# ---- operand_loader ----
[config.mk]
export PLATFORM = sky130hd
export DESIGN_NAME = operand_loader
export DESIGN_NICKNAME = d
export VERILOG_FILES = /design/src/rtl/operand_loader.sv
export SDC_FILE = /design/constraint.sdc
export NUM_CORES = 1
export LEC_CHECK = 0
export CORE_MARGIN = 4
export CORE_UTILIZATION = 60
export CTS_CLUSTER_DIAMETER = 40
export DETAILED_ROUTE_END_ITERATION = 8
export GPL_TIMING_DRIVEN = 0
export PLACE_DENSITY = 0.94
export SYNTH_ARGS = -nofsm -noshare
export SYNTH_HDL_FRONTEND = slang
export SYNTH_SLANG_ARGS = --single-unit
[constraint.sdc]
create_clock -name clk -period 4.1 [get_ports clk]
set_input_delay 1.23 -clock clk [delete_from_list [all_inputs] [get_ports clk]]
set_output_delay 1.23 -clock clk [all_outputs]
set_load 0.02 [all_outputs]
[src/rtl/operand_loader.sv]
// rtl/operand_loader.sv - debounced two-press operand loader (optional OPERAND_TIMEOUT_EN)
module operand_loader #(
    parameter int WIDTH     = 5,
    parameter int DB_CYCLES = 500000,
    parameter int TIMEOUT   = 50000000
) (
    input  logic             clk,
    input  logic             rst_n,
    input  logic [WIDTH-1:0] sw,
    input  logic             btn,
    output logic [WIDTH-1:0] x,
    output logic [WIDTH-1:0] y,
    output logic             valid,
    output logic [1:0]       phase
);

    localparam int CW = $clog2(DB_CYCLES + 1);

    typedef enum logic [1:0] {
        WAIT_X = 2'b00,
        WAIT_Y = 2'b01,
        SHOW   = 2'b10
    } state_t;

    logic             btn_m;
    logic             btn_s;
    logic [WIDTH-1:0] sw_m;
    logic [WIDTH-1:0] sw_s;
    logic [CW-1:0]    cnt;
    logic             db_lvl;
    logic             db_prev;
    logic             press;
    state_t           state;

`ifdef OPERAND_TIMEOUT_EN
    localparam int TW = (TIMEOUT > 1) ? $clog2(TIMEOUT) : 1;
    logic [TW-1:0] tmo;
`endif

    // Two-flop synchronisers for the button and the switch bank
    always_ff @(posedge clk or negedge rst_n) begin
        if (!rst_n) begin
            btn_m <= 1'b0;
            btn_s <= 1'b0;
            sw_m  <= '0;
            sw_s  <= '0;
        end else begin
            btn_m <= btn;
            btn_s <= btn_m;
            sw_m  <= sw;
            sw_s  <= sw_m;
        end
    end

    // Debounce: the level only follows btn_s after an unbroken run of differing samples;
    // the run length lines the debounced edge up two edges after btn_s has settled for DB_CYCLES
    always_ff @(posedge clk or negedge rst_n) begin
        if (!rst_n) begin
            cnt    <= '0;
            db_lvl <= 1'b0;
        end else if (btn_s == db_lvl) begin
            cnt <= '0;
        end else if (cnt == CW'(DB_CYCLES)) begin
            db_lvl <= btn_s;
            cnt    <= '0;
        end else begin
            cnt <= cnt + CW'(1);
        end
    end

    // One-cycle press pulse on the debounced rising edge; a held button yields one press
    always_ff @(posedge clk or negedge rst_n) begin
        if (!rst_n) begin
            db_prev <= 1'b0;
            press   <= 1'b0;
        end else begin
            db_prev <= db_lvl;
            press   <= db_lvl & ~db_prev;
        end
    end

    // Operand sequencer: one transition per press, operands copied bit-exact
    always_ff @(posedge clk or negedge rst_n) begin
        if (!rst_n) begin
            state <= WAIT_X;
            x     <= '0;
            y     <= '0;
            valid <= 1'b0;
`ifdef OPERAND_TIMEOUT_EN
            tmo   <= '0;
`endif
        end else begin
            case (state)
                WAIT_X: begin
                    if (press) begin
                        x     <= sw_s;
                        state <= WAIT_Y;
`ifdef OPERAND_TIMEOUT_EN
                        tmo   <= '0;
`endif
                    end
                end
                WAIT_Y: begin
                    if (press) begin
                        y     <= sw_s;
                        valid <= 1'b1;
                        state <= SHOW;
`ifdef OPERAND_TIMEOUT_EN
                        tmo   <= '0;
                    end else if (tmo == TW'(TIMEOUT - 1)) begin
                        // abandon the half-entered pair; y keeps its previous value
                        state <= WAIT_X;
                        tmo   <= '0;
                    end else begin
                        tmo <= tmo + TW'(1);
`endif
                    end
                end
                SHOW: begin
                    if (press) begin
                        valid <= 1'b0;
                        state <= WAIT_X;
                    end
                end
                default: begin
                    valid <= 1'b0;
                    state <= WAIT_X;
                end
            endcase
        end
    end

    assign phase = state;

endmodule
Fig. 1: operand_loader, clock network drawn from the DEF
Scale bar: 20 um.
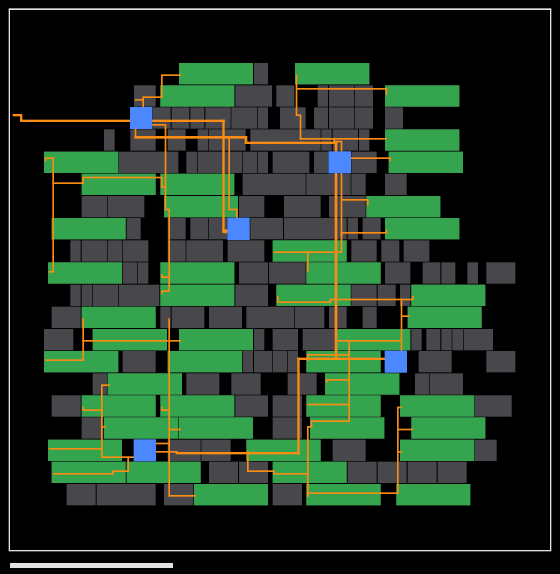
- green: flip-flops (count 47)
- blue: clock drivers (count 5)
- orange: clock wires (length 487 um)
- routed clock nets: 6

==> CHANGELOG.md <==
### Changed

- TritonCTS clock tree: done
- CP Launch Type: flip-flop
- Final RePlAce weighted congestion: 0.763
- Minimum setup slack in the final design: 1.40 ns
- Number of levels in the clock H-tree: 2
- Met3 Wirelength: 123 um
- Timing-limited maximum frequency: approximately 370 MHz
- Net Count, Synth: 163
- Number of gates resized after cts: 0
- # nets final: 191
- Worst setup path startpoint: phase[1]$_DFFE_PN0P_
- Crit path capture type: primary output
- Dominant cell area share: 57.7%
- Worst-margin pin slew: 0.472 ns
- Number of setup buffers added after CTS: 0
- FF-to-FF path depth: 4
- IO Count: 21
- Number of OpenROAD warnings: 27
- Per-cell via count in the routed design: roughly 5.5
- Met1 demand-to-capacity share in global routing: 23.1%
- Register name with the most flops: cnt
- Post-synth top cells: dfrtp_1, xnor2_1, mux2_2, nor2_2, nor2_1
- Run status: finished, final reports clean
- Most frequent cell after synthesis: dfrtp_1
- Die Span Y: 66.3 um
- Total cells reported by yosys after synthesis: 153
- Post-synth tally of flip-flops with integrated enable: 0
- Antenna cells: 0
final cells by class:
cell class / instances / area, um^2
buffer: 3 / 35.0
clock buffer: 6 / 41.3
clock inverter: 2 / 16.3
fill: 207 / 786
inverter: 6 / 22.5
multi-input combinational: 97 / 806
sequential: 47 / 1180
tap: 44 / 55.1
timing repair buffer: 21 / 215
logic make-up (layout without fill, tap and decap cells):
| kind of cell | after synthesis | after routing | share of synthesized area (%) |
|---|---|---|---|
| adders and majority gates | 2 | 2 | 1.23 |
| buffers and inverters | 9 | 38 | 2.82 |
| muxes | 12 | 12 | 6.56 |
| AOI/OAI and AO/OA | 7 | 7 | 2.45 |
| and+or+nand+nor | 59 | 59 | 22.0 |
| xor gates and xnor gates | 17 | 17 | 7.30 |
| DFF | 47 | 47 | 57.7 |
report_power, final:
part | leakage (nW) | switching (mW) | total (mW) | internal (mW)
combinational | 0.368 | 0.0182 | 0.0316 | 0.0134
clock | 0.0289 | 0.149 | 0.218 | 0.0695
sequential | 0.626 | 0.00624 | 0.478 | 0.472
total | 1.02 | 0.173 | 0.728 | 0.555

# ---- bidir_dir_arbiter_flat ----
[config.mk]
export PLATFORM = sky130hd
export DESIGN_NAME = bidir_dir_arbiter_flat
export DESIGN_NICKNAME = d
export VERILOG_FILES = /design/src/rtl/bidir_dir_arbiter_if.sv /design/src/rtl/bidir_dir_arbiter.sv /design/src/flat_wrapper.sv
export SDC_FILE = /design/constraint.sdc
export NUM_CORES = 1
export LEC_CHECK = 0
export CAP_MARGIN = 20
export CORE_UTILIZATION = 50
export DETAILED_ROUTE_END_ITERATION = 6
export PLACE_DENSITY_LB_ADDON = 0.05
export SKIP_LAST_GASP = 1
export SLEW_MARGIN = 20
export SYNTH_ARGS = -nofsm -noshare
export SYNTH_HDL_FRONTEND = slang
export SYNTH_SLANG_ARGS = --single-unit
[constraint.sdc]
create_clock -name clk -period 2.6 [get_ports clk]
set_clock_uncertainty 0.2 [all_clocks]
set_input_delay 0.39 -clock clk [delete_from_list [all_inputs] [get_ports clk]]
set_output_delay 0.39 -clock clk [all_outputs]
set_load 0.02 [all_outputs]
[src/rtl/bidir_dir_arbiter_if.sv]
// Handshake bundle between the two requesting agents and the direction arbiter.
// Latency: none (wires only). Backpressure: a requester holds req until it sees
// its grant and stops driving the bus as soon as the grant falls.
// Ports/signals:
//   req_a, req_b  - side A / side B bus requests (from the agents)
//   en_ab, en_ba  - buffer direction enables (from the arbiter)
//   gnt_a, gnt_b  - grants, identical to en_ab / en_ba
//   busy, turn    - bus owned or turning around / dead-bus turnaround only
interface bidir_dir_arbiter_if;
   logic req_a;
   logic req_b;
   logic en_ab;
   logic en_ba;
   logic gnt_a;
   logic gnt_b;
   logic busy;
   logic turn;

   // Requesting side: drives the requests and observes the grants.
   modport master (
      output req_a, req_b,
      input  en_ab, en_ba, gnt_a, gnt_b, busy, turn
   );

   // Arbiter side: observes the requests and drives the enables and grants.
   modport slave (
      input  req_a, req_b,
      output en_ab, en_ba, gnt_a, gnt_b, busy, turn
   );
endinterface

[src/rtl/bidir_dir_arbiter.sv]
// Direction arbiter for a shared bidirectional A/B buffer pair.
// Latency: grant 1 cycle after the request is sampled; TURNAROUND dead cycles after any release.
// Backpressure: a waiting side bounds the owner's tenure to MAX_HOLD cycles (0 = unlimited).
// Ports:
//   clk  - rising-edge clock
//   rst  - asynchronous active-high reset; forces every output low at once
//   bus  - slave side of bidir_dir_arbiter_if (req_a/req_b in; enables, grants, busy, turn out)
module bidir_dir_arbiter #(
   parameter int TURNAROUND = 2,
   parameter int MAX_HOLD   = 16
) (
   input  logic                 clk,
   input  logic                 rst,
   bidir_dir_arbiter_if.slave   bus
);

   localparam int HOLD_W     = (MAX_HOLD > 0) ? $clog2(MAX_HOLD + 1) : 1;
   localparam int TURN_W     = (TURNAROUND > 0) ? $clog2(TURNAROUND + 1) : 1;
   localparam int HOLD_LIMIT = (MAX_HOLD > 0) ? MAX_HOLD - 1 : 0;
   localparam int TURN_LIMIT = (TURNAROUND > 0) ? TURNAROUND - 1 : 0;

   localparam logic [HOLD_W-1:0] HOLD_SAT  = HOLD_W'(MAX_HOLD);
   localparam logic [HOLD_W-1:0] HOLD_LAST = HOLD_W'(HOLD_LIMIT);
   localparam logic [TURN_W-1:0] TURN_LAST = TURN_W'(TURN_LIMIT);
   localparam logic              HOLD_EN   = (MAX_HOLD != 0);

   typedef enum logic [1:0] {
      IDLE  = 2'd0,
      DRV_A = 2'd1,
      DRV_B = 2'd2,
      TURN  = 2'd3
   } state_t;

   state_t              state_q, state_d;
   logic                last_b_q, last_b_d;   // 1: the most recent owner was B
   logic [HOLD_W-1:0]   hold_q, hold_d;
   logic [TURN_W-1:0]   turn_q, turn_d;
   logic                hold_expired;
   logic [HOLD_W-1:0]   hold_inc;

   // Single grant wins outright; a tie goes to the side that did not own last.
   function automatic state_t pick(input logic ra, input logic rb, input logic last_b);
      state_t s;
      if (ra && rb)
         s = last_b ? DRV_A : DRV_B;
      else if (ra)
         s = DRV_A;
      else if (rb)
         s = DRV_B;
      else
         s = IDLE;
      return s;
   endfunction

   // Using >= rather than == means a waiter that shows up after the count has
   // already saturated still forces a release on its first waiting cycle.
   assign hold_expired = HOLD_EN && (hold_q >= HOLD_LAST);
   assign hold_inc     = (hold_q == HOLD_SAT) ? hold_q : hold_q + 1'b1;

   always_ff @(posedge clk or posedge rst) begin
      if (rst) begin
         state_q  <= IDLE;
         last_b_q <= 1'b1;
         hold_q   <= '0;
         turn_q   <= '0;
      end else begin
         state_q  <= state_d;
         last_b_q <= last_b_d;
         hold_q   <= hold_d;
         turn_q   <= turn_d;
      end
   end

   always_comb begin
      state_d  = state_q;
      last_b_d = last_b_q;
      hold_d   = hold_q;
      turn_d   = turn_q;
      case (state_q)
         IDLE: begin
            state_d = pick(bus.req_a, bus.req_b, last_b_q);
            hold_d  = '0;
         end
         DRV_A: begin
            if (!bus.req_a || (bus.req_b && hold_expired)) begin
               state_d  = TURN;
               last_b_d = 1'b0;
               turn_d   = '0;
            end else begin
               hold_d = hold_inc;
            end
         end
         DRV_B: begin
            if (!bus.req_b || (bus.req_a && hold_expired)) begin
               state_d  = TURN;
               last_b_d = 1'b1;
               turn_d   = '0;
            end else begin
               hold_d = hold_inc;
            end
         end
         TURN: begin
            // Forced and voluntary releases look the same from here on.
            if (turn_q == TURN_LAST) begin
               state_d = pick(bus.req_a, bus.req_b, last_b_q);
               hold_d  = '0;
            end else begin
               turn_d = turn_q + 1'b1;
            end
         end
         default: begin
            state_d = IDLE;
         end
      endcase
   end

   // Outputs decode the state register alone, so reset clears them immediately
   // and the two enables can never be high together.
   assign bus.en_ab = (state_q == DRV_A);
   assign bus.en_ba = (state_q == DRV_B);
   assign bus.gnt_a = (state_q == DRV_A);
   assign bus.gnt_b = (state_q == DRV_B);
   assign bus.busy  = (state_q != IDLE);
   assign bus.turn  = (state_q == TURN);

endmodule

[src/flat_wrapper.sv]
// flat-port wrapper written by rule: the top's interface ports become plain ports
module bidir_dir_arbiter_flat 
#(
   parameter int TURNAROUND = 2,
   parameter int MAX_HOLD   = 16
)
  (clk, rst, bus_req_a, bus_req_b, bus_en_ab, bus_en_ba, bus_gnt_a, bus_gnt_b, bus_busy, bus_turn);
  bidir_dir_arbiter_if bus_i ();
  input  logic clk;
  input  logic rst;
  input wire logic [$bits(bus_i.req_a)-1:0] bus_req_a;
  input wire logic [$bits(bus_i.req_b)-1:0] bus_req_b;
  output wire logic [$bits(bus_i.en_ab)-1:0] bus_en_ab;
  output wire logic [$bits(bus_i.en_ba)-1:0] bus_en_ba;
  output wire logic [$bits(bus_i.gnt_a)-1:0] bus_gnt_a;
  output wire logic [$bits(bus_i.gnt_b)-1:0] bus_gnt_b;
  output wire logic [$bits(bus_i.busy)-1:0] bus_busy;
  output wire logic [$bits(bus_i.turn)-1:0] bus_turn;
  assign bus_i.req_a = bus_req_a;
  assign bus_i.req_b = bus_req_b;
  assign bus_en_ab = bus_i.en_ab;
  assign bus_en_ba = bus_i.en_ba;
  assign bus_gnt_a = bus_i.gnt_a;
  assign bus_gnt_b = bus_i.gnt_b;
  assign bus_busy = bus_i.busy;
  assign bus_turn = bus_i.turn;
  bidir_dir_arbiter #(.TURNAROUND(TURNAROUND), .MAX_HOLD(MAX_HOLD)) u_core (.clk(clk), .rst(rst), .bus(bus_i));
endmodule
==> CHANGELOG.md <==
### Changed

- Crit path to: u_core.hold_q[3]$_DFFE_PP0P_
- Dominant cell area share: roughly 31%
- Number of buffers on the longest clock path: 2
- Worst hold margin: between 0.15 and 0.2 ns
- Count of mapped cells out of synthesis: 78
- Core region area: 1320 um^2
- Number of hold-slack violations in the final timing report: 0
- Post-synth tally of flip-flops with integrated enable: 0
- Met1 demand-to-capacity share in global routing: roughly 30%
- Antenna cells: 0
- Crit path capture type: flip-flop
- # nets final: roughly 100
- Endpoint arrival time on the critical path: between 2 and 2.5 ns
- Logic pwr share: 60.0%
- Run status: finished, final reports clean
- Count of final setup violators: 0
- Yosys synthesis warning count: 0
- Total wire length: 1410 um
- Most common logic cell in the routed design: inv_1
- RSZ-0062 raised after global routing: false
## area by class of cell
class | count | area [um^2] | share of cell area, %
Multi-Input combinational cell | 53 | 413 | 47.7
Tap cell | 15 | 18.8 | 2.17
Timing Repair Buffer | 11 | 105 | 12.1
Clock buffer | 4 | 36.3 | 4.19
Sequential cell | 10 | 251 | 29.0
Inverter | 11 | 41.3 | 4.77
## stage by stage
step | power, mW | utilization, % | std cells
6_report | 0.986 | 65.7 | 104
5_1_grt | 1.08 | 65.7 | 104
4_1_cts | 0.994 | 64.8 | 104
3_5_place_dp | 0.841 | 62.0 | 100
3_3_place_gp | 0.834 | 62.0 | 100
2_1_floorplan | 0.697 | - | 78
## cell families (layout without fill, tap and decap cells)
family                     Yosys count  count (layout)  synth area share [%]
AOI/OAI and AO/OA                   18              18                  18.2
buffers and inverters               15              26                  9.86
DFF                                 10              10                  34.8
adders and majority gates            9               9                  15.6
muxes                                2               2                  2.77
and+or+nand+nor                     24              24                  18.9
## sequential cells by signal, indices dropped and copies added, names as in the netlist
name             cells
u_core.hold_q        5
u_core.last_b_q      1
u_core.state_q       2
u_core.turn_q        2
Fig. 2: bidir_dir_arbiter_flat, routing congestion
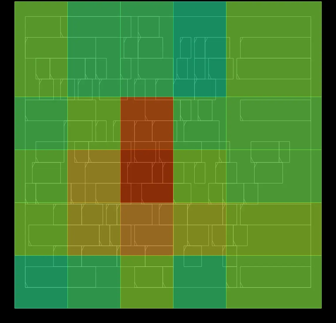
final core utilization: 65.7%
met3 routing resource usage after global routing: 5.00%
global routing's busiest layer: met2
average routed wire per standard cell: 13.6 um
overall track demand over capacity in global routing: 21.8%

Fig. 3: bidir_dir_arbiter_flat, gate-type map
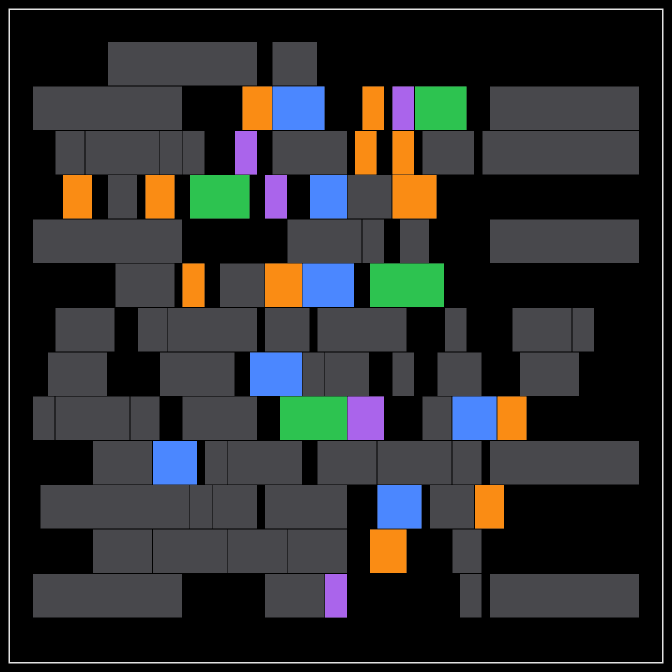
- purple: NOR gates (cells 5; most used nor2_1)
- blue: AND and OR gates (cells 7)
- orange: NAND gates (cells 12; most used nand3_1)
- green: AND-OR and OR-AND gates (cells 4)


# ---- regfile_mp_flat ----
`src/rtl/rv_pkg.sv`:
```
// Shared rv32i core definitions used by the register file and its read ports.
package rv_pkg;

    localparam int XLEN_DEF = 32;
    localparam int REG_AW   = 5;
    localparam int REG_ZERO = 0;

    typedef logic [REG_AW-1:0]   reg_addr_t;
    typedef logic [XLEN_DEF-1:0] xword_t;

endpackage : rv_pkg

```
`src/rtl/regfile_mp_if.sv`:
```
// Bus bundle between issue/writeback logic (master) and the register file (slave).
interface regfile_mp_if #(
    parameter int XLEN  = 32,
    parameter int NREGS = 32,
    parameter int NRD   = 2,
    parameter int NWR   = 1,
    parameter int NISS  = 1
);
    localparam int AW = $clog2(NREGS);

    logic [NRD*AW-1:0]   rd_addr;
    logic [NRD*XLEN-1:0] rd_data;
    logic [NRD-1:0]      rd_busy;
    logic [NWR-1:0]      wr_en;
    logic [NWR*AW-1:0]   wr_addr;
    logic [NWR*XLEN-1:0] wr_data;
    logic [NISS-1:0]     iss_en;
    logic [NISS*AW-1:0]  iss_rd;
    logic                busy_any;

    modport master (
        output rd_addr, wr_en, wr_addr, wr_data, iss_en, iss_rd,
        input  rd_data, rd_busy, busy_any
    );

    modport slave (
        input  rd_addr, wr_en, wr_addr, wr_data, iss_en, iss_rd,
        output rd_data, rd_busy, busy_any
    );

endinterface : regfile_mp_if

```
`src/rtl/regfile_rd_port.sv`:
```
// One combinational read port: stored value, optional same-cycle write bypass
// (highest-index write port wins) and x0 masking.
module regfile_rd_port
    import rv_pkg::*;
#(
    parameter int XLEN   = 32,
    parameter int NREGS  = 32,
    parameter int NWR    = 1,
    parameter int BYPASS = 1,
    parameter int AW     = $clog2(NREGS)
) (
    input  logic                rst_n,
    input  logic [AW-1:0]       addr,
    input  logic [XLEN-1:0]     regs [NREGS],
    input  logic [NREGS-1:0]    busy_vec,
    input  logic [NWR-1:0]      wr_en,
    input  logic [NWR*AW-1:0]   wr_addr,
    input  logic [NWR*XLEN-1:0] wr_data,
    output logic [XLEN-1:0]     data,
    output logic                busy
);

    // Select stored state, let later write ports override earlier ones, then force x0 to zero.
    always_comb begin
        data = regs[addr];
        busy = busy_vec[addr];
        if (BYPASS != 0 && rst_n) begin
            for (int j = 0; j < NWR; j++) begin
                if (wr_en[j] && wr_addr[j*AW +: AW] == addr) begin
                    data = wr_data[j*XLEN +: XLEN];
                    busy = 1'b0;
                end
            end
        end
        if (int'(addr) == REG_ZERO) begin
            data = '0;
            busy = 1'b0;
        end
    end

endmodule : regfile_rd_port

```
`src/rtl/regfile_mp.sv`:
```
// Multi-port integer register file with a pending-write scoreboard.
// Owns storage, busy bits and reset; read ports are generated sub-modules.
module regfile_mp
    import rv_pkg::*;
#(
    parameter int XLEN   = XLEN_DEF,
    parameter int NREGS  = 32,
    parameter int NRD    = 2,
    parameter int NWR    = 1,
    parameter int NISS   = 1,
    parameter int BYPASS = 1
) (
    input  logic         clk,
    input  logic         rst_n,
    regfile_mp_if.slave  bus
);

    localparam int AW = $clog2(NREGS);

    logic [XLEN-1:0]  regs [NREGS];
    logic [NREGS-1:0] busy;
    logic [NREGS-1:0] next_busy;

    // Scoreboard next state: completions clear, issues set afterwards so a new producer wins.
    always_comb begin
        next_busy = busy;
        for (int j = 0; j < NWR; j++) begin
            if (bus.wr_en[j]) begin
                next_busy[bus.wr_addr[j*AW +: AW]] = 1'b0;
            end
        end
        for (int i = 0; i < NISS; i++) begin
            if (bus.iss_en[i]) begin
                next_busy[bus.iss_rd[i*AW +: AW]] = 1'b1;
            end
        end
        next_busy[0] = 1'b0;
    end

    // Storage and busy bits; later write ports overwrite earlier ones on collision.
    always_ff @(posedge clk or negedge rst_n) begin
        if (!rst_n) begin
            for (int r = 0; r < NREGS; r++) begin
                regs[r] <= '0;
            end
            busy <= '0;
        end else begin
            for (int j = 0; j < NWR; j++) begin
                if (bus.wr_en[j] && bus.wr_addr[j*AW +: AW] != '0) begin
                    regs[bus.wr_addr[j*AW +: AW]] <= bus.wr_data[j*XLEN +: XLEN];
                end
            end
            busy <= next_busy;
        end
    end

    // Drain detection looks only at stored busy bits.
    always_comb begin
        bus.busy_any = |busy;
    end

    for (genvar k = 0; k < NRD; k++) begin : g_rd
        regfile_rd_port #(
            .XLEN   (XLEN),
            .NREGS  (NREGS),
            .NWR    (NWR),
            .BYPASS (BYPASS),
            .AW     (AW)
        ) u_rd_port (
            .rst_n    (rst_n),
            .addr     (bus.rd_addr[k*AW +: AW]),
            .regs     (regs),
            .busy_vec (busy),
            .wr_en    (bus.wr_en),
            .wr_addr  (bus.wr_addr),
            .wr_data  (bus.wr_data),
            .data     (bus.rd_data[k*XLEN +: XLEN]),
            .busy     (bus.rd_busy[k])
        );
    end

endmodule : regfile_mp

```
`src/flat_wrapper.sv`:
```
// flat-port wrapper written by rule: the top's interface ports become plain ports
module regfile_mp_flat import rv_pkg::*;
#(
    parameter int XLEN   = XLEN_DEF,
    parameter int NREGS  = 32,
    parameter int NRD    = 2,
    parameter int NWR    = 1,
    parameter int NISS   = 1,
    parameter int BYPASS = 1
)
  (clk, rst_n, bus_rd_addr, bus_wr_en, bus_wr_addr, bus_wr_data, bus_iss_en, bus_iss_rd, bus_rd_data, bus_rd_busy, bus_busy_any);
  regfile_mp_if #(.XLEN(XLEN), .NREGS(NREGS), .NRD(NRD), .NWR(NWR), .NISS(NISS)) bus_i ();
  input  logic clk;
  input  logic rst_n;
  input wire logic [$bits(bus_i.rd_addr)-1:0] bus_rd_addr;
  input wire logic [$bits(bus_i.wr_en)-1:0] bus_wr_en;
  input wire logic [$bits(bus_i.wr_addr)-1:0] bus_wr_addr;
  input wire logic [$bits(bus_i.wr_data)-1:0] bus_wr_data;
  input wire logic [$bits(bus_i.iss_en)-1:0] bus_iss_en;
  input wire logic [$bits(bus_i.iss_rd)-1:0] bus_iss_rd;
  output wire logic [$bits(bus_i.rd_data)-1:0] bus_rd_data;
  output wire logic [$bits(bus_i.rd_busy)-1:0] bus_rd_busy;
  output wire logic [$bits(bus_i.busy_any)-1:0] bus_busy_any;
  assign bus_i.rd_addr = bus_rd_addr;
  assign bus_i.wr_en = bus_wr_en;
  assign bus_i.wr_addr = bus_wr_addr;
  assign bus_i.wr_data = bus_wr_data;
  assign bus_i.iss_en = bus_iss_en;
  assign bus_i.iss_rd = bus_iss_rd;
  assign bus_rd_data = bus_i.rd_data;
  assign bus_rd_busy = bus_i.rd_busy;
  assign bus_busy_any = bus_i.busy_any;
  regfile_mp #(.XLEN(XLEN), .NREGS(NREGS), .NRD(NRD), .NWR(NWR), .NISS(NISS), .BYPASS(BYPASS)) u_core (.clk(clk), .rst_n(rst_n), .bus(bus_i));
endmodule
```
`config.mk`:
```
export PLATFORM = sky130hd
export DESIGN_NAME = regfile_mp_flat
export DESIGN_NICKNAME = d
export VERILOG_FILES = /design/src/rtl/rv_pkg.sv /design/src/rtl/regfile_mp_if.sv /design/src/rtl/regfile_rd_port.sv /design/src/rtl/regfile_mp.sv /design/src/flat_wrapper.sv
export SDC_FILE = /design/constraint.sdc
export NUM_CORES = 2
export LEC_CHECK = 0
export CORE_UTILIZATION = 45
export DETAILED_ROUTE_END_ITERATION = 8
export PLACE_DENSITY_LB_ADDON = 0.3
export RECOVER_POWER = 25
export SLEW_MARGIN = 0
export SYNTH_ARGS = -nofsm -noshare
export SYNTH_HDL_FRONTEND = slang
export SYNTH_SLANG_ARGS = --single-unit
```
`constraint.sdc`:
```
create_clock -name clk -period 2.4 [get_ports clk]
set_input_delay 0.36 -clock clk [delete_from_list [all_inputs] [get_ports clk]]
set_output_delay 0.36 -clock clk [all_outputs]
set_load 0.02 [all_outputs]
```
Fig. 4: regfile_mp_flat, placement by cell class
Scale bar: 100 um.
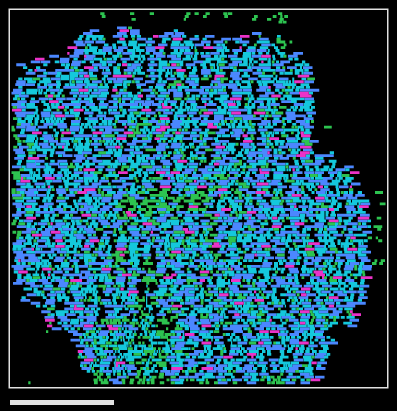
- cyan: combinational and other logic (cells 2753; share of their area 44%)
- blue: flops (cells 1055; share of their area 37%)
- magenta: clock drivers and dummy loads (cells 215; share of their area 5.6%)
- green: other buffers and delay cells (cells 925; share of their area 13%)

Fig. 5: regfile_mp_flat, register map, names as in the netlist
Scale bar: 100 um. Other cells in gray.
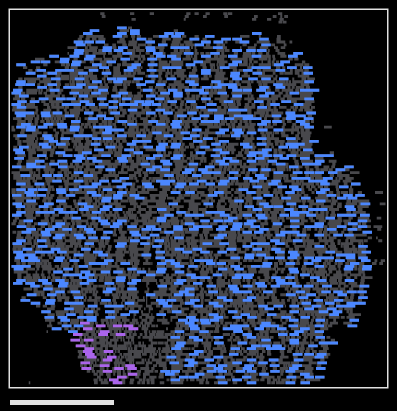
- blue: `u_core.regs` (flops 1024; where spread over the die)
- purple: `u_core.busy` (flops 31; where lower left)

[area by class of cell]
| type | count | area share [%] |
|---|---|---|
| inverters | 8 | 0.0446 |
| clock inverters | 29 | 0.578 |
| diodes | 1 | 0.00343 |
| multi-input cells | 2745 | 42.5 |
| repair buffers | 925 | 12.9 |
| flip-flops and latches | 1055 | 36.2 |
| well taps | 1662 | 2.85 |
| clock buffers | 186 | 4.91 |
[sequential cells by signal, indices dropped and copies added (netlist names)]
name and cells:
u_core.regs 1024, u_core.busy 31
[cell families after synthesis]
logic type | count (synthesis) | share of synthesized area (%)
xor+xnor | 10 | 0.151
buf+inv | 492 | 4.28
compound gates | 580 | 7.58
mux | 1781 | 38.9
flops | 1055 | 45.5
simple gates | 374 | 3.64
[final timing paths]
path	endpoint	slack, ns	cells past startpoint
min reg2reg	u_core.regs[1005]$_DFFE_PN0P_	0.39	0
min	u_core.regs[375]$_DFFE_PN0P_	0.38	2
max in group asynchronous	u_core.regs[655]$_DFFE_PN0P_	-0.23	5
max reg2reg	u_core.busy[8]$_DFF_PN0_	1.30	4
min in group asynchronous	u_core.regs[738]$_DFFE_PN0P_	0.97	4
max	bus_rd_data[50]	-0.62	8
==> CHANGELOG.md <==
### Changed

- Wire length on met1: about 81000 um
- Number of gates resized after cts: 636
- Buffers added on ports: 122
- Violated checks: capacitance limit, slew limit, setup timing
- Filler-free cell count of the finished design: 6611
- Maximum single-stage delay on the critical path: 0.48 ns
- Largest net degree at the start of global routing: 149
- Hold WC Path Type: in2reg
- Proportion of layout cells with a drive suffix above 1: 53.3%
- RSZ-0062 raised after global routing: true
- Die x size: around 360 um
- Fin crit share: 126%
- Number of OpenROAD warnings: 47
- Number of pins exceeding their max-slew limit in the final report: 31
- Run status: complete, but fails checks
- Group drawing the most power: sequential cells
- Number of setup buffers added after CTS: 28
- DP Worst Slack: -1.25 ns
- Count of final setup violators: 286
- Net Count, Synth: approximately 4.3k
- Total wire length: 201000 um
- Critical path class: reg2out
- Minimum setup slack in the final design: -0.620 ns
- Max-cap violations: 1
- Clock network power: 18.7 mW
- Final RePlAce weighted congestion: 0.875
- Switching part of the total: ~29%
- Overall track demand over capacity in global routing: 30.6%

# ---- rng_arbiter ----
Fig. 6: rng_arbiter, clock network drawn from the DEF
Scale bar: 20 um.
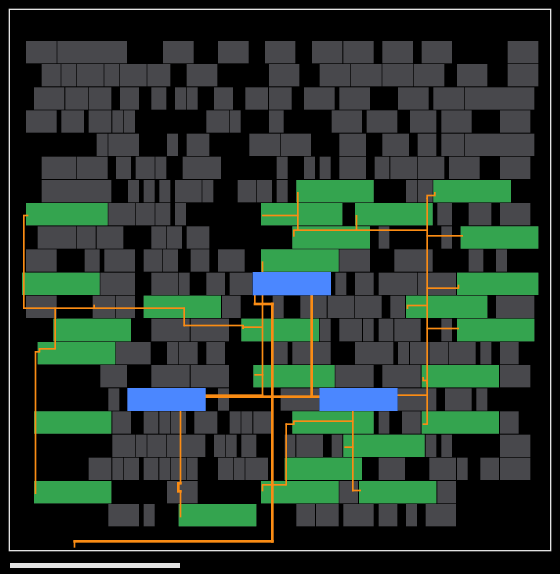
Fig. 7: rng_arbiter, gate-type map
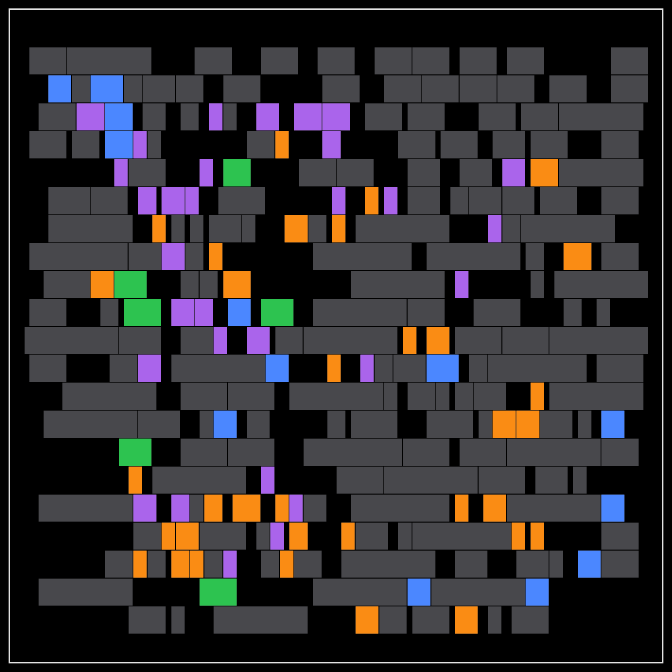
<file path="src/rtl/rng_pkg.sv">
// Shared types and constants for the random-number arbiter and its generator.
package rng_pkg;

  localparam int              RNG_W         = 5;
  localparam int              MAX_TRIES_DEF = 8;
  localparam logic [RNG_W-1:0] RNG_SEED     = 5'h1f;

  typedef enum logic [1:0] {
    ST_IDLE  = 2'd0,
    ST_GRANT = 2'd1,
    ST_DRAW  = 2'd2,
    ST_DONE  = 2'd3
  } state_t;

endpackage

</file>
<file path="src/rtl/rng.sv">
// Free-running 5-bit maximal-length LFSR (x^5 + x^3 + 1), period 31, never zero.
module rng
  import rng_pkg::*;
(
  input  logic             clk,
  input  logic             rst_n,
  output logic [RNG_W-1:0] d
);

  always_ff @(posedge clk or posedge rst_n) begin
    if (rst_n) d <= RNG_SEED;
    else       d <= {d[3:0], d[4] ^ d[2]};
  end

endmodule

</file>
<file path="src/rtl/rng_arbiter.sv">
// Round-robin arbiter handing out bounded random values from a shared LFSR.
//   state    | meaning
//   ST_IDLE  | wait for any request, pick next round-robin
//   ST_GRANT | latch requester limit, clear try counter
//   ST_DRAW  | compare draw against limit, retry or fall back
//   ST_DONE  | one-cycle ack with result, update last-served pointer
module rng_arbiter
  import rng_pkg::*;
#(
  parameter int NREQ      = 4,
  parameter int MAX_TRIES = MAX_TRIES_DEF
) (
  input  logic                       clk,
  input  logic                       rst_n,
  input  logic [NREQ-1:0]            req,
  input  logic [NREQ-1:0][RNG_W-1:0] limit,
  output logic [NREQ-1:0]            ack,
  output logic [RNG_W-1:0]           rnd,
  output logic                       busy,
  output logic [2:0]                 gnt_id
);

  localparam int TW = $clog2(MAX_TRIES + 1);
  localparam int IW = (NREQ > 1) ? $clog2(NREQ) : 1;

  state_t           state, state_nxt;
  logic [RNG_W-1:0] d;
  logic [RNG_W-1:0] lim_q, lim_nxt, lim_sel;
  logic [RNG_W-1:0] rnd_q, rnd_nxt;
  logic [2:0]       gnt_q, gnt_nxt;
  logic [2:0]       last_q, last_nxt;
  logic [TW-1:0]    tries_q, tries_nxt;
  logic [2:0]       pick;
  logic             any;
  int               idx;

  rng u_rng (
    .clk   (clk),
    .rst_n (rst_n),
    .d     (d)
  );

  // Walk downward so the nearest index after last_q wins.
  always_comb begin
    pick = '0;
    any  = 1'b0;
    idx  = 0;
    for (int i = NREQ; i >= 1; i--) begin
      idx = int'(last_q) + i;
      if (idx >= NREQ) idx = idx - NREQ;
      if (req[idx[IW-1:0]]) begin
        pick = 3'(idx);
        any  = 1'b1;
      end
    end
  end

  always_comb begin
    lim_sel = '0;
    for (int i = 0; i < NREQ; i++) begin
      if (gnt_q == 3'(i)) lim_sel = limit[i];
    end
  end

  always_comb begin
    state_nxt = state;
    gnt_nxt   = gnt_q;
    lim_nxt   = lim_q;
    tries_nxt = tries_q;
    rnd_nxt   = rnd_q;
    last_nxt  = last_q;
    case (state)
      ST_IDLE: begin
        if (any) begin
          gnt_nxt   = pick;
          state_nxt = ST_GRANT;
        end
      end
      ST_GRANT: begin
        lim_nxt   = lim_sel;
        tries_nxt = '0;
        state_nxt = ST_DRAW;
      end
      ST_DRAW: begin
        if (d <= lim_q) begin
          rnd_nxt   = d;
          state_nxt = ST_DONE;
        end else if (tries_q == TW'(MAX_TRIES - 1)) begin
          // Masking with the limit can never exceed it, so the result stays in range.
          tries_nxt = tries_q + 1'b1;
          rnd_nxt   = d & lim_q;
          state_nxt = ST_DONE;
        end else begin
          tries_nxt = tries_q + 1'b1;
        end
      end
      ST_DONE: begin
        last_nxt  = gnt_q;
        state_nxt = ST_IDLE;
      end
      default: state_nxt = ST_IDLE;
    endcase
  end

  always_ff @(posedge clk or posedge rst_n) begin
    if (rst_n) begin
      state   <= ST_IDLE;
      gnt_q   <= '0;
      lim_q   <= '0;
      tries_q <= '0;
      rnd_q   <= '0;
      last_q  <= 3'(NREQ - 1);
    end else begin
      state   <= state_nxt;
      gnt_q   <= gnt_nxt;
      lim_q   <= lim_nxt;
      tries_q <= tries_nxt;
      rnd_q   <= rnd_nxt;
      last_q  <= last_nxt;
    end
  end

  always_comb begin
    ack = '0;
    for (int i = 0; i < NREQ; i++) begin
      ack[i] = (state == ST_DONE) && (gnt_q == 3'(i));
    end
  end

  assign rnd    = (state == ST_DONE) ? rnd_q : '0;
  assign busy   = (state != ST_IDLE);
  assign gnt_id = (state == ST_IDLE) ? 3'd0 : gnt_q;

endmodule

</file>
<file path="config.mk">
export PLATFORM = sky130hd
export DESIGN_NAME = rng_arbiter
export DESIGN_NICKNAME = d
export VERILOG_FILES = /design/src/rtl/rng_pkg.sv /design/src/rtl/rng.sv /design/src/rtl/rng_arbiter.sv
export SDC_FILE = /design/constraint.sdc
export NUM_CORES = 1
export LEC_CHECK = 0
export CAP_MARGIN = 10
export CORE_MARGIN = 1
export CORE_UTILIZATION = 52
export CTS_BUF_LIST = sky130_fd_sc_hd__clkbuf_16
export DETAILED_ROUTE_END_ITERATION = 12
export PLACE_DENSITY = 0.79
export SYNTH_ARGS = -nofsm -noshare
export SYNTH_HDL_FRONTEND = slang
export SYNTH_SLANG_ARGS = --single-unit
export TNS_END_PERCENT = 50
</file>
<file path="constraint.sdc">
create_clock -name clk -period 3 [get_ports clk]
set_clock_uncertainty 0.15 [all_clocks]
set_input_delay 0.6 -clock clk [delete_from_list [all_inputs] [get_ports clk]]
set_output_delay 0.6 -clock clk [all_outputs]
set_load 0.02 [all_outputs]
</file>
==> CHANGELOG.md <==
### Changed

- Run status: finished, final reports clean
- Reg-to-reg critical path startpoint: last_q[0]$_DFFE_PP1P_
- TritonCTS clock tree: done
- First-pass GRT wire length: between 7000 and 8000 um
- Wire length on met1: 1930 um
- Overall via count from detail_route: around 1.6k
- Total power: 1.94 mW
- Cell-by-cell listing of the critical path: inv_1 > ha_1 > mux4_2 > a211o_1 > a221o_1 > a21oi_2
- Clock latency reported for the late side of the worst-skew pair: 0.26 ns
- Met1 demand-to-capacity share in global routing: 30.1%
- Met3 routing resource usage after global routing: 3.62%
- Post-synth tally of flip-flops with integrated enable: 0
- Total cells reported by yosys after synthesis: 215
- RSZ-0062 raised after global routing: false
- Area of all placed cells without fillers: 2450 um^2
- Number of buffers on the longest clock path: 2
- Net Count, Synth: 258
- Average routed wire per standard cell: 14.0 um
- Dominant cell area share: 25.5%
- Crit path capture type: flip-flop
- Number of OpenROAD warnings: 35
- Die Span Y: 63.4 um
- Instance count on the critical path: 6
- Overflow after GRT: 0
- Worst hold margin: roughly 0.23 ns
- Simple Share, Synth: approximately 21%
- Maximum single-stage delay on the critical path: 0.73 ns
- Average size of a mapped cell: 9.13 um^2
- CP Launch Type: flip-flop
- # nets final: between 200 and 300
## Picture notes: Fig. 6
- green: flip-flops (count 27)
- blue: clock drivers (count 3)
- orange: clock wires (length 304 um)
- routed clock nets: 4

## Picture notes: Fig. 7
- purple: NOR gates (cells 30; most used nor2_1)
- blue: AND and OR gates (cells 13; most used and2_1; where spread over the die)
- orange: NAND gates (cells 34; most used nand2_1)
- green: AND-OR and OR-AND gates (cells 6; most used a221o_1)

## where the power goes
group,internal (mW),switching [mW]
combinational,0.487,0.514
sequential,0.471,0.168
clock,0.181,0.120
total,1.14,0.802
## layout make-up
type | count | area [um^2]
Inverter | 19 | 71.3
Multi-Input combinational cell | 156 | 1150
Clock buffer | 3 | 75.1
Fill cell | 292 | 1010
Sequential cell | 27 | 684
Clock inverter | 1 | 7.51
Timing Repair Buffer | 42 | 410
Tap cell | 46 | 57.6
## placed cells by master, fill, tap and decap left out, types with 7 or more instances in the layout
master	Yosys	final
clkdlybuf4s50_1	0	38
dfrtp_1	20	20
inv_1	19	19
nand2_1	18	18
ha_1	17	17
nor2_1	15	15
o21ai_0	9	9
a21oi_1	9	9
nor2b_1	8	8
nand4_1	8	8
o221ai_1	7	7
and2_1	7	7
dfstp_2	7	7
## worst register-to-register path: cells and delay by family, from the launching register on
kind                     cells  cell delay (ns)
AND-OR/OR-AND                3             0.72
adder cells (fa/ha/maj)      1             0.47
buffers and inverters        1             0.14
flip-flops                   1             0.73
multiplexers                 1             0.37
## sequential cells by signal, summed over array words and instances, names as in the netlist
signal and count:
last_q 3, u_rng.d 5, tries_q 4, rnd_q 5, state 2, gnt_q 3
lim_q 5

# ---- dmem_arbiter ----
Fig. 8: dmem_arbiter, clock network drawn from the DEF
Scale bar: 20 um.
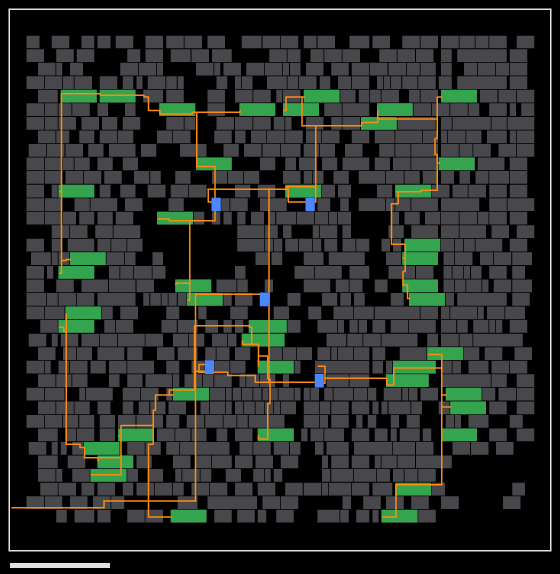
Fig. 9: dmem_arbiter, routing congestion
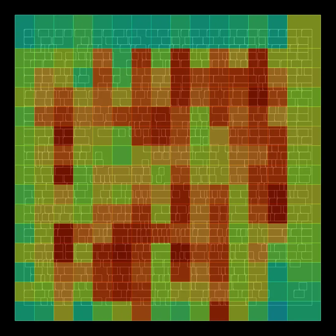
**src/rtl/dmem_arbiter.sv**
```systemverilog
// rtl/dmem_arbiter.sv - per-cycle host/core arbiter for the shared data memory with locked bursts
module dmem_arbiter #(
    parameter int NCORES = 4,
    parameter int AW     = 16,
    parameter int DW     = 16
) (
    input  logic                 clk,
    input  logic                 RESET,
    input  logic                 host_req,
    input  logic                 host_we,
    input  logic                 host_lock,
    input  logic [AW-1:0]        host_addr,
    input  logic [DW-1:0]        host_wdata,
    output logic                 host_gnt,
    output logic                 host_rvalid,
    input  logic [NCORES-1:0]    core_req,
    input  logic [NCORES-1:0]    core_we,
    input  logic [NCORES-1:0]    core_lock,
    input  logic [NCORES*AW-1:0] core_addr,
    input  logic [NCORES*DW-1:0] core_wdata,
    output logic [NCORES-1:0]    core_gnt,
    output logic [NCORES-1:0]    core_rvalid,
    output logic [DW-1:0]        rdata,
    output logic [AW-1:0]        mem_addr,
    output logic [DW-1:0]        mem_wdata,
    output logic                 mem_we,
    output logic                 mem_re,
    input  logic [DW-1:0]        mem_rdata
);
    localparam int IW = (NCORES > 1) ? $clog2(NCORES) : 1;
    localparam logic [0:0] ST_ARB    = 1'b0;
    localparam logic [0:0] ST_LOCKED = 1'b1;

    logic [0:0]    state;
    logic          owner_host;
    logic [IW-1:0] owner_idx;
    logic [IW-1:0] rr_ptr;
    logic [AW-1:0] addr_q;
    logic [DW-1:0] wdata_q;

    logic          found;
    logic [IW-1:0] win_idx;
    logic [IW-1:0] cand;
    logic [IW-1:0] core_sel;
    logic          any_gnt;
    logic          sel_we;
    logic          sel_lock;
    logic [AW-1:0] sel_addr;
    logic [DW-1:0] sel_wdata;

    // Round-robin search starting at rr_ptr, wrapping modulo NCORES.
    always_comb begin
        found   = 1'b0;
        win_idx = '0;
        cand    = '0;
        for (int i = 0; i < NCORES; i++) begin
            cand = IW'((int'(rr_ptr) + i) % NCORES);
            if (!found && core_req[cand]) begin
                found   = 1'b1;
                win_idx = cand;
            end
        end
    end

    assign core_sel = (state == ST_LOCKED) ? owner_idx : win_idx;

    always_comb begin
        host_gnt = 1'b0;
        core_gnt = '0;
        if (!RESET) begin
            if (state == ST_LOCKED) begin
                if (owner_host) host_gnt = host_req;
                else            core_gnt[owner_idx] = core_req[owner_idx];
            end else if (host_req) begin
                host_gnt = 1'b1;
            end else if (found) begin
                core_gnt[win_idx] = 1'b1;
            end
        end
    end

    assign any_gnt   = host_gnt | (|core_gnt);
    assign sel_we    = host_gnt ? host_we    : core_we[core_sel];
    assign sel_lock  = host_gnt ? host_lock  : core_lock[core_sel];
    assign sel_addr  = host_gnt ? host_addr  : core_addr[int'(core_sel)*AW +: AW];
    assign sel_wdata = host_gnt ? host_wdata : core_wdata[int'(core_sel)*DW +: DW];

    assign mem_we    = any_gnt & sel_we;
    assign mem_re    = any_gnt & ~sel_we;
    assign mem_addr  = any_gnt ? sel_addr  : addr_q;
    assign mem_wdata = any_gnt ? sel_wdata : wdata_q;
    assign rdata     = mem_rdata;

    always_ff @(posedge clk) begin
        if (RESET) begin
            state       <= ST_ARB;
            owner_host  <= 1'b0;
            owner_idx   <= '0;
            rr_ptr      <= '0;
            addr_q      <= '0;
            wdata_q     <= '0;
            host_rvalid <= 1'b0;
            core_rvalid <= '0;
        end else begin
            host_rvalid <= host_gnt & ~host_we;
            core_rvalid <= core_gnt & ~core_we;
            if (any_gnt) begin
                addr_q  <= sel_addr;
                wdata_q <= sel_wdata;
            end
            if (|core_gnt)
                rr_ptr <= (int'(core_sel) == NCORES-1) ? '0 : core_sel + 1'b1;
            // An ungranted locked cycle means the owner dropped req: the lock is abandoned.
            if (state == ST_ARB) begin
                if (any_gnt && sel_lock) begin
                    state      <= ST_LOCKED;
                    owner_host <= host_gnt;
                    owner_idx  <= core_sel;
                end
            end else if (!any_gnt || !sel_lock) begin
                state <= ST_ARB;
            end
        end
    end
endmodule

```
**config.mk**
```make
export PLATFORM = sky130hd
export DESIGN_NAME = dmem_arbiter
export DESIGN_NICKNAME = d
export VERILOG_FILES = /design/src/rtl/dmem_arbiter.sv
export SDC_FILE = /design/constraint.sdc
export NUM_CORES = 1
export LEC_CHECK = 0
export CAP_MARGIN = 40
export CORE_MARGIN = 3
export CORE_UTILIZATION = 39
export CTS_BUF_LIST = sky130_fd_sc_hd__clkbuf_2
export DETAILED_ROUTE_END_ITERATION = 8
export GPL_ROUTABILITY_DRIVEN = 1
export GPL_TIMING_DRIVEN = 0
export PLACE_DENSITY = 0.93
export SKIP_CTS_REPAIR_TIMING = 1
export SLEW_MARGIN = 20
export SYNTH_ARGS = -nofsm -noshare
export SYNTH_HDL_FRONTEND = slang
export SYNTH_SLANG_ARGS = --single-unit
```
**constraint.sdc**
```tcl
create_clock -name clk -period 3.27 [get_ports clk]
set_input_delay 0.654 -clock clk [delete_from_list [all_inputs] [get_ports clk]]
set_output_delay 0.654 -clock clk [all_outputs]
set_load 0.05 [all_outputs]
```
==> CHANGELOG.md <==
### Changed

- Filler-free cell count of the finished design: 909
- Critical path peak fanout: 6
- Minimum setup slack in the final design: -0.192 ns
- Overall via count from detail_route: 5662
- Endpoint arrival time on the critical path: 2.81 ns
- Count of final setup violators: 35
- CP Launch Type: primary input
- Run status: complete, but fails checks
- Violated checks: setup timing
- Summed standard-cell area reported by yosys: 4090 um^2
- CP Buf/Inv Count: 3
- Vias in the first global route: 5324
- Number of OpenROAD warnings: 27
- Die Span Y: 108 um
- R2R Path End: wdata_q[8]$_SDFF_PP0_
- TritonCTS clock tree: done
## Picture notes: Fig. 8
- green: flip-flops (count 43)
- orange: clock wires (length 701 um)
- blue: clock drivers (count 5)
- flops lie: spread over the die

## Picture notes: Fig. 9
overall track demand over capacity in global routing: 29.4%
average routed wire per standard cell: 22.5 um
GR Util met2: 52.6%

## cell usage after synthesis (all sizes together) (6+ instances only)
library cell	instances	share of area (%)
nand3	6	0.73
dfxtp	43	21
inv	6	0.61
nor2b	9	1.4
nor3	36	7.3
o311a	32	7.8
nand2	9	0.89
buf	33	5.9
a221oi	32	6.9
nor2	72	6.6
a2111oi	32	7.8
and4	65	14
clkbuf	46	4.2
a21oi	6	0.73
nand2b	35	5.4
## final cells by class
type | instances | area, um^2
multi-input cells | 375 | 3280
repair buffers | 268 | 2650
fillers | 701 | 2390
flip-flops and latches | 43 | 873
plain buffers | 77 | 559
well taps | 133 | 166
clock buffers | 6 | 30.0
clock inverters | 1 | 30.0
inverters | 6 | 25.0
## report_power, final
part           internal (mW)  leakage (nW)  switching, mW
clock network          0.129        0.0391          0.197
logic                   1.22          2.61           1.53
registers              0.600         0.357         0.0340
## layer usage
metal  up-vias  global-route usage (%)  share of wire (%)
li1       2527                       -                  -
met1      2643                    34.7                 37
met2       430                    52.6                 51
met3        62                    6.03                9.4
met4         0                    10.4                3.4
met5         -                       0                  0

# ---- us_period_meter ----
File: src/rtl/us_period_meter.sv
// Measures period and high time of an asynchronous pulse train in whole microseconds and publishes them as a registered snapshot.
// A rise sampled on clk edge k gives valid in cycle k+SYNC_STAGES+2; there is no backpressure, so the consumer must take each one-cycle strobe.
module us_period_meter #(
    parameter int CLK_PER_US  = 40,
    parameter int CNT_W       = 16,
    parameter int SYNC_STAGES = 2
) (
    input  logic             clk,
    input  logic             rst_n,
    input  logic             sig_in,
    input  logic             meas_en,
    output logic [CNT_W-1:0] period_us,
    output logic [CNT_W-1:0] high_us,
    output logic             sat,
    output logic             valid,
    output logic             busy
);

    localparam int               PSC_W   = (CLK_PER_US > 1) ? $clog2(CLK_PER_US) : 1;
    localparam logic [PSC_W-1:0] PSC_MAX = PSC_W'(CLK_PER_US - 1);
    localparam logic [CNT_W-1:0] CNT_MAX = '1;

    typedef enum logic [1:0] {
        ST_IDLE,
        ST_ARM,
        ST_HIGH,
        ST_LOW
    } state_t;

    logic [SYNC_STAGES-1:0] sync_q, sync_d;
    logic                   s_dly_q, s_dly_d;
    logic                   rise_q, rise_d;
    logic                   fall_q, fall_d;
    logic                   s_sync;

    state_t                 state_q, state_d;
    logic [PSC_W-1:0]       psc_q, psc_d;
    logic [CNT_W-1:0]       cnt_q, cnt_d;
    logic [CNT_W-1:0]       hi_lat_q, hi_lat_d;
    logic                   hi_sat_q, hi_sat_d;

    logic                   pub_q, pub_d;
    logic [CNT_W-1:0]       pub_per_q, pub_per_d;
    logic [CNT_W-1:0]       pub_hi_q, pub_hi_d;
    logic                   pub_sat_q, pub_sat_d;

    logic [CNT_W-1:0]       period_q, period_d;
    logic [CNT_W-1:0]       high_q, high_d;
    logic                   sat_q, sat_d;
    logic                   valid_q, valid_d;
    logic                   busy_q, busy_d;

    logic                   psc_wrap;
    logic [PSC_W-1:0]       psc_nxt;
    logic [CNT_W-1:0]       cnt_inc;

    // Edge pulses are registered so rise and fall see the same latency; N is unaffected.
    always_comb begin
        s_sync  = sync_q[SYNC_STAGES-1];
        sync_d  = {sync_q[SYNC_STAGES-2:0], sig_in};
        s_dly_d = s_sync;
        rise_d  = s_sync & ~s_dly_q;
        fall_d  = ~s_sync & s_dly_q;
    end

    // cnt_inc already includes a wrap happening this cycle, so a result equals floor(N/CLK_PER_US).
    always_comb begin
        psc_wrap = (psc_q == PSC_MAX);
        psc_nxt  = psc_wrap ? '0 : psc_q + PSC_W'(1);
        cnt_inc  = (psc_wrap && (cnt_q != CNT_MAX)) ? cnt_q + CNT_W'(1) : cnt_q;
    end

    always_comb begin
        state_d   = state_q;
        psc_d     = psc_nxt;
        cnt_d     = cnt_inc;
        hi_lat_d  = hi_lat_q;
        hi_sat_d  = hi_sat_q;
        pub_d     = 1'b0;
        pub_per_d = pub_per_q;
        pub_hi_d  = pub_hi_q;
        pub_sat_d = pub_sat_q;

        if (!meas_en) begin
            state_d = ST_IDLE;
            psc_d   = '0;
            cnt_d   = '0;
        end else begin
            case (state_q)
                ST_IDLE: begin
                    state_d = ST_ARM;
                    psc_d   = '0;
                    cnt_d   = '0;
                end
                ST_ARM: begin
                    psc_d = '0;
                    cnt_d = '0;
                    if (rise_q) begin
                        state_d = ST_HIGH;
                    end
                end
                ST_HIGH: begin
                    if (fall_q) begin
                        state_d  = ST_LOW;
                        hi_lat_d = cnt_inc;
                        hi_sat_d = (cnt_inc == CNT_MAX);
                    end else if (rise_q) begin
                        // Missed fall: the whole period counts as high time.
                        pub_d     = 1'b1;
                        pub_per_d = cnt_inc;
                        pub_hi_d  = cnt_inc;
                        pub_sat_d = (cnt_inc == CNT_MAX);
                        psc_d     = '0;
                        cnt_d     = '0;
                    end
                end
                ST_LOW: begin
                    if (rise_q) begin
                        state_d   = ST_HIGH;
                        pub_d     = 1'b1;
                        pub_per_d = cnt_inc;
                        pub_hi_d  = hi_lat_q;
                        pub_sat_d = (cnt_inc == CNT_MAX) | hi_sat_q;
                        psc_d     = '0;
                        cnt_d     = '0;
                    end
                end
                default: begin
                    state_d = ST_IDLE;
                end
            endcase
        end
    end

    // Publish stage; a disable in flight suppresses the strobe and keeps old results.
    always_comb begin
        period_d = period_q;
        high_d   = high_q;
        sat_d    = sat_q;
        valid_d  = pub_q & meas_en;
        busy_d   = (state_d == ST_HIGH) | (state_d == ST_LOW);
        if (pub_q && meas_en) begin
            period_d = pub_per_q;
            high_d   = pub_hi_q;
            sat_d    = pub_sat_q;
        end
    end

    always_ff @(posedge clk or negedge rst_n) begin
        if (!rst_n) begin
            sync_q    <= '0;
            s_dly_q   <= 1'b0;
            rise_q    <= 1'b0;
            fall_q    <= 1'b0;
            state_q   <= ST_IDLE;
            psc_q     <= '0;
            cnt_q     <= '0;
            hi_lat_q  <= '0;
            hi_sat_q  <= 1'b0;
            pub_q     <= 1'b0;
            pub_per_q <= '0;
            pub_hi_q  <= '0;
            pub_sat_q <= 1'b0;
            period_q  <= '0;
            high_q    <= '0;
            sat_q     <= 1'b0;
            valid_q   <= 1'b0;
            busy_q    <= 1'b0;
        end else begin
            sync_q    <= sync_d;
            s_dly_q   <= s_dly_d;
            rise_q    <= rise_d;
            fall_q    <= fall_d;
            state_q   <= state_d;
            psc_q     <= psc_d;
            cnt_q     <= cnt_d;
            hi_lat_q  <= hi_lat_d;
            hi_sat_q  <= hi_sat_d;
            pub_q     <= pub_d;
            pub_per_q <= pub_per_d;
            pub_hi_q  <= pub_hi_d;
            pub_sat_q <= pub_sat_d;
            period_q  <= period_d;
            high_q    <= high_d;
            sat_q     <= sat_d;
            valid_q   <= valid_d;
            busy_q    <= busy_d;
        end
    end

    assign period_us = period_q;
    assign high_us   = high_q;
    assign sat       = sat_q;
    assign valid     = valid_q;
    assign busy      = busy_q;

endmodule

File: config.mk
export PLATFORM = sky130hd
export DESIGN_NAME = us_period_meter
export DESIGN_NICKNAME = d
export VERILOG_FILES = /design/src/rtl/us_period_meter.sv
export SDC_FILE = /design/constraint.sdc
export NUM_CORES = 1
export LEC_CHECK = 0
export ABC_AREA = 1
export CORE_MARGIN = 5
export CORE_UTILIZATION = 55
export DETAILED_ROUTE_END_ITERATION = 7
export PLACE_DENSITY = 0.82
export SLEW_MARGIN = 30
export SYNTH_ARGS = -nofsm -noshare
export SYNTH_HDL_FRONTEND = slang
export SYNTH_SLANG_ARGS = --single-unit
File: constraint.sdc
create_clock -name clk -period 2.15 [get_ports clk]
set_input_delay 0.43 -clock clk [delete_from_list [all_inputs] [get_ports clk]]
set_output_delay 0.43 -clock clk [all_outputs]
set_load 0.03 [all_outputs]
Fig. 10: us_period_meter, wire density map
Scale bar: 20 um. The die is cut into 21 by 21 equal tiles; dark blue is low, red is high, scaled to the fullest tile. Values are wire area over tile area, all layers added.
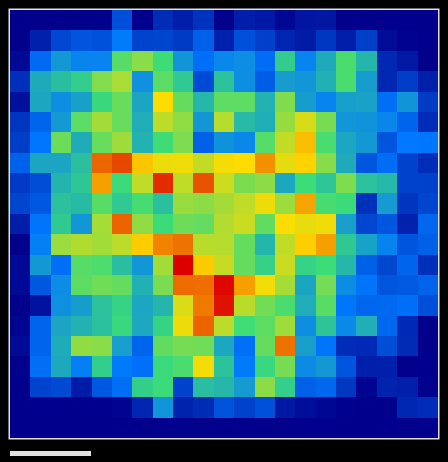
- densest ninth of the die: center
- tiles over half the peak: 30%
- emptiest ninth of the die: lower right

Fig. 11: us_period_meter, gate-type map
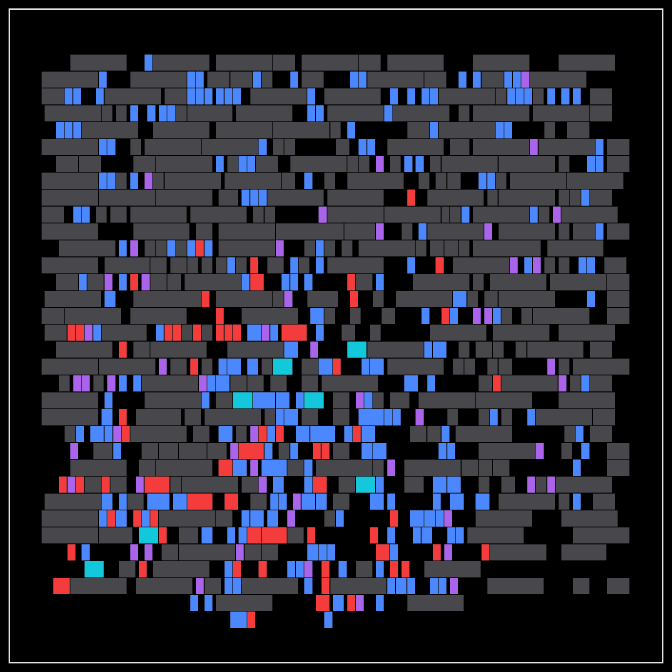
- purple: inverters (cells 52; most used inv_1)
- red: NOR gates (cells 64; most used nor2_1)
- cyan: XOR/XNOR gates (cells 7; most used xor2_1)
- blue: NAND gates (cells 220; most used nand2_1; where spread over the die)

==> CHANGELOG.md <==
### Changed

- Run status: finished, final reports clean
- Overall track demand over capacity in global routing: 24.8%
- Group drawing the most power: clock
- Antenna cells: 0
- GR Util met2: between 40% and 50%
- Placed cell areas: 5720 um^2
- Fin crit share: 95.5%
- Endpoint arrival time on the critical path: about 2.5 ns
- Number of pins exceeding their max-slew limit in the final report: 0
- Total wire length: 13400 um
- TritonCTS clock tree: done
- Power Combinational: 0.674 mW
- Area of all placed cells without fillers: 6480 um^2
- Critical path peak fanout: 4
- Overall via count from detail_route: 4287
- Critical path class: reg2reg
- Mux cell area share: 0%
- Crit path to: hi_sat_q$_DFFE_PN0P_
- Clock network power: 2.86 mW
- Mapped Area: 4970 um^2
- Min-Delay Startpoint: sync_q[0]$_DFF_PN0_
- Post-synth regs: 115
- Synth-to-layout area growth: 30.5%
- Net Count, Synth: roughly 590
- Wire length on met1: 5670 um
- Top routing layer used: met4
==> cell type report <==
type | instances | area [um^2] | share of cell area (%)
Clock buffer | 19 | 432 | 6.66
Sequential cell | 115 | 2880 | 44.4
Timing Repair Buffer | 84 | 788 | 12.2
Multi-Input combinational cell | 397 | 1880 | 29.0
Tap cell | 108 | 135 | 2.08
Inverter | 52 | 195 | 3.01
Clock inverter | 13 | 174 | 2.68
==> flip-flops by register name, indices dropped and copies added (netlist names), 2 cells and up <==
signal	count
state_q	2
psc_q	6
hi_lat_q	16
cnt_q	16
period_us	16
high_us	16
pub_per_q	16
pub_hi_q	16
sync_q	2
==> cell usage in the layout (no fill, tap or decap), drive strengths merged <==
cell type / instances
nand2: 197
dfrtp: 115
o21ai: 69
nor2: 63
inv: 52
buf: 46
clkdlybuf4s50: 37
a21oi: 19
clkbuf: 19
nand3: 17
o22ai: 14
clkinv: 7
xor2: 6
nand4: 5
bufinv: 3
clkinvlp: 3
ha: 2
nor3b: 1
a2111oi: 1
nand3b: 1
xnor2: 1
o211ai: 1
dlygate4sd3: 1

# ---- division_bram_flat ----
Fig. 12: division_bram_flat, clock network drawn from the DEF
Scale bar: 200 um.
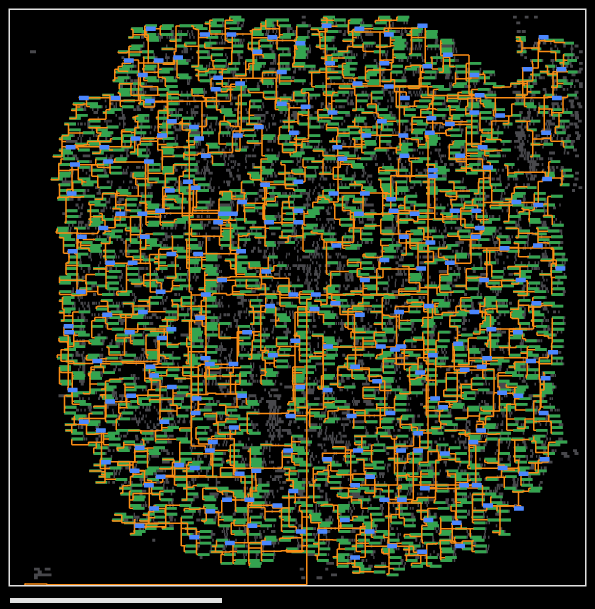
Fig. 13: division_bram_flat, placement by cell class
Scale bar: 200 um.
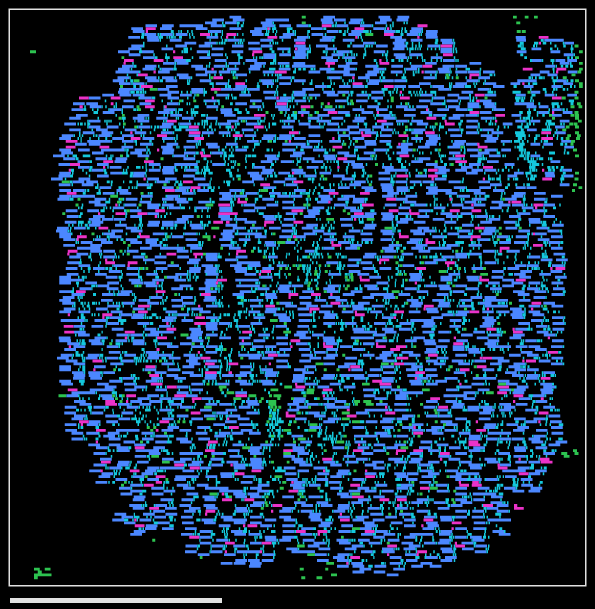
### config.mk
export PLATFORM = sky130hd
export DESIGN_NAME = division_bram_flat
export DESIGN_NICKNAME = d
export VERILOG_FILES = /design/src/rtl/division_bram_if.sv /design/src/rtl/division_bram.sv /design/src/flat_wrapper.sv
export SDC_FILE = /design/constraint.sdc
export NUM_CORES = 2
export LEC_CHECK = 0
export ABC_AREA = 1
export CORE_MARGIN = 2
export CORE_UTILIZATION = 30
export DETAILED_ROUTE_END_ITERATION = 10
export MAX_ROUTING_LAYER = met4
export PLACE_DENSITY_LB_ADDON = 0.1
export SLEW_MARGIN = 20
export SYNTH_ARGS = -nofsm -noshare
export SYNTH_HDL_FRONTEND = slang
export SYNTH_SLANG_ARGS = --single-unit
### constraint.sdc
create_clock -name clk -period 4.09 [get_ports clk]
set_input_delay 0.409 -clock clk [delete_from_list [all_inputs] [get_ports clk]]
set_output_delay 0.409 -clock clk [all_outputs]
set_load 0.005 [all_outputs]
### src/rtl/division_bram_if.sv
// Bus bundle for division_bram: BRAM access, start strobe and result handshake.
// Check ports exist only when DIV_CHECK_EN is defined.
interface division_bram_if #(
    parameter int DW = 8,
    parameter int AW = 8
);
    logic            r_w;
    logic            str;
    logic [AW-1:0]   address;
    logic [DW-1:0]   div_const;
    logic [2*DW-1:0] dividend;
    logic            busy;
    logic            done;
    logic [2*DW-1:0] quot;
    logic [DW-1:0]   rem;
    logic            div_zero;
`ifdef DIV_CHECK_EN
    logic [2*DW-1:0] quot_exp;
    logic [DW-1:0]   rem_exp;
    logic            chk_err;
`endif

    modport master (
        output r_w, str, address, div_const, dividend,
`ifdef DIV_CHECK_EN
        input  quot_exp, rem_exp, chk_err,
`endif
        input  busy, done, quot, rem, div_zero
    );

    modport slave (
        input  r_w, str, address, div_const, dividend,
`ifdef DIV_CHECK_EN
        output quot_exp, rem_exp, chk_err,
`endif
        output busy, done, quot, rem, div_zero
    );
endinterface

### src/rtl/division_bram.sv
// Restoring divider by a BRAM-stored constant: 2*DW-bit dividend, DW-bit divisor.
// Define DIV_CHECK_EN to add behavioural reference outputs and a mismatch flag.
module division_bram #(
    parameter int DW = 8,
    parameter int AW = 8
) (
    input  logic          clk,
    input  logic          rst,
    division_bram_if.slave bus
);
    localparam int CW = $clog2(2*DW);

    typedef enum logic [1:0] {IDLE, CALC, DONE} state_t;

    state_t          state, state_nx;
    logic [DW-1:0]   mem [2**AW];
    logic [DW-1:0]   reg_b, dsr_q;
    logic [2*DW-1:0] dvd_q, q_nx, quot_q;
    logic [DW:0]     pr_q, pr_sh, pr_nx;
    logic [CW-1:0]   cnt_q;
    logic [DW-1:0]   rem_q;
    logic            zero_q, ge, last, b_zero;

    always_ff @(posedge clk) begin
        if (!bus.r_w) mem[bus.address] <= bus.div_const;
    end

    always_ff @(posedge clk or negedge rst) begin
        if (!rst)          reg_b <= '0;
        else if (bus.r_w)  reg_b <= mem[bus.address];
    end

    // Dividend register doubles as quotient shift register.
    always_comb begin
        b_zero = (reg_b == '0);
        last   = (cnt_q == CW'(2*DW-1));
        pr_sh  = {pr_q[DW-1:0], dvd_q[2*DW-1]};
        ge     = (pr_sh >= {1'b0, dsr_q});
        pr_nx  = ge ? pr_sh - {1'b0, dsr_q} : pr_sh;
        q_nx   = {dvd_q[2*DW-2:0], ge};
    end

    always_ff @(posedge clk or negedge rst) begin
        if (!rst) state <= IDLE;
        else      state <= state_nx;
    end

    always_comb begin
        state_nx = state;
        unique case (state)
            IDLE: if (bus.str) state_nx = b_zero ? DONE : CALC;
            CALC: if (last)    state_nx = DONE;
            DONE:              state_nx = IDLE;
            default:           state_nx = IDLE;
        endcase
    end

    always_ff @(posedge clk or negedge rst) begin
        if (!rst) begin
            dvd_q  <= '0;
            dsr_q  <= '0;
            pr_q   <= '0;
            cnt_q  <= '0;
            quot_q <= '0;
            rem_q  <= '0;
            zero_q <= 1'b0;
        end else begin
            unique case (state)
                IDLE: begin
                    if (bus.str && b_zero) begin
                        quot_q <= '1;
                        rem_q  <= bus.dividend[DW-1:0];
                        zero_q <= 1'b1;
                    end else if (bus.str) begin
                        dvd_q <= bus.dividend;
                        dsr_q <= reg_b;
                        pr_q  <= '0;
                        cnt_q <= '0;
                    end
                end
                CALC: begin
                    dvd_q <= q_nx;
                    pr_q  <= pr_nx;
                    cnt_q <= cnt_q + 1'b1;
                    if (last) begin
                        quot_q <= q_nx;
                        rem_q  <= pr_nx[DW-1:0];
                        zero_q <= 1'b0;
                    end
                end
                default: ;
            endcase
        end
    end

    assign bus.busy     = (state == CALC);
    assign bus.done     = (state == DONE);
    assign bus.quot     = quot_q;
    assign bus.rem      = rem_q;
    assign bus.div_zero = zero_q;

`ifdef DIV_CHECK_EN
    logic [2*DW-1:0] dvd_o, qe_q;
    logic [DW-1:0]   re_q;
    logic [2*DW-1:0] dsr_w;

    assign dsr_w = {{DW{1'b0}}, dsr_q};

    always_ff @(posedge clk or negedge rst) begin
        if (!rst) begin
            dvd_o <= '0;
            qe_q  <= '0;
            re_q  <= '0;
        end else begin
            if (state == IDLE && bus.str && b_zero) begin
                qe_q <= '1;
                re_q <= bus.dividend[DW-1:0];
            end else if (state == IDLE && bus.str) begin
                dvd_o <= bus.dividend;
            end else if (state == CALC && last) begin
                qe_q <= dvd_o / dsr_w;
                re_q <= DW'(dvd_o % dsr_w);
            end
        end
    end

    assign bus.quot_exp = qe_q;
    assign bus.rem_exp  = re_q;
    assign bus.chk_err  = bus.done && (quot_q != qe_q || rem_q != re_q);
`endif
endmodule
### src/flat_wrapper.sv
// flat-port wrapper written by rule: the top's interface ports become plain ports
module division_bram_flat 
#(
    parameter int DW = 8,
    parameter int AW = 8
)
  (clk, rst, bus_r_w, bus_str, bus_address, bus_div_const, bus_dividend, bus_busy, bus_done, bus_quot, bus_rem, bus_div_zero);
  division_bram_if #(.DW(DW), .AW(AW)) bus_i ();
  input  logic clk;
  input  logic rst;
  input wire logic [$bits(bus_i.r_w)-1:0] bus_r_w;
  input wire logic [$bits(bus_i.str)-1:0] bus_str;
  input wire logic [$bits(bus_i.address)-1:0] bus_address;
  input wire logic [$bits(bus_i.div_const)-1:0] bus_div_const;
  input wire logic [$bits(bus_i.dividend)-1:0] bus_dividend;
  output wire logic [$bits(bus_i.busy)-1:0] bus_busy;
  output wire logic [$bits(bus_i.done)-1:0] bus_done;
  output wire logic [$bits(bus_i.quot)-1:0] bus_quot;
  output wire logic [$bits(bus_i.rem)-1:0] bus_rem;
  output wire logic [$bits(bus_i.div_zero)-1:0] bus_div_zero;
  assign bus_i.r_w = bus_r_w;
  assign bus_i.str = bus_str;
  assign bus_i.address = bus_address;
  assign bus_i.div_const = bus_div_const;
  assign bus_i.dividend = bus_dividend;
  assign bus_busy = bus_i.busy;
  assign bus_done = bus_i.done;
  assign bus_quot = bus_i.quot;
  assign bus_rem = bus_i.rem;
  assign bus_div_zero = bus_i.div_zero;
  division_bram #(.DW(DW), .AW(AW)) u_core (.clk(clk), .rst(rst), .bus(bus_i));
endmodule
==> CHANGELOG.md <==
### Changed

- Worst endpoint required time: approximately 4.9 ns
- CP Launch Type: primary input
- TritonCTS clock tree: done
- Unique masters post-synth: 32
- Main area contributors: edfxtp_1, nand2_1, nor2_1, dfrtp_1, buf_2
- Run status: finished, final reports clean
- Total DRC errors in the routed layout: 0
- Timing-limited maximum frequency: approximately 350 MHz
- Maximum single-stage delay on the critical path: 0.62 ns
- Clock buf/inv share: roughly 7.4%
- Largest net degree at the start of global routing: 117
- Hold Crit Depth: 1
- First-pass GRT wire length: 423000 um
- Async set or reset register ratio after synthesis: 3.35%
- Core region area: approximately 290000 um^2
- RSZ-0062 raised after global routing: false
- Dominant cell area share: 71.0%
- Logic pwr share: 8.9%
- Clock latency reported for the late side of the worst-skew pair: 0.90 ns
Notes on Fig. 12 above:
- blue: clock drivers (count 241)
- orange: clock wires (length 29.2 mm)
- green: flip-flops (count 2119)
- flops lie: spread over the die

Notes on Fig. 13 above:
- blue: flops (cells 2119; share of their area 66%)
- cyan: combinational and other logic (cells 5418; share of their area 22%)
- green: other buffers and delay cells (cells 425; share of their area 4.3%)
- magenta: clock drivers and dummy loads (cells 435; share of their area 7.8%)

kinds of logic after synthesis:
| family | Yosys count | synth area share (%) |
|---|---|---|
| buffers and inverters | 508 | 2.54 |
| AND/OR/NAND/NOR | 4989 | 22.2 |
| adder cells (fa/ha/maj) | 10 | 0.153 |
| flip-flops | 2119 | 73.1 |
| AND-OR/OR-AND | 315 | 1.94 |
| XOR/XNOR | 6 | 0.0607 |
flip-flops by register name, summed over array words and instances, names as in the netlist, 2 cells and up:
signal           flops
u_core.state         2
u_core.reg_b         8
u_core.pr_q          8
u_core.bus.quot     16
u_core.bus.rem       8
u_core.mem        2048
u_core.dsr_q         8
u_core.dvd_q        16
u_core.cnt_q         4
cells in the final DEF (no fill, tap or decap), types with 51 or more instances in the layout:
master           Yosys  layout
nand2_1           4092    4075
edfxtp_1          2048    2048
nor2_1             621     617
buf_4                6     297
clkbuf_16            0     243
nand3_1            148     148
a21oi_1            116     116
nand4_1            115     115
o21ai_1            100     100
inv_1               92      91
dfrtp_1             71      71
clkinv_1             3      67
buf_12               0      62
o21ai_0             52      52
clkdlybuf4s50_1      0      51
what timing repair did:
action | in CTS | in global routing
setup buffers | 0 | 0
hold endpoints to repair | 112 | 0
hold buffers | 5 | 0

# ---- xbar_sched ----
Fig. 14: xbar_sched, clock network drawn from the DEF
Scale bar: 20 um.
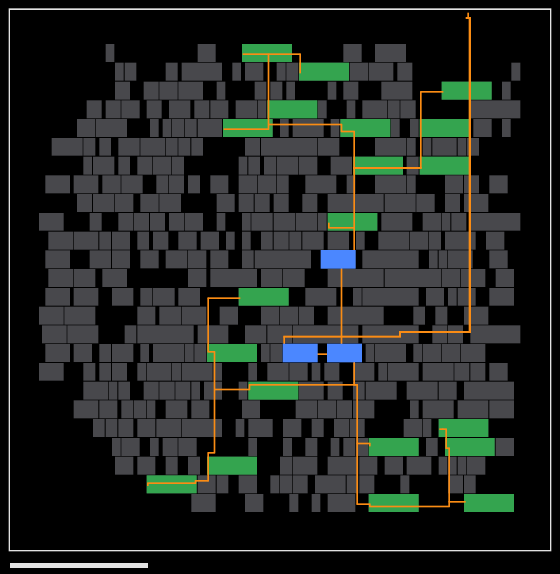
==> config.mk <==
export PLATFORM = sky130hd
export DESIGN_NAME = xbar_sched
export DESIGN_NICKNAME = d
export VERILOG_FILES = /design/src/rtl/xbar_sched_pkg.sv /design/src/rtl/xbar_sched_port.sv /design/src/rtl/xbar_sched.sv
export SDC_FILE = /design/constraint.sdc
export NUM_CORES = 1
export LEC_CHECK = 0
export CAP_MARGIN = 20
export CORE_MARGIN = 4
export CORE_UTILIZATION = 55
export CTS_CLUSTER_SIZE = 8
export DETAILED_ROUTE_END_ITERATION = 8
export MAX_ROUTING_LAYER = met4
export PLACE_DENSITY_LB_ADDON = 0.2
export SLEW_MARGIN = 30
export SYNTH_ARGS = -nofsm -noshare
export SYNTH_HDL_FRONTEND = slang
export SYNTH_SLANG_ARGS = --single-unit
==> constraint.sdc <==
create_clock -name clk_i -period 2.7 [get_ports clk_i]
set_clock_uncertainty 0.1 [all_clocks]
set_input_delay 0.27 -clock clk_i [delete_from_list [all_inputs] [get_ports clk_i]]
set_output_delay 0.27 -clock clk_i [all_outputs]
set_load 0.1 [all_outputs]
==> src/rtl/xbar_sched_pkg.sv <==
// Shared types, default parameters and the round-robin pick helper for xbar_sched.
package xbar_sched_pkg;

  typedef enum logic {
    IDLE   = 1'b0,
    LOCKED = 1'b1
  } sched_state_e;

  localparam int DEF_NUM_INPUT      = 4;
  localparam int DEF_NUM_OUTPUT     = 4;
  localparam int DEF_TIMEOUT_CYCLES = 16;

  // Widest requester vector rr_pick can scan.
  localparam int RR_MAX_N   = 32;
  localparam int RR_IDX_W   = $clog2(RR_MAX_N);

  // First set bit of req at or after ptr, wrapping modulo n.
  function automatic int unsigned rr_pick(input logic [RR_MAX_N-1:0] req,
                                          input int unsigned         ptr,
                                          input int unsigned         n);
    int unsigned idx;
    logic        found;
    found   = 1'b0;
    rr_pick = 0;
    for (int unsigned k = 0; k < RR_MAX_N; k++) begin
      if (k < n && !found) begin
        idx = ptr + k;
        if (idx >= n) idx = idx - n;
        if (req[idx[RR_IDX_W-1:0]]) begin
          found   = 1'b1;
          rr_pick = idx;
        end
      end
    end
  endfunction

endpackage

==> src/rtl/xbar_sched_port.sv <==
// One output port of xbar_sched: IDLE/LOCKED FSM, round-robin pointer and owner.
// Stall-release counter present only when XBAR_SCHED_TIMEOUT_EN is defined.
module xbar_sched_port
  import xbar_sched_pkg::*;
#(
  parameter int NUM_INPUT      = DEF_NUM_INPUT,
  parameter int TIMEOUT_CYCLES = DEF_TIMEOUT_CYCLES,
  localparam int IW            = $clog2(NUM_INPUT)
) (
  input  logic                 clk_i,
  input  logic                 rst_i,
  input  logic [NUM_INPUT-1:0] cand,
  input  logic [NUM_INPUT-1:0] req_valid,
  input  logic [NUM_INPUT-1:0] req_last,
  input  logic                 out_ready,
  output logic                 out_valid,
  output logic [IW-1:0]        sel,
  output logic [NUM_INPUT-1:0] grant_ready,
  output logic                 locked,
  output logic                 timeout
);

  if (NUM_INPUT < 2 || NUM_INPUT > RR_MAX_N || TIMEOUT_CYCLES < 2) begin : g_bad_param
    $error("xbar_sched_port: illegal NUM_INPUT/TIMEOUT_CYCLES");
  end

  sched_state_e  state_q, state_d;
  logic [IW-1:0] owner_q, owner_d, ptr_q, ptr_d, owner_inc;
  logic          xfer, expire;

  assign owner_inc = (owner_q == IW'(NUM_INPUT - 1)) ? '0 : owner_q + IW'(1);
  assign xfer      = (state_q == LOCKED) && req_valid[owner_q] && out_ready;

`ifdef XBAR_SCHED_TIMEOUT_EN
  localparam int CW = $clog2(TIMEOUT_CYCLES + 1);
  logic [CW-1:0] stall_q;

  assign expire = (state_q == LOCKED) && (stall_q == CW'(TIMEOUT_CYCLES));

  always_ff @(posedge clk_i) begin
    if (rst_i || state_q != LOCKED || xfer) stall_q <= '0;
    else if (!expire)                        stall_q <= stall_q + CW'(1);
  end
`else
  assign expire = 1'b0;
`endif

  always_ff @(posedge clk_i) begin
    if (rst_i) begin
      state_q <= IDLE;
      owner_q <= '0;
      ptr_q   <= '0;
    end else begin
      state_q <= state_d;
      owner_q <= owner_d;
      ptr_q   <= ptr_d;
    end
  end

  // Arbitration uses only request state, never out_ready.
  always_comb begin
    state_d = state_q;
    owner_d = owner_q;
    ptr_d   = ptr_q;
    unique case (state_q)
      IDLE: begin
        if (|cand) begin
          owner_d = IW'(rr_pick(RR_MAX_N'(cand), 32'(ptr_q), NUM_INPUT));
          state_d = LOCKED;
        end
      end
      LOCKED: begin
        if (expire || (xfer && req_last[owner_q])) begin
          state_d = IDLE;
          ptr_d   = owner_inc;
        end
      end
      default: state_d = IDLE;
    endcase
  end

  always_comb begin
    out_valid   = 1'b0;
    grant_ready = '0;
    if (state_q == LOCKED) begin
      out_valid            = req_valid[owner_q];
      grant_ready[owner_q] = out_ready;
    end
  end

  // Select holds the last owner while idle so the crossbar mux never glitches.
  assign sel     = owner_q;
  assign locked  = (state_q == LOCKED);
  assign timeout = expire;

endmodule

==> src/rtl/xbar_sched.sv <==
// Per-output packet scheduler steering handshakes and select_vector for xbar.
// Optional stall release per output enabled by defining XBAR_SCHED_TIMEOUT_EN.
module xbar_sched
  import xbar_sched_pkg::*;
#(
  parameter int NUM_INPUT      = DEF_NUM_INPUT,
  parameter int NUM_OUTPUT     = DEF_NUM_OUTPUT,
  parameter int TIMEOUT_CYCLES = DEF_TIMEOUT_CYCLES,
  localparam int IW            = $clog2(NUM_INPUT),
  localparam int DW            = $clog2(NUM_OUTPUT)
) (
  input  logic                           clk_i,
  input  logic                           rst_i,
  input  logic [NUM_INPUT-1:0]           req_valid_i,
  input  logic [NUM_INPUT-1:0][DW-1:0]   req_dest_i,
  input  logic [NUM_INPUT-1:0]           req_last_i,
  output logic [NUM_INPUT-1:0]           req_ready_o,
  input  logic [NUM_OUTPUT-1:0]          out_ready_i,
  output logic [NUM_OUTPUT-1:0]          out_valid_o,
  output logic [NUM_OUTPUT-1:0][IW-1:0]  select_vector_o,
  output logic [NUM_OUTPUT-1:0]          timeout_o
);

  logic [NUM_OUTPUT-1:0][NUM_INPUT-1:0] cand, grant_ready;
  logic [NUM_INPUT-1:0][NUM_OUTPUT-1:0] grant_ready_t;
  logic [NUM_OUTPUT-1:0]                locked;

  for (genvar o = 0; o < NUM_OUTPUT; o++) begin : g_port
    for (genvar i = 0; i < NUM_INPUT; i++) begin : g_cand
      assign cand[o][i]          = req_valid_i[i] && (req_dest_i[i] == DW'(o));
      assign grant_ready_t[i][o] = grant_ready[o][i];
    end

    xbar_sched_port #(
      .NUM_INPUT      (NUM_INPUT),
      .TIMEOUT_CYCLES (TIMEOUT_CYCLES)
    ) u_port (
      .clk_i       (clk_i),
      .rst_i       (rst_i),
      .cand        (cand[o]),
      .req_valid   (req_valid_i),
      .req_last    (req_last_i),
      .out_ready   (out_ready_i[o]),
      .out_valid   (out_valid_o[o]),
      .sel         (select_vector_o[o]),
      .grant_ready (grant_ready[o]),
      .locked      (locked[o]),
      .timeout     (timeout_o[o])
    );
  end

  // An input owns at most one output, so OR-ing the per-port readies is exact.
  for (genvar i = 0; i < NUM_INPUT; i++) begin : g_ready
    assign req_ready_o[i] = |grant_ready_t[i];
  end

`ifndef SYNTHESIS
  for (genvar o = 0; o < NUM_OUTPUT; o++) begin : g_dest_chk
    always_ff @(posedge clk_i) begin
      if (!rst_i && locked[o] && req_valid_i[select_vector_o[o]])
        assert (req_dest_i[select_vector_o[o]] == DW'(o))
          else $error("xbar_sched: input %0d changed destination mid-packet", select_vector_o[o]);
    end
  end
`endif

endmodule

==> CHANGELOG.md <==
### Changed

- Run status: finished, final reports clean
- Core region area: 4750 um^2
- Simple Share, Synth: 29.7%
- FF-to-FF path depth: 7
- # placed instances: 437
- Most common logic cell in the routed design: buf_4
- Clock buf/inv share: roughly 1.3%
- CTS root buffer: clkbuf_8
- Post-synth regs: 20
- Count of final setup violators: 0
- Vias in the first global route: 2635
- Clock network fraction of design power: between 10% and 20%
- Buffers added on ports: 37
- Overall track demand over capacity in global routing: 25.2%
- Setup TNS Final: 0 ns
- Total wire length: 7550 um
- Number of buffers created by CTS: 3
- Unique masters post-synth: 63
- GR Util met2: 40.0%
- Main area contributors: dfxtp_1, ha_1, mux4_2, a21oi_1, nand2_1
- Cell-by-cell listing of the critical path: inv_1 > ha_1 > nor4bb_1 > nor2_1 > a32o_1 > a21oi_1 > o211ai_1
- Slowest stage cell, crit path: ha_1
- Post-synth tally of flip-flops with integrated enable: 0
- Final non-clock buffer share: 16.4%
- Average size of a mapped cell: 7.98 um^2
- Flip-flop cell with the highest count after synthesis: dfxtp_1
- Cell taking the most area after synthesis: dfxtp_1
## Picture notes: Fig. 14
- orange: clock wires (length 303 um)
- green: flip-flops (count 20)
- blue: clock drivers (count 3)
- routed clock nets: 4

[stage by stage]
step                      setup slack (ns)  total power [mW]  area [um^2]
final                                0.282              1.11         3230
after global routing                0.0635              1.17         3230
after CTS                            0.292              1.11         3230
after detailed placement             0.208             0.914         3180
after global placement               0.295             0.906         3180
after floorplan                      0.115             0.763         2730
[final timing paths]
| kind | slack (ns) | startpoint | end |
|---|---|---|---|
| setup / recovery | 0.28 | g_port[0].u_port.ptr_q[1]$_SDFFE_PP0P_ | g_port[0].u_port.sel[0]$_SDFFE_PP0P_ |
| hold / removal | 0.43 | g_port[0].u_port.locked$_SDFF_PP0_ | g_port[0].u_port.locked$_SDFF_PP0_ |
| setup reg to reg | 0.28 | g_port[0].u_port.ptr_q[1]$_SDFFE_PP0P_ | g_port[0].u_port.sel[0]$_SDFFE_PP0P_ |
| hold reg to reg | 0.43 | g_port[0].u_port.locked$_SDFF_PP0_ | g_port[0].u_port.locked$_SDFF_PP0_ |
[power groups by stage]
stage	Clock, mW	Sequential (mW)	Combinational [mW]
floorplan	0	0.413	0.349
global placement	0	0.355	0.552
detailed placement	0	0.356	0.558
CTS	0.199	0.349	0.560
global route	0.217	0.354	0.598
finish	0.196	0.349	0.564

# ---- key_event_filter ----
Fig. 15: key_event_filter, gate-type map
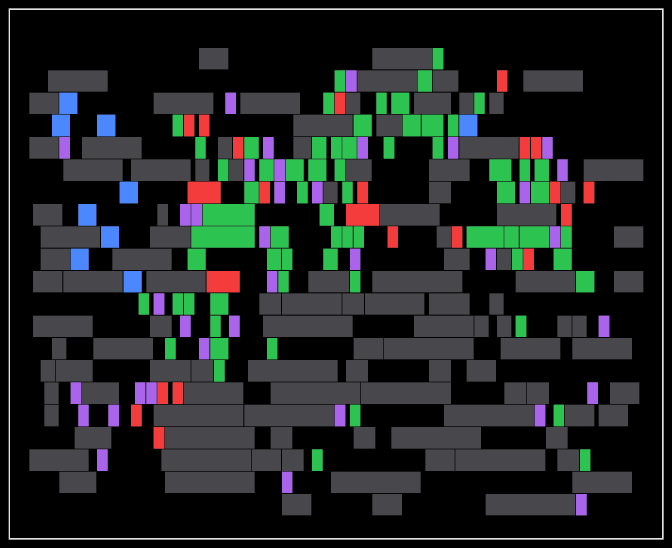
Fig. 16: key_event_filter, placement by cell class
Scale bar: 20 um.
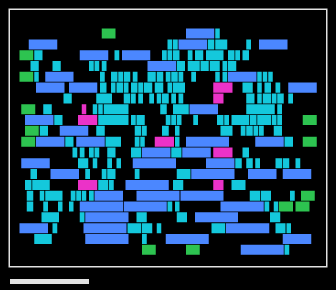
$ cat config.mk
export PLATFORM = sky130hd
export DESIGN_NAME = key_event_filter
export DESIGN_NICKNAME = d
export VERILOG_FILES = /design/src/rtl/safe_pkg.sv /design/src/rtl/key_event_fifo.sv /design/src/rtl/key_event_filter.sv
export SDC_FILE = /design/constraint.sdc
export NUM_CORES = 1
export LEC_CHECK = 0
export ABC_AREA = 1
export CAP_MARGIN = 20
export CORE_ASPECT_RATIO = 0.8
export CORE_MARGIN = 2
export CORE_UTILIZATION = 45
export CTS_BUF_LIST = sky130_fd_sc_hd__clkbuf_4 sky130_fd_sc_hd__clkbuf_8 sky130_fd_sc_hd__clkbuf_16
export DETAILED_ROUTE_END_ITERATION = 6
export SETUP_SLACK_MARGIN = 0.1
export SYNTH_ARGS = -nofsm -noshare
export SYNTH_HDL_FRONTEND = slang
export SYNTH_SLANG_ARGS = --single-unit
$ cat constraint.sdc
create_clock -name clk -period 3.11 [get_ports clk]
set_clock_uncertainty 0.2 [all_clocks]
set_input_delay 0.311 -clock clk [delete_from_list [all_inputs] [get_ports clk]]
set_output_delay 0.311 -clock clk [all_outputs]
set_load 0.005 [all_outputs]
$ cat src/rtl/safe_pkg.sv
// Shared key codes, debounce state encoding and small helpers for the safe keypad path.
// Latency: n/a (declarations only).
// Backpressure: n/a.
package safe_pkg;

  localparam logic [3:0] KEY_NONE = 4'hF;
  localparam logic [3:0] KEY_STAR = 4'hA;
  localparam logic [3:0] KEY_HASH = 4'hB;

  localparam logic [1:0] DB_IDLE         = 2'd0;
  localparam logic [1:0] DB_PRESS_WAIT   = 2'd1;
  localparam logic [1:0] DB_HELD         = 2'd2;
  localparam logic [1:0] DB_RELEASE_WAIT = 2'd3;

  typedef enum logic [1:0] {
    ST_IDLE         = DB_IDLE,
    ST_PRESS_WAIT   = DB_PRESS_WAIT,
    ST_HELD         = DB_HELD,
    ST_RELEASE_WAIT = DB_RELEASE_WAIT
  } db_state_t;

  // Digits 0-9, star and hash are real keys; C, D, E and F all mean "no key".
  function automatic logic is_valid_key(input logic [3:0] code);
    return (code <= 4'h9) || (code == KEY_STAR) || (code == KEY_HASH);
  endfunction

  // Ceiling log2, used for counter and pointer widths (callers pass values >= 2).
  function automatic int clog2(input int value);
    int res;
    int v;
    res = 0;
    v   = value - 1;
    while (v > 0) begin
      res = res + 1;
      v   = v >> 1;
    end
    return res;
  endfunction

endpackage

$ cat src/rtl/key_event_fifo.sv
// Show-ahead FIFO holding debounced key events; head visible from registered state.
// Latency: a push is visible at the head one cycle later; pop takes effect on the next edge.
// Backpressure: push while full is refused unless a pop happens in the same cycle.
module key_event_fifo
  import safe_pkg::*;
#(
  parameter int DEPTH = 4,
  parameter int WIDTH = 4,
  localparam int PTR_W = clog2(DEPTH)
) (
  input  logic             clk,
  input  logic             rst,
  input  logic             push,
  input  logic [WIDTH-1:0] push_dat,
  input  logic             pop,
  output logic [WIDTH-1:0] head_dat,
  output logic             full,
  output logic             empty,
  output logic [PTR_W:0]   count
);

  logic [WIDTH-1:0] mem [DEPTH];
  logic [PTR_W-1:0] wr_ptr;
  logic [PTR_W-1:0] rd_ptr;
  logic             do_push;
  logic             do_pop;

  assign full     = (count == (PTR_W + 1)'(DEPTH));
  assign empty    = (count == '0);
  assign do_pop   = pop && !empty;
  assign do_push  = push && (!full || do_pop);
  assign head_dat = mem[rd_ptr];

  // Storage array; contents are only meaningful where count says so, so no reset.
  always_ff @(posedge clk) begin
    if (do_push) begin
      mem[wr_ptr] <= push_dat;
    end
  end

  // Pointers wrap naturally because DEPTH is a power of two; count separates full from empty.
  always_ff @(posedge clk) begin
    if (rst) begin
      wr_ptr <= '0;
      rd_ptr <= '0;
      count  <= '0;
    end else begin
      if (do_push) wr_ptr <= wr_ptr + 1'b1;
      if (do_pop)  rd_ptr <= rd_ptr + 1'b1;
      case ({do_push, do_pop})
        2'b10:   count <= count + 1'b1;
        2'b01:   count <= count - 1'b1;
        default: count <= count;
      endcase
    end
  end

endmodule

$ cat src/rtl/key_event_filter.sv
// Resynchronises and debounces raw keypad codes, emitting one buffered event per press.
// Latency: key steady from cycle t gives key_valid at t+DEBOUNCE_CYCLES+3 when the FIFO is empty.
// Backpressure: valid/ready on the FIFO head; events arriving while full are dropped and flagged sticky.
module key_event_filter
  import safe_pkg::*;
#(
  parameter int DEBOUNCE_CYCLES = 16,
  parameter int FIFO_DEPTH      = 4
) (
  input  logic       clk,
  input  logic       rst,
  input  logic [3:0] raw_key,
  output logic [3:0] key_code,
  output logic       key_valid,
  input  logic       key_ready,
  output logic       key_held,
  output logic       overflow
);

  localparam int              CNT_W    = clog2(DEBOUNCE_CYCLES);
  localparam int              FPTR_W   = clog2(FIFO_DEPTH);
  localparam logic [CNT_W-1:0] CNT_LAST = CNT_W'(DEBOUNCE_CYCLES - 1);

  logic [3:0]       sync1;
  logic [3:0]       sync2;
  logic [3:0]       key_s;
  db_state_t        state;
  db_state_t        state_nxt;
  logic [3:0]       cand;
  logic [3:0]       cand_nxt;
  logic [CNT_W-1:0] cnt;
  logic [CNT_W-1:0] cnt_nxt;
  logic             push_vld;
  logic             fifo_pop;
  logic             fifo_full;
  logic             fifo_empty;
  logic [3:0]       head_dat;
  logic [FPTR_W:0]  fifo_count;

  // Two-flop resynchroniser; idles at "no key".
  always_ff @(posedge clk) begin
    if (rst) begin
      sync1 <= KEY_NONE;
      sync2 <= KEY_NONE;
    end else begin
      sync1 <= raw_key;
      sync2 <= sync1;
    end
  end

  // Invalid codes are folded into "no key" after the synchroniser, keeping sync1->sync2 logic-free.
  assign key_s = is_valid_key(sync2) ? sync2 : KEY_NONE;

  // Debounce state, candidate key and stability counter.
  always_ff @(posedge clk) begin
    if (rst) begin
      state <= ST_IDLE;
      cand  <= KEY_NONE;
      cnt   <= '0;
    end else begin
      state <= state_nxt;
      cand  <= cand_nxt;
      cnt   <= cnt_nxt;
    end
  end

  // Debounce next-state: a press or release must be stable for the full count to be accepted.
  always_comb begin
    state_nxt = state;
    cand_nxt  = cand;
    cnt_nxt   = cnt;
    push_vld  = 1'b0;
    case (state)
      ST_IDLE: begin
        if (key_s != KEY_NONE) begin
          state_nxt = ST_PRESS_WAIT;
          cand_nxt  = key_s;
          cnt_nxt   = '0;
        end
      end
      ST_PRESS_WAIT: begin
        if (key_s == cand) begin
          if (cnt == CNT_LAST) begin
            push_vld  = 1'b1;
            state_nxt = ST_HELD;
          end else begin
            cnt_nxt = cnt + 1'b1;
          end
        end else if (key_s == KEY_NONE) begin
          state_nxt = ST_IDLE;
        end else begin
          cand_nxt = key_s;
          cnt_nxt  = '0;
        end
      end
      ST_HELD: begin
        if (key_s != cand) begin
          state_nxt = ST_RELEASE_WAIT;
          cnt_nxt   = '0;
        end
      end
      ST_RELEASE_WAIT: begin
        if (key_s == KEY_NONE) begin
          if (cnt == CNT_LAST) begin
            state_nxt = ST_IDLE;
          end else begin
            cnt_nxt = cnt + 1'b1;
          end
        end else if (key_s == cand) begin
          state_nxt = ST_HELD;
        end else begin
          // Rolling onto another key never yields an event until everything is released.
          cnt_nxt = '0;
        end
      end
      default: state_nxt = ST_IDLE;
    endcase
  end

  assign key_held = (state == ST_HELD) || (state == ST_RELEASE_WAIT);

  assign fifo_pop  = key_valid && key_ready;
  assign key_valid = !fifo_empty;
  assign key_code  = (fifo_count == '0) ? KEY_NONE : head_dat;

  key_event_fifo #(
    .DEPTH (FIFO_DEPTH),
    .WIDTH (4)
  ) u_fifo (
    .clk      (clk),
    .rst      (rst),
    .push     (push_vld),
    .push_dat (cand),
    .pop      (fifo_pop),
    .head_dat (head_dat),
    .full     (fifo_full),
    .empty    (fifo_empty),
    .count    (fifo_count)
  );

  // Sticky drop flag: only a push refused by a full FIFO (no simultaneous pop) sets it.
  always_ff @(posedge clk) begin
    if (rst) begin
      overflow <= 1'b0;
    end else if (push_vld && fifo_full && !fifo_pop) begin
      overflow <= 1'b1;
    end
  end

endmodule
==> CHANGELOG.md <==
### Changed

- Net Count, Synth: 240
- Clock sinks: between 40 and 50
- Global routing's busiest layer: met1
- Number of gates resized after cts: 0
- GR Util met2: 20.3%
- Count of sequential standard cells: 44
- Cell-by-cell listing of the critical path: inv_1 > nand2_1 > nand2_2 > nor2_4 > nand3_4 > nor2_1 > nand2_1 > nand2_2 > inv_1 > fa_1 > nand3b_1 > a21oi_1 > nor2_1
- Slew headroom: 66.7%
- Run status: finished, final reports clean
- Clock latency reported for the late side of the worst-skew pair: 0.29 ns
- CTS root buffer: clkbuf_8
- Number of tapcells: 57
- Buffers added on ports: 13
- Dominant delay contributor by cell family on the critical path: simple AND/OR/NAND/NOR gates
- Cell taking the most area after synthesis: dfxtp_1
- CP Launch Type: flip-flop
- Initial antenna violation count: 0
- Minimum setup slack in the final design: about 0.75 ns
- Largest net degree at the start of global routing: 15
- Post-synth tally of flip-flops with integrated enable: 16
- Total power: 1.66 mW
- Number of antenna-violating nets in the routed design: 0
Notes on Fig. 15 above:
- green: NAND gates (cells 66; most used nand2_1)
- purple: inverters (cells 36; most used inv_1)
- blue: AND and OR gates (cells 9; most used or2_2)
- red: NOR gates (cells 22; most used nor2_1)

Notes on Fig. 16 above:
- magenta: clock drivers and dummy loads (cells 8; share of their area 3.9%)
- blue: flops (cells 44; share of their area 46%)
- green: other buffers and delay cells (cells 13; share of their area 5.8%)
- cyan: combinational and other logic (cells 179; share of their area 44%)

[routing by layer]
layer	routed length (um)	up-vias
met5	0	-
met4	40	0
met3	124	5
met2	1380	23
met1	1880	659
li1	-	771
[power breakdown]
part | internal (mW) | switching, mW
registers | 0.671 | 0.0810
logic | 0.248 | 0.312
clock network | 0.165 | 0.188
total | 1.08 | 0.581
[metrics by stage]
step / hold WS, ns / util, %
6_report: 0.211 / 54.3
5_1_grt: 0.234 / 54.3
4_1_cts: 0.212 / 54.3
3_5_place_dp: 0.193 / 52.2
3_3_place_gp: 0.191 / 52.2
2_1_floorplan: 0.189 / -
[flip-flops by register name, indices dropped and copies added, names as in the netlist, named ones only]
signal	flops
sync1	4
state	2
u_fifo.mem	16
overflow	1
cand	4
cnt	4
u_fifo.rd_ptr	2
u_fifo.count	3
sync2	4
u_fifo.wr_ptr	2
[cells by family after synthesis]
family,share of synthesized area (%)
and+or+nand+nor,24.8
DFF,50.7
buffers and inverters,7.50
AOI/OAI and AO/OA,10.6
adders and majority gates,4.02
muxes,1.95
xor gates and xnor gates,0.427

# ---- fpu_arbiter ----
## src/rtl/fpu_arbiter.sv

```systemverilog
// Round-robin front end that time-shares one fixed-latency fpu among NREQ clients.
// One operation in flight: grant in IDLE, count FPU_LAT cycles in WAIT, hold the result in RESP.
module fpu_arbiter #(
    parameter int NREQ    = 4,
    parameter int FPU_LAT = 2,
    parameter int IDW     = 2
) (
    input  logic                 clk,
    input  logic                 rst_n,
    input  logic [NREQ-1:0]      req_valid,
    output logic [NREQ-1:0]      req_ready,
    input  logic [NREQ*32-1:0]   req_a,
    input  logic [NREQ*32-1:0]   req_b,
    input  logic [NREQ*2-1:0]    req_op,
    output logic [31:0]          fpu_a,
    output logic [31:0]          fpu_b,
    output logic [1:0]           fpu_op,
    input  logic [31:0]          fpu_o,
    output logic                 rsp_valid,
    input  logic                 rsp_ready,
    output logic [IDW-1:0]       rsp_id,
    output logic [31:0]          rsp_data,
    output logic                 busy
);

    localparam int CW = (FPU_LAT < 2) ? 1 : $clog2(FPU_LAT);
    localparam logic [CW-1:0]  CNT_LAST = CW'(FPU_LAT - 1);
    localparam logic [IDW:0]   NREQ_C   = (IDW+1)'(NREQ);

    typedef enum logic [1:0] {IDLE, WAIT, RESP} state_t;

    state_t          state_q, state_d;
    logic [IDW-1:0]  rr_q, rr_d;
    logic [CW-1:0]   cnt_q, cnt_d;
    logic [31:0]     fpu_a_q, fpu_a_d;
    logic [31:0]     fpu_b_q, fpu_b_d;
    logic [1:0]      fpu_op_q, fpu_op_d;
    logic [IDW-1:0]  rsp_id_q, rsp_id_d;
    logic [31:0]     rsp_data_q, rsp_data_d;
    logic            rsp_valid_q, rsp_valid_d;

    logic            win_found;
    logic [IDW-1:0]  win_idx;
    logic [NREQ-1:0] win_oh;
    logic [31:0]     win_a, win_b;
    logic [1:0]      win_op;
    logic [IDW:0]    cand;
    logic [IDW:0]    rr_nxt;

    // Search starts at rr_q and wraps; first valid requester wins.
    always_comb begin
        win_found = 1'b0;
        win_idx   = '0;
        cand      = '0;
        for (int k = 0; k < NREQ; k++) begin
            cand = {1'b0, rr_q} + (IDW+1)'(k);
            if (cand >= NREQ_C) cand = cand - NREQ_C;
            if (!win_found && req_valid[cand[IDW-1:0]]) begin
                win_found = 1'b1;
                win_idx   = cand[IDW-1:0];
            end
        end
    end

    always_comb begin
        win_oh = '0;
        win_a  = '0;
        win_b  = '0;
        win_op = '0;
        for (int k = 0; k < NREQ; k++) begin
            if (win_idx == IDW'(k)) begin
                win_oh[k] = win_found;
                win_a     = req_a[32*k +: 32];
                win_b     = req_b[32*k +: 32];
                win_op    = req_op[2*k +: 2];
            end
        end
    end

    always_comb begin
        rr_nxt = {1'b0, win_idx} + (IDW+1)'(1);
        if (rr_nxt >= NREQ_C) rr_nxt = '0;
    end

    // Gated by rst_n so no client sees an accept while reset is asserted.
    assign req_ready = (state_q == IDLE && rst_n) ? win_oh : '0;

    always_comb begin
        state_d     = state_q;
        rr_d        = rr_q;
        cnt_d       = cnt_q;
        fpu_a_d     = fpu_a_q;
        fpu_b_d     = fpu_b_q;
        fpu_op_d    = fpu_op_q;
        rsp_id_d    = rsp_id_q;
        rsp_data_d  = rsp_data_q;
        rsp_valid_d = rsp_valid_q;
        case (state_q)
            IDLE: begin
                if (win_found) begin
                    fpu_a_d  = win_a;
                    fpu_b_d  = win_b;
                    fpu_op_d = win_op;
                    rsp_id_d = win_idx;
                    rr_d     = rr_nxt[IDW-1:0];
                    cnt_d    = '0;
                    state_d  = WAIT;
                end
            end
            WAIT: begin
                cnt_d = cnt_q + CW'(1);
                if (cnt_q == CNT_LAST) begin
                    rsp_data_d  = fpu_o;
                    rsp_valid_d = 1'b1;
                    state_d     = RESP;
                end
            end
            RESP: begin
                if (rsp_ready) begin
                    rsp_valid_d = 1'b0;
                    state_d     = IDLE;
                end
            end
            default: state_d = IDLE;
        endcase
    end

    always_ff @(posedge clk or negedge rst_n) begin
        if (!rst_n) begin
            state_q     <= IDLE;
            rr_q        <= '0;
            cnt_q       <= '0;
            fpu_a_q     <= '0;
            fpu_b_q     <= '0;
            fpu_op_q    <= '0;
            rsp_id_q    <= '0;
            rsp_data_q  <= '0;
            rsp_valid_q <= 1'b0;
        end else begin
            state_q     <= state_d;
            rr_q        <= rr_d;
            cnt_q       <= cnt_d;
            fpu_a_q     <= fpu_a_d;
            fpu_b_q     <= fpu_b_d;
            fpu_op_q    <= fpu_op_d;
            rsp_id_q    <= rsp_id_d;
            rsp_data_q  <= rsp_data_d;
            rsp_valid_q <= rsp_valid_d;
        end
    end

    assign fpu_a     = fpu_a_q;
    assign fpu_b     = fpu_b_q;
    assign fpu_op    = fpu_op_q;
    assign rsp_valid = rsp_valid_q;
    assign rsp_id    = rsp_id_q;
    assign rsp_data  = rsp_data_q;
    assign busy      = (state_q != IDLE);

endmodule

```

## config.mk

```make
export PLATFORM = sky130hd
export DESIGN_NAME = fpu_arbiter
export DESIGN_NICKNAME = d
export VERILOG_FILES = /design/src/rtl/fpu_arbiter.sv
export SDC_FILE = /design/constraint.sdc
export NUM_CORES = 1
export LEC_CHECK = 0
export CAP_MARGIN = 0
export CELL_PAD_IN_SITES_DETAIL_PLACEMENT = 1
export CELL_PAD_IN_SITES_GLOBAL_PLACEMENT = 2
export CORE_MARGIN = 3
export CORE_UTILIZATION = 21
export CTS_CLUSTER_DIAMETER = 40
export DETAILED_ROUTE_END_ITERATION = 8
export GPL_TIMING_DRIVEN = 0
export PLACE_DENSITY = 0.95
export SYNTH_ARGS = -nofsm -noshare
export SYNTH_HDL_FRONTEND = slang
export SYNTH_SLANG_ARGS = --single-unit
```

## constraint.sdc

```tcl
create_clock -name clk -period 6.91 [get_ports clk]
set_input_delay 1.0365 -clock clk [delete_from_list [all_inputs] [get_ports clk]]
set_output_delay 1.0365 -clock clk [all_outputs]
set_load 0.01 [all_outputs]
```

Fig. 17: fpu_arbiter, register map, names as in the netlist
Scale bar: 50 um. Other sequential cells in the stronger gray, the rest of the logic in the fainter gray.
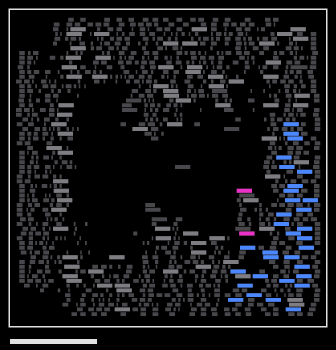
- blue: `rsp_data` (flops 32)
- magenta: `state_q` (flops 2)
- not colored: 72

Fig. 18: fpu_arbiter, gate-type map
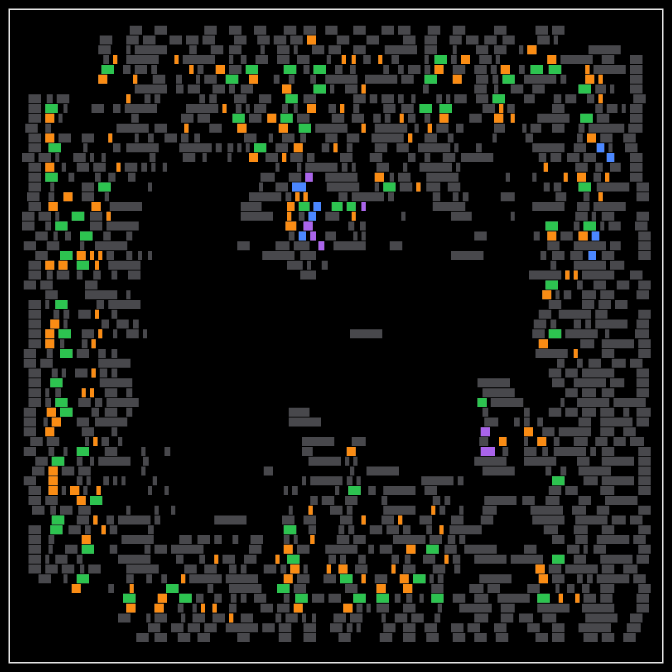
- purple: NOR gates (cells 7)
- orange: NAND gates (cells 140; most used nand2_1; where spread over the die)
- blue: AND and OR gates (cells 8; most used and3_1)
- green: AND-OR and OR-AND gates (cells 70; most used a221o_1; where spread over the die)

==> CHANGELOG.md <==
### Changed

- Run status: finished, final reports clean
- Slowest stage cell, crit path: clkbuf_1
- Group drawing the most power: combinational cells
- Largest net degree at the start of global routing: ~75
- CTS root buffer: clkbuf_16
- Summed standard-cell area reported by yosys: ~6400 um^2
- Timing-limited maximum frequency: 171 MHz
- Xor and xnor fraction of the mapped netlist area: 0%
- Filler-free cell count of the finished design: 1539
- Unique masters post-synth: 32
- Max-cap violations: 0
- Portion of the post-synthesis area used by sequential elements: 41.2%
- Number of gates resized after cts: 0
- Main logic family after synthesis: AND-OR/OR-AND gates
- Average routed wire per standard cell: about 22 um
- Area used by sequential logic in the layout: about 2700 um^2
- Proportion of layout cells with a drive suffix above 1: 7.57%
- Buffers added on ports: 408
- Total DRC errors in the routed layout: 0
- Final RePlAce weighted congestion: 0.783
Fig. 19: fpu_arbiter, routing congestion
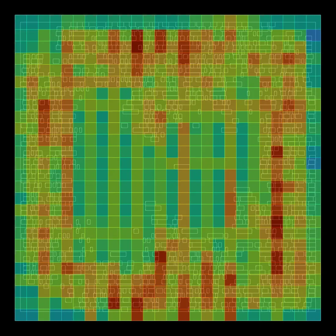
met3 routing resource usage after global routing: 4.11%
GR Util met2: 35.0%

-- final cells by class --
cell class,instances,share of cell area [%]
multi-input cells,473,28.1
well taps,390,4.30
clock inverters,7,0.805
clock buffers,9,1.98
repair buffers,409,36.2
plain buffers,77,2.99
flip-flops and latches,106,23.4
inverters,68,2.25
-- flip-flops by register name, summed over array words and instances (netlist names) --
| register | count |
|---|---|
| cnt_q | 1 |
| rsp_id | 2 |
| fpu_a | 32 |
| state_q | 2 |
| rsp_data | 32 |
| rsp_valid | 1 |
| fpu_op | 2 |
| rr_q | 2 |
| fpu_b | 32 |
-- per-stage QoR --
step           worst slack (ns)  total power, mW  setup TNS (ns)  instance area [um^2]
6_report                   1.06             4.57               0                 11400
4_1_cts                   0.978             4.64               0                 11400
2_1_floorplan              3.19             2.60               0                  6430
3_3_place_gp             -0.547             3.95           -2.14                 11000
3_5_place_dp              0.985             4.05               0                 11000
5_1_grt                   0.702             4.88               0                 11400
-- metal layers --
layer	vias up	routed length [um]	part of all wire, %	track usage, %
met5	-	0	0	0
met4	0	668	2.0	5.09
met3	36	1990	6.0	4.11
met2	265	16800	51	35.0
met1	3698	13700	41	23.0
li1	3494	-	-	-

# ---- div19sx8s_flat ----
Fig. 20: div19sx8s_flat, clock network drawn from the DEF
Scale bar: 50 um.
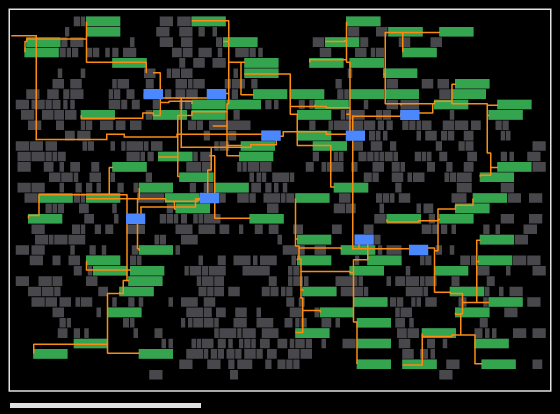
Fig. 21: div19sx8s_flat, placement by cell class
Scale bar: 50 um.
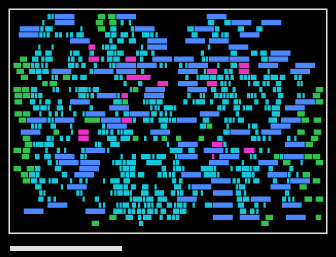
Fig. 22: div19sx8s_flat, gate-type map
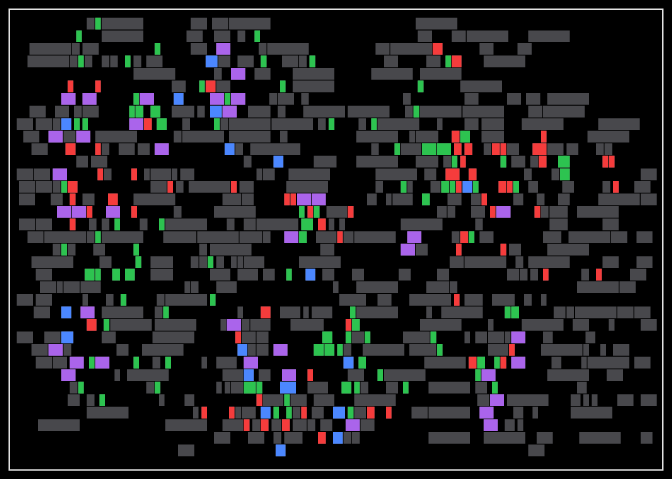
**src/rtl/div19sx8s_if.sv**
```systemverilog
// ============================================================================
// Module      : div19sx8s_if
// Description : Operand/result handshake bundle for the 19s/8s divider.
//               The master side presents operands and accepts results; the
//               slave side is the divider itself.
// Revision    : 1.0  initial release
// ============================================================================
`default_nettype none

interface div19sx8s_if;
    // Input side: operands offered with valid/ready
    logic              in_valid;
    logic              in_ready;
    logic [18:0]       dividend;
    logic [7:0]        divisor;

    // Output side: result held with valid/ready
    logic              out_valid;
    logic              out_ready;
    logic [10:0]       quotient;
    logic [7:0]        remainder;
    logic              overflow;
    logic              div_by_zero;

    modport master (
        output in_valid,
        output dividend,
        output divisor,
        output out_ready,
        input  in_ready,
        input  out_valid,
        input  quotient,
        input  remainder,
        input  overflow,
        input  div_by_zero
    );

    modport slave (
        input  in_valid,
        input  dividend,
        input  divisor,
        input  out_ready,
        output in_ready,
        output out_valid,
        output quotient,
        output remainder,
        output overflow,
        output div_by_zero
    );
endinterface

`default_nettype wire

```
**src/rtl/div19sx8s.sv**
```systemverilog
// ============================================================================
// Module      : div19sx8s
// Description : Sequential signed divider, 19-bit dividend by 8-bit divisor.
//               Sign-magnitude, radix-2 restoring iteration (one quotient bit
//               per cycle). Produces an 11-bit saturated quotient truncated
//               toward zero, an 8-bit remainder carrying the dividend sign,
//               and overflow / divide-by-zero flags.
// Revision    : 1.0  initial release
// ============================================================================
`default_nettype none

module div19sx8s (
    input  wire logic   clk,
    input  wire logic   rst_n,
    div19sx8s_if.slave  bus
);

    // ------------------------------------------------------------------------
    // Constants
    // ------------------------------------------------------------------------
    localparam logic [10:0] Q_MAX      = 11'h3FF;   // +1023
    localparam logic [10:0] Q_MIN      = 11'h400;   // -1024
    localparam logic [18:0] POS_LIMIT  = 19'd1023;
    localparam logic [18:0] NEG_LIMIT  = 19'd1024;
    localparam logic [4:0]  ITER_LAST  = 5'd18;     // 19 iterations: 18..0

    typedef enum logic [1:0] {
        IDLE   = 2'd0,
        DIVIDE = 2'd1,
        FINISH = 2'd2,
        HOLD   = 2'd3
    } state_t;

    // ------------------------------------------------------------------------
    // State and datapath registers
    // ------------------------------------------------------------------------
    state_t       state_q,       state_d;
    logic         sgn_dd_q,      sgn_dd_d;      // dividend sign
    logic         sgn_dv_q,      sgn_dv_d;      // divisor sign
    logic [18:0]  dd_mag_q,      dd_mag_d;      // dividend magnitude, shifted out MSB first
    logic [7:0]   dv_mag_q,      dv_mag_d;      // divisor magnitude (128 fits)
    logic         dd_zero_q,     dd_zero_d;
    logic         dv_zero_q,     dv_zero_d;
    logic [8:0]   part_q,        part_d;        // partial remainder
    logic [4:0]   cnt_q,         cnt_d;         // iterations left
    logic [18:0]  quo_mag_q,     quo_mag_d;     // quotient magnitude

    // Registered result outputs
    logic [10:0]  quotient_q,    quotient_d;
    logic [7:0]   remainder_q,   remainder_d;
    logic         overflow_q,    overflow_d;
    logic         div_by_zero_q, div_by_zero_d;
    logic         out_valid_q,   out_valid_d;

    // ------------------------------------------------------------------------
    // Combinational helpers
    // ------------------------------------------------------------------------
    logic [18:0]  w_dd_abs;
    logic [7:0]   w_dv_abs;
    logic [9:0]   w_trial;
    logic [9:0]   w_diff;
    logic         w_ge;
    logic         w_q_neg;
    logic [7:0]   w_rem_mag;
    logic [10:0]  fin_quo;
    logic [7:0]   fin_rem;
    logic         fin_ovf;
    logic         fin_dbz;

    // Operand magnitudes; the most negative codes map to 2^18 and 128
    always_comb begin
        w_dd_abs = bus.dividend[18] ? (~bus.dividend + 19'd1) : bus.dividend;
        w_dv_abs = bus.divisor[7]   ? (~bus.divisor  + 8'd1)  : bus.divisor;
    end

    // One restoring step: shift in the next dividend bit and trial-subtract.
    // While the divisor is nonzero the partial stays below it (<=127), so the
    // trial is at most 255 and bit 9 of the difference is a clean borrow flag.
    always_comb begin
        w_trial = {part_q, dd_mag_q[18]};
        w_diff  = w_trial - {2'b00, dv_mag_q};
        w_ge    = ~w_diff[9];
    end

    // Result formatting: sign application, saturation and special operands
    always_comb begin
        fin_quo   = 11'd0;
        fin_rem   = 8'd0;
        fin_ovf   = 1'b0;
        fin_dbz   = 1'b0;
        w_q_neg   = sgn_dd_q ^ sgn_dv_q;
        w_rem_mag = part_q[7:0];
        if (dv_zero_q) begin
            // Zero divisor wins over zero dividend: saturate toward the dividend sign
            fin_dbz = 1'b1;
            fin_quo = sgn_dd_q ? Q_MIN : Q_MAX;
        end else if (dd_zero_q) begin
            fin_quo = 11'd0;
        end else begin
            fin_rem = sgn_dd_q ? (~w_rem_mag + 8'd1) : w_rem_mag;
            if (w_q_neg) begin
                if (quo_mag_q > NEG_LIMIT) begin
                    fin_quo = Q_MIN;
                    fin_ovf = 1'b1;
                end else begin
                    // A magnitude of exactly 1024 negates to the -1024 code
                    fin_quo = ~quo_mag_q[10:0] + 11'd1;
                end
            end else begin
                if (quo_mag_q > POS_LIMIT) begin
                    fin_quo = Q_MAX;
                    fin_ovf = 1'b1;
                end else begin
                    fin_quo = quo_mag_q[10:0];
                end
            end
        end
    end

    // Next-state and next-datapath selection for the four-state controller
    always_comb begin
        state_d       = state_q;
        sgn_dd_d      = sgn_dd_q;
        sgn_dv_d      = sgn_dv_q;
        dd_mag_d      = dd_mag_q;
        dv_mag_d      = dv_mag_q;
        dd_zero_d     = dd_zero_q;
        dv_zero_d     = dv_zero_q;
        part_d        = part_q;
        cnt_d         = cnt_q;
        quo_mag_d     = quo_mag_q;
        quotient_d    = quotient_q;
        remainder_d   = remainder_q;
        overflow_d    = overflow_q;
        div_by_zero_d = div_by_zero_q;
        out_valid_d   = out_valid_q;

        case (state_q)
            IDLE: begin
                if (bus.in_valid) begin
                    sgn_dd_d  = bus.dividend[18];
                    sgn_dv_d  = bus.divisor[7];
                    dd_mag_d  = w_dd_abs;
                    dv_mag_d  = w_dv_abs;
                    dd_zero_d = (bus.dividend == 19'd0);
                    dv_zero_d = (bus.divisor == 8'd0);
                    part_d    = 9'd0;
                    quo_mag_d = 19'd0;
                    cnt_d     = ITER_LAST;
                    state_d   = DIVIDE;
                end
            end

            DIVIDE: begin
                dd_mag_d  = {dd_mag_q[17:0], 1'b0};
                part_d    = w_ge ? w_diff[8:0] : w_trial[8:0];
                quo_mag_d = {quo_mag_q[17:0], w_ge};
                if (cnt_q == 5'd0) begin
                    state_d = FINISH;
                end else begin
                    cnt_d = cnt_q - 5'd1;
                end
            end

            FINISH: begin
                quotient_d    = fin_quo;
                remainder_d   = fin_rem;
                overflow_d    = fin_ovf;
                div_by_zero_d = fin_dbz;
                out_valid_d   = 1'b1;
                state_d       = HOLD;
            end

            HOLD: begin
                if (bus.out_ready) begin
                    out_valid_d = 1'b0;
                    state_d     = IDLE;
                end
            end

            default: begin
                state_d = IDLE;
            end
        endcase
    end

    // Register all state; asynchronous reset aborts any operation in flight
    always_ff @(posedge clk or negedge rst_n) begin
        if (!rst_n) begin
            state_q       <= IDLE;
            sgn_dd_q      <= 1'b0;
            sgn_dv_q      <= 1'b0;
            dd_mag_q      <= 19'd0;
            dv_mag_q      <= 8'd0;
            dd_zero_q     <= 1'b0;
            dv_zero_q     <= 1'b0;
            part_q        <= 9'd0;
            cnt_q         <= 5'd0;
            quo_mag_q     <= 19'd0;
            quotient_q    <= 11'd0;
            remainder_q   <= 8'd0;
            overflow_q    <= 1'b0;
            div_by_zero_q <= 1'b0;
            out_valid_q   <= 1'b0;
        end else begin
            state_q       <= state_d;
            sgn_dd_q      <= sgn_dd_d;
            sgn_dv_q      <= sgn_dv_d;
            dd_mag_q      <= dd_mag_d;
            dv_mag_q      <= dv_mag_d;
            dd_zero_q     <= dd_zero_d;
            dv_zero_q     <= dv_zero_d;
            part_q        <= part_d;
            cnt_q         <= cnt_d;
            quo_mag_q     <= quo_mag_d;
            quotient_q    <= quotient_d;
            remainder_q   <= remainder_d;
            overflow_q    <= overflow_d;
            div_by_zero_q <= div_by_zero_d;
            out_valid_q   <= out_valid_d;
        end
    end

    // Outputs: in_ready decodes the state only, everything else is a flop
    always_comb begin
        bus.in_ready    = (state_q == IDLE);
        bus.out_valid   = out_valid_q;
        bus.quotient    = quotient_q;
        bus.remainder   = remainder_q;
        bus.overflow    = overflow_q;
        bus.div_by_zero = div_by_zero_q;
    end

endmodule

`default_nettype wire
```
**src/flat_wrapper.sv**
```systemverilog
// flat-port wrapper written by rule: the top's interface ports become plain ports
module div19sx8s_flat 
  (clk, rst_n, bus_in_valid, bus_dividend, bus_divisor, bus_out_ready, bus_in_ready, bus_out_valid, bus_quotient, bus_remainder, bus_overflow, bus_div_by_zero);
  div19sx8s_if bus_i ();
  input  wire logic clk;
  input  wire logic rst_n;
  input wire logic [$bits(bus_i.in_valid)-1:0] bus_in_valid;
  input wire logic [$bits(bus_i.dividend)-1:0] bus_dividend;
  input wire logic [$bits(bus_i.divisor)-1:0] bus_divisor;
  input wire logic [$bits(bus_i.out_ready)-1:0] bus_out_ready;
  output wire logic [$bits(bus_i.in_ready)-1:0] bus_in_ready;
  output wire logic [$bits(bus_i.out_valid)-1:0] bus_out_valid;
  output wire logic [$bits(bus_i.quotient)-1:0] bus_quotient;
  output wire logic [$bits(bus_i.remainder)-1:0] bus_remainder;
  output wire logic [$bits(bus_i.overflow)-1:0] bus_overflow;
  output wire logic [$bits(bus_i.div_by_zero)-1:0] bus_div_by_zero;
  assign bus_i.in_valid = bus_in_valid;
  assign bus_i.dividend = bus_dividend;
  assign bus_i.divisor = bus_divisor;
  assign bus_i.out_ready = bus_out_ready;
  assign bus_in_ready = bus_i.in_ready;
  assign bus_out_valid = bus_i.out_valid;
  assign bus_quotient = bus_i.quotient;
  assign bus_remainder = bus_i.remainder;
  assign bus_overflow = bus_i.overflow;
  assign bus_div_by_zero = bus_i.div_by_zero;
  div19sx8s u_core (.clk(clk), .rst_n(rst_n), .bus(bus_i));
endmodule
```
**config.mk**
```make
export PLATFORM = sky130hd
export DESIGN_NAME = div19sx8s_flat
export DESIGN_NICKNAME = d
export VERILOG_FILES = /design/src/rtl/div19sx8s_if.sv /design/src/rtl/div19sx8s.sv /design/src/flat_wrapper.sv
export SDC_FILE = /design/constraint.sdc
export NUM_CORES = 1
export LEC_CHECK = 0
export ABC_CLOCK_PERIOD_IN_PS = 3300
export CORE_ASPECT_RATIO = 0.7
export CORE_MARGIN = 1
export CORE_UTILIZATION = 38
export CTS_BUF_LIST = sky130_fd_sc_hd__clkbuf_8
export CTS_CLUSTER_DIAMETER = 50
export DETAILED_ROUTE_END_ITERATION = 16
export HOLD_SLACK_MARGIN = 0.05
export PLACE_DENSITY_LB_ADDON = 0.05
export SLEW_MARGIN = 20
export SYNTH_ARGS = -nofsm -noshare
export SYNTH_HDL_FRONTEND = slang
export SYNTH_SLANG_ARGS = --single-unit
```
**constraint.sdc**
```tcl
create_clock -name clk -period 3.3 [get_ports clk]
set_input_delay 0.66 -clock clk [delete_from_list [all_inputs] [get_ports clk]]
set_output_delay 0.66 -clock clk [all_outputs]
set_load 0.01 [all_outputs]
```
==> CHANGELOG.md <==
### Changed

- Xor and xnor fraction of the mapped netlist area: approximately 6.4%
- Overall track demand over capacity in global routing: 19.5%
- Net Count, Synth: between 600 and 700
- Total DRC errors in the routed layout: 0
- Min Tclk post-route: 2.75 ns
- Initial Utilization: 39.0%
- Post-synth regs: 88
- Combinational gate area: around 2700 um^2
- Summed standard-cell area reported by yosys: 5160 um^2
- RSZ-0062 raised after global routing: false
- Number of pins exceeding their max-slew limit in the final report: 0
- Slowest stage cell, crit path: or4b_1
- Total power: 5.97 mW
- Cell-by-cell listing of the critical path: ha_1 > a21o_1 > or4b_1 > o221a_1 > and2_1 > a221o_1
- Flip-flop cell with the highest count after synthesis: dfrtp_1
- Max-cap violations: 0
- Hold WC Path Type: in2async
- Main area contributors: dfrtp_1, o21ai_0, nand2_1, ha_1, xor2_1
- Run status: finished, final reports clean
- Count of hold buffers inserted by post-cts repair: 0
- Simple Share, Synth: 16.1%
- Slew headroom: between 40% and 50%
- Critical path class: reg2reg
- Clock latency reported for the late side of the worst-skew pair: 0.36 ns
Notes on Fig. 20 above:
- blue: clock drivers (count 9)
- orange: clock wires (length 1180 um)
- green: flip-flops (count 88)
- routed clock nets: 10

Notes on Fig. 21 above:
- cyan: combinational and other logic (cells 457; share of their area 48%)
- green: other buffers and delay cells (cells 64; share of their area 11%)
- blue: flops (cells 88; share of their area 38%)
- magenta: clock drivers and dummy loads (cells 16; share of their area 3.7%)

Notes on Fig. 22 above:
- green: NAND gates (cells 93; most used nand2_1)
- purple: XOR/XNOR gates (cells 38; most used xor2_1; where spread over the die)
- blue: AND and OR gates (cells 18; most used or3_1)
- red: NOR gates (cells 68; most used nor2_1; where spread over the die)

==> flip-flops by register name, summed over array words and instances (netlist names) <==
signal / cells
u_core.dd_mag_q: 19
u_core.quo_mag_q: 19
u_core.bus.quotient: 11
u_core.part_q: 9
u_core.bus.remainder: 8
u_core.dv_mag_q: 8
u_core.cnt_q: 5
u_core.state_q: 2
u_core.bus.div_by_zero: 1
u_core.bus.out_valid: 1
u_core.bus.overflow: 1
u_core.dd_zero_q: 1
u_core.dv_zero_q: 1
u_core.sgn_dd_q: 1
u_core.sgn_dv_q: 1
==> layer usage <==
metal,part of all wire (%),global-route usage [%],up-vias
met3,4.1,3.61,5
met1,55,30.4,2029
met2,40,27.6,102
li1,-,-,2156
met4,0.48,3.68,0
met5,0,0,-
==> power by group <==
group	internal [mW]	switching, mW	total [mW]
sequential	1.49	0.389	1.88
clock	0.414	0.392	0.806
combinational	1.40	1.88	3.28
total	3.31	2.66	5.97
==> area by class of cell <==
class / instances / share of cell area (%)
inverters: 37 / 2.28
multi-input cells: 420 / 44.1
clock buffers: 12 / 2.71
flip-flops and latches: 88 / 36.1
repair buffers: 64 / 10.2
well taps: 185 / 3.79
clock inverters: 4 / 0.841


==> screenshots <==
Placement by cell class.
panel A
Scale bar: 50 um.
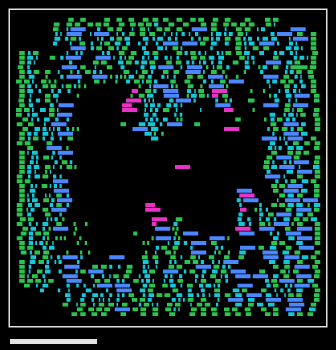
panel B
Scale bar: 20 um.
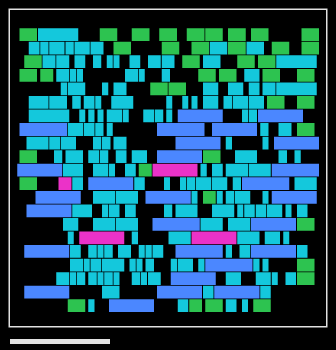
panel C
Scale bar: 10 um.
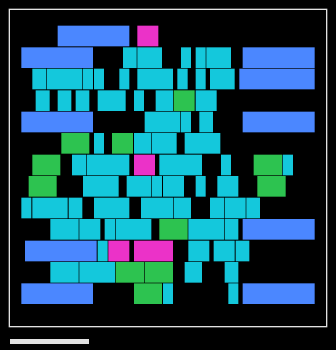
panel D
Scale bar: 20 um.
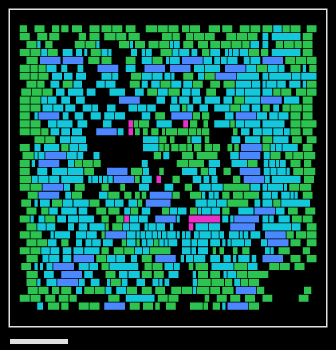
panel E
Scale bar: 20 um.
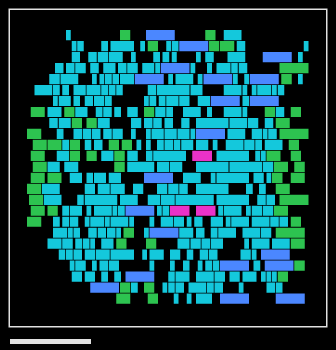
panel F
Scale bar: 20 um.
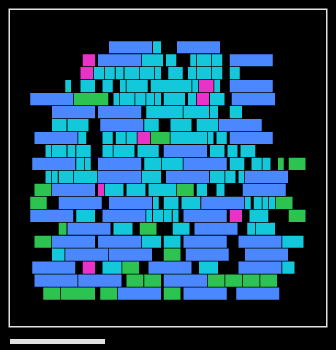
- most cells: panel A
For dmem_arbiter, see panel D.
For fpu_arbiter, see panel A.
For rng_arbiter, see panel B.
For bidir_dir_arbiter_flat, see panel C.
For operand_loader, see panel F.
For xbar_sched, see panel E.

Key to panel F:
- cyan: combinational and other logic (cells 103; share of their area 36%)
- green: other buffers and delay cells (cells 24; share of their area 11%)
- magenta: clock drivers and dummy loads (cells 8; share of their area 2.5%)
- blue: flops (cells 47; share of their area 51%)


## Gallery

Register map, names as in the netlist.
image #1
Scale bar: 20 um. Other sequential cells in the stronger gray, the rest of the logic in the fainter gray.
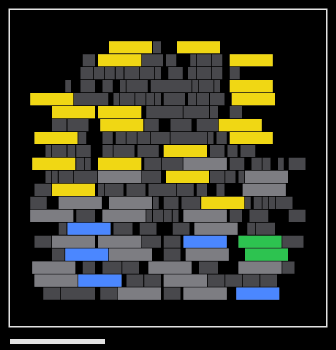
image #2
Scale bar: 200 um. Other sequential cells in the stronger gray, the rest of the logic in the fainter gray.
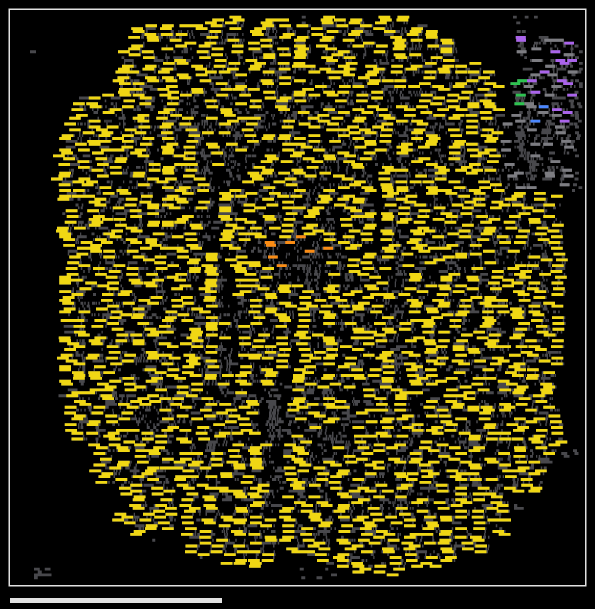
image #3
Scale bar: 50 um. Other sequential cells in the stronger gray, the rest of the logic in the fainter gray.
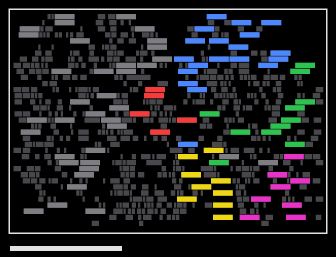
image #4
Scale bar: 10 um. Other sequential cells in the stronger gray, the rest of the logic in the fainter gray.
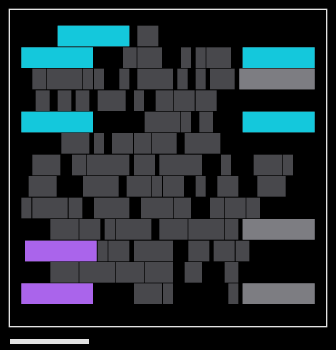
image #5
Scale bar: 20 um. Other sequential cells in the stronger gray, the rest of the logic in the fainter gray.
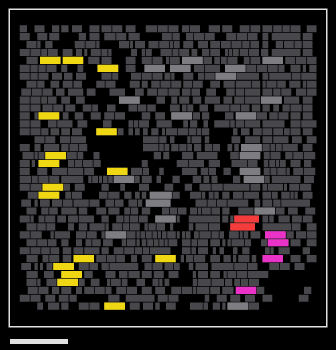
image #6
Scale bar: 20 um. Other sequential cells in the stronger gray, the rest of the logic in the fainter gray.
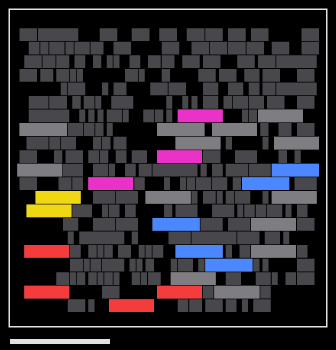
| from | picture |
|---|---|
| dmem_arbiter | image #5 |
| rng_arbiter | image #6 |
| division_bram_flat | image #2 |
| bidir_dir_arbiter_flat | image #4 |
| div19sx8s_flat | image #3 |
| operand_loader | image #1 |
- most sequential cells: image #2
- most cells: image #2

Key to image #2:
- orange: `u_core.reg_b` (flops 8; where center)
- yellow: `u_core.mem` (flops 2048; where spread over the die)
- blue: `u_core.state` (flops 2)
- purple: `u_core.bus.quot` (flops 16; where upper right)
- green: `u_core.cnt_q` (flops 4; where upper right)

Power is estimated from default activity; no workload was simulated.
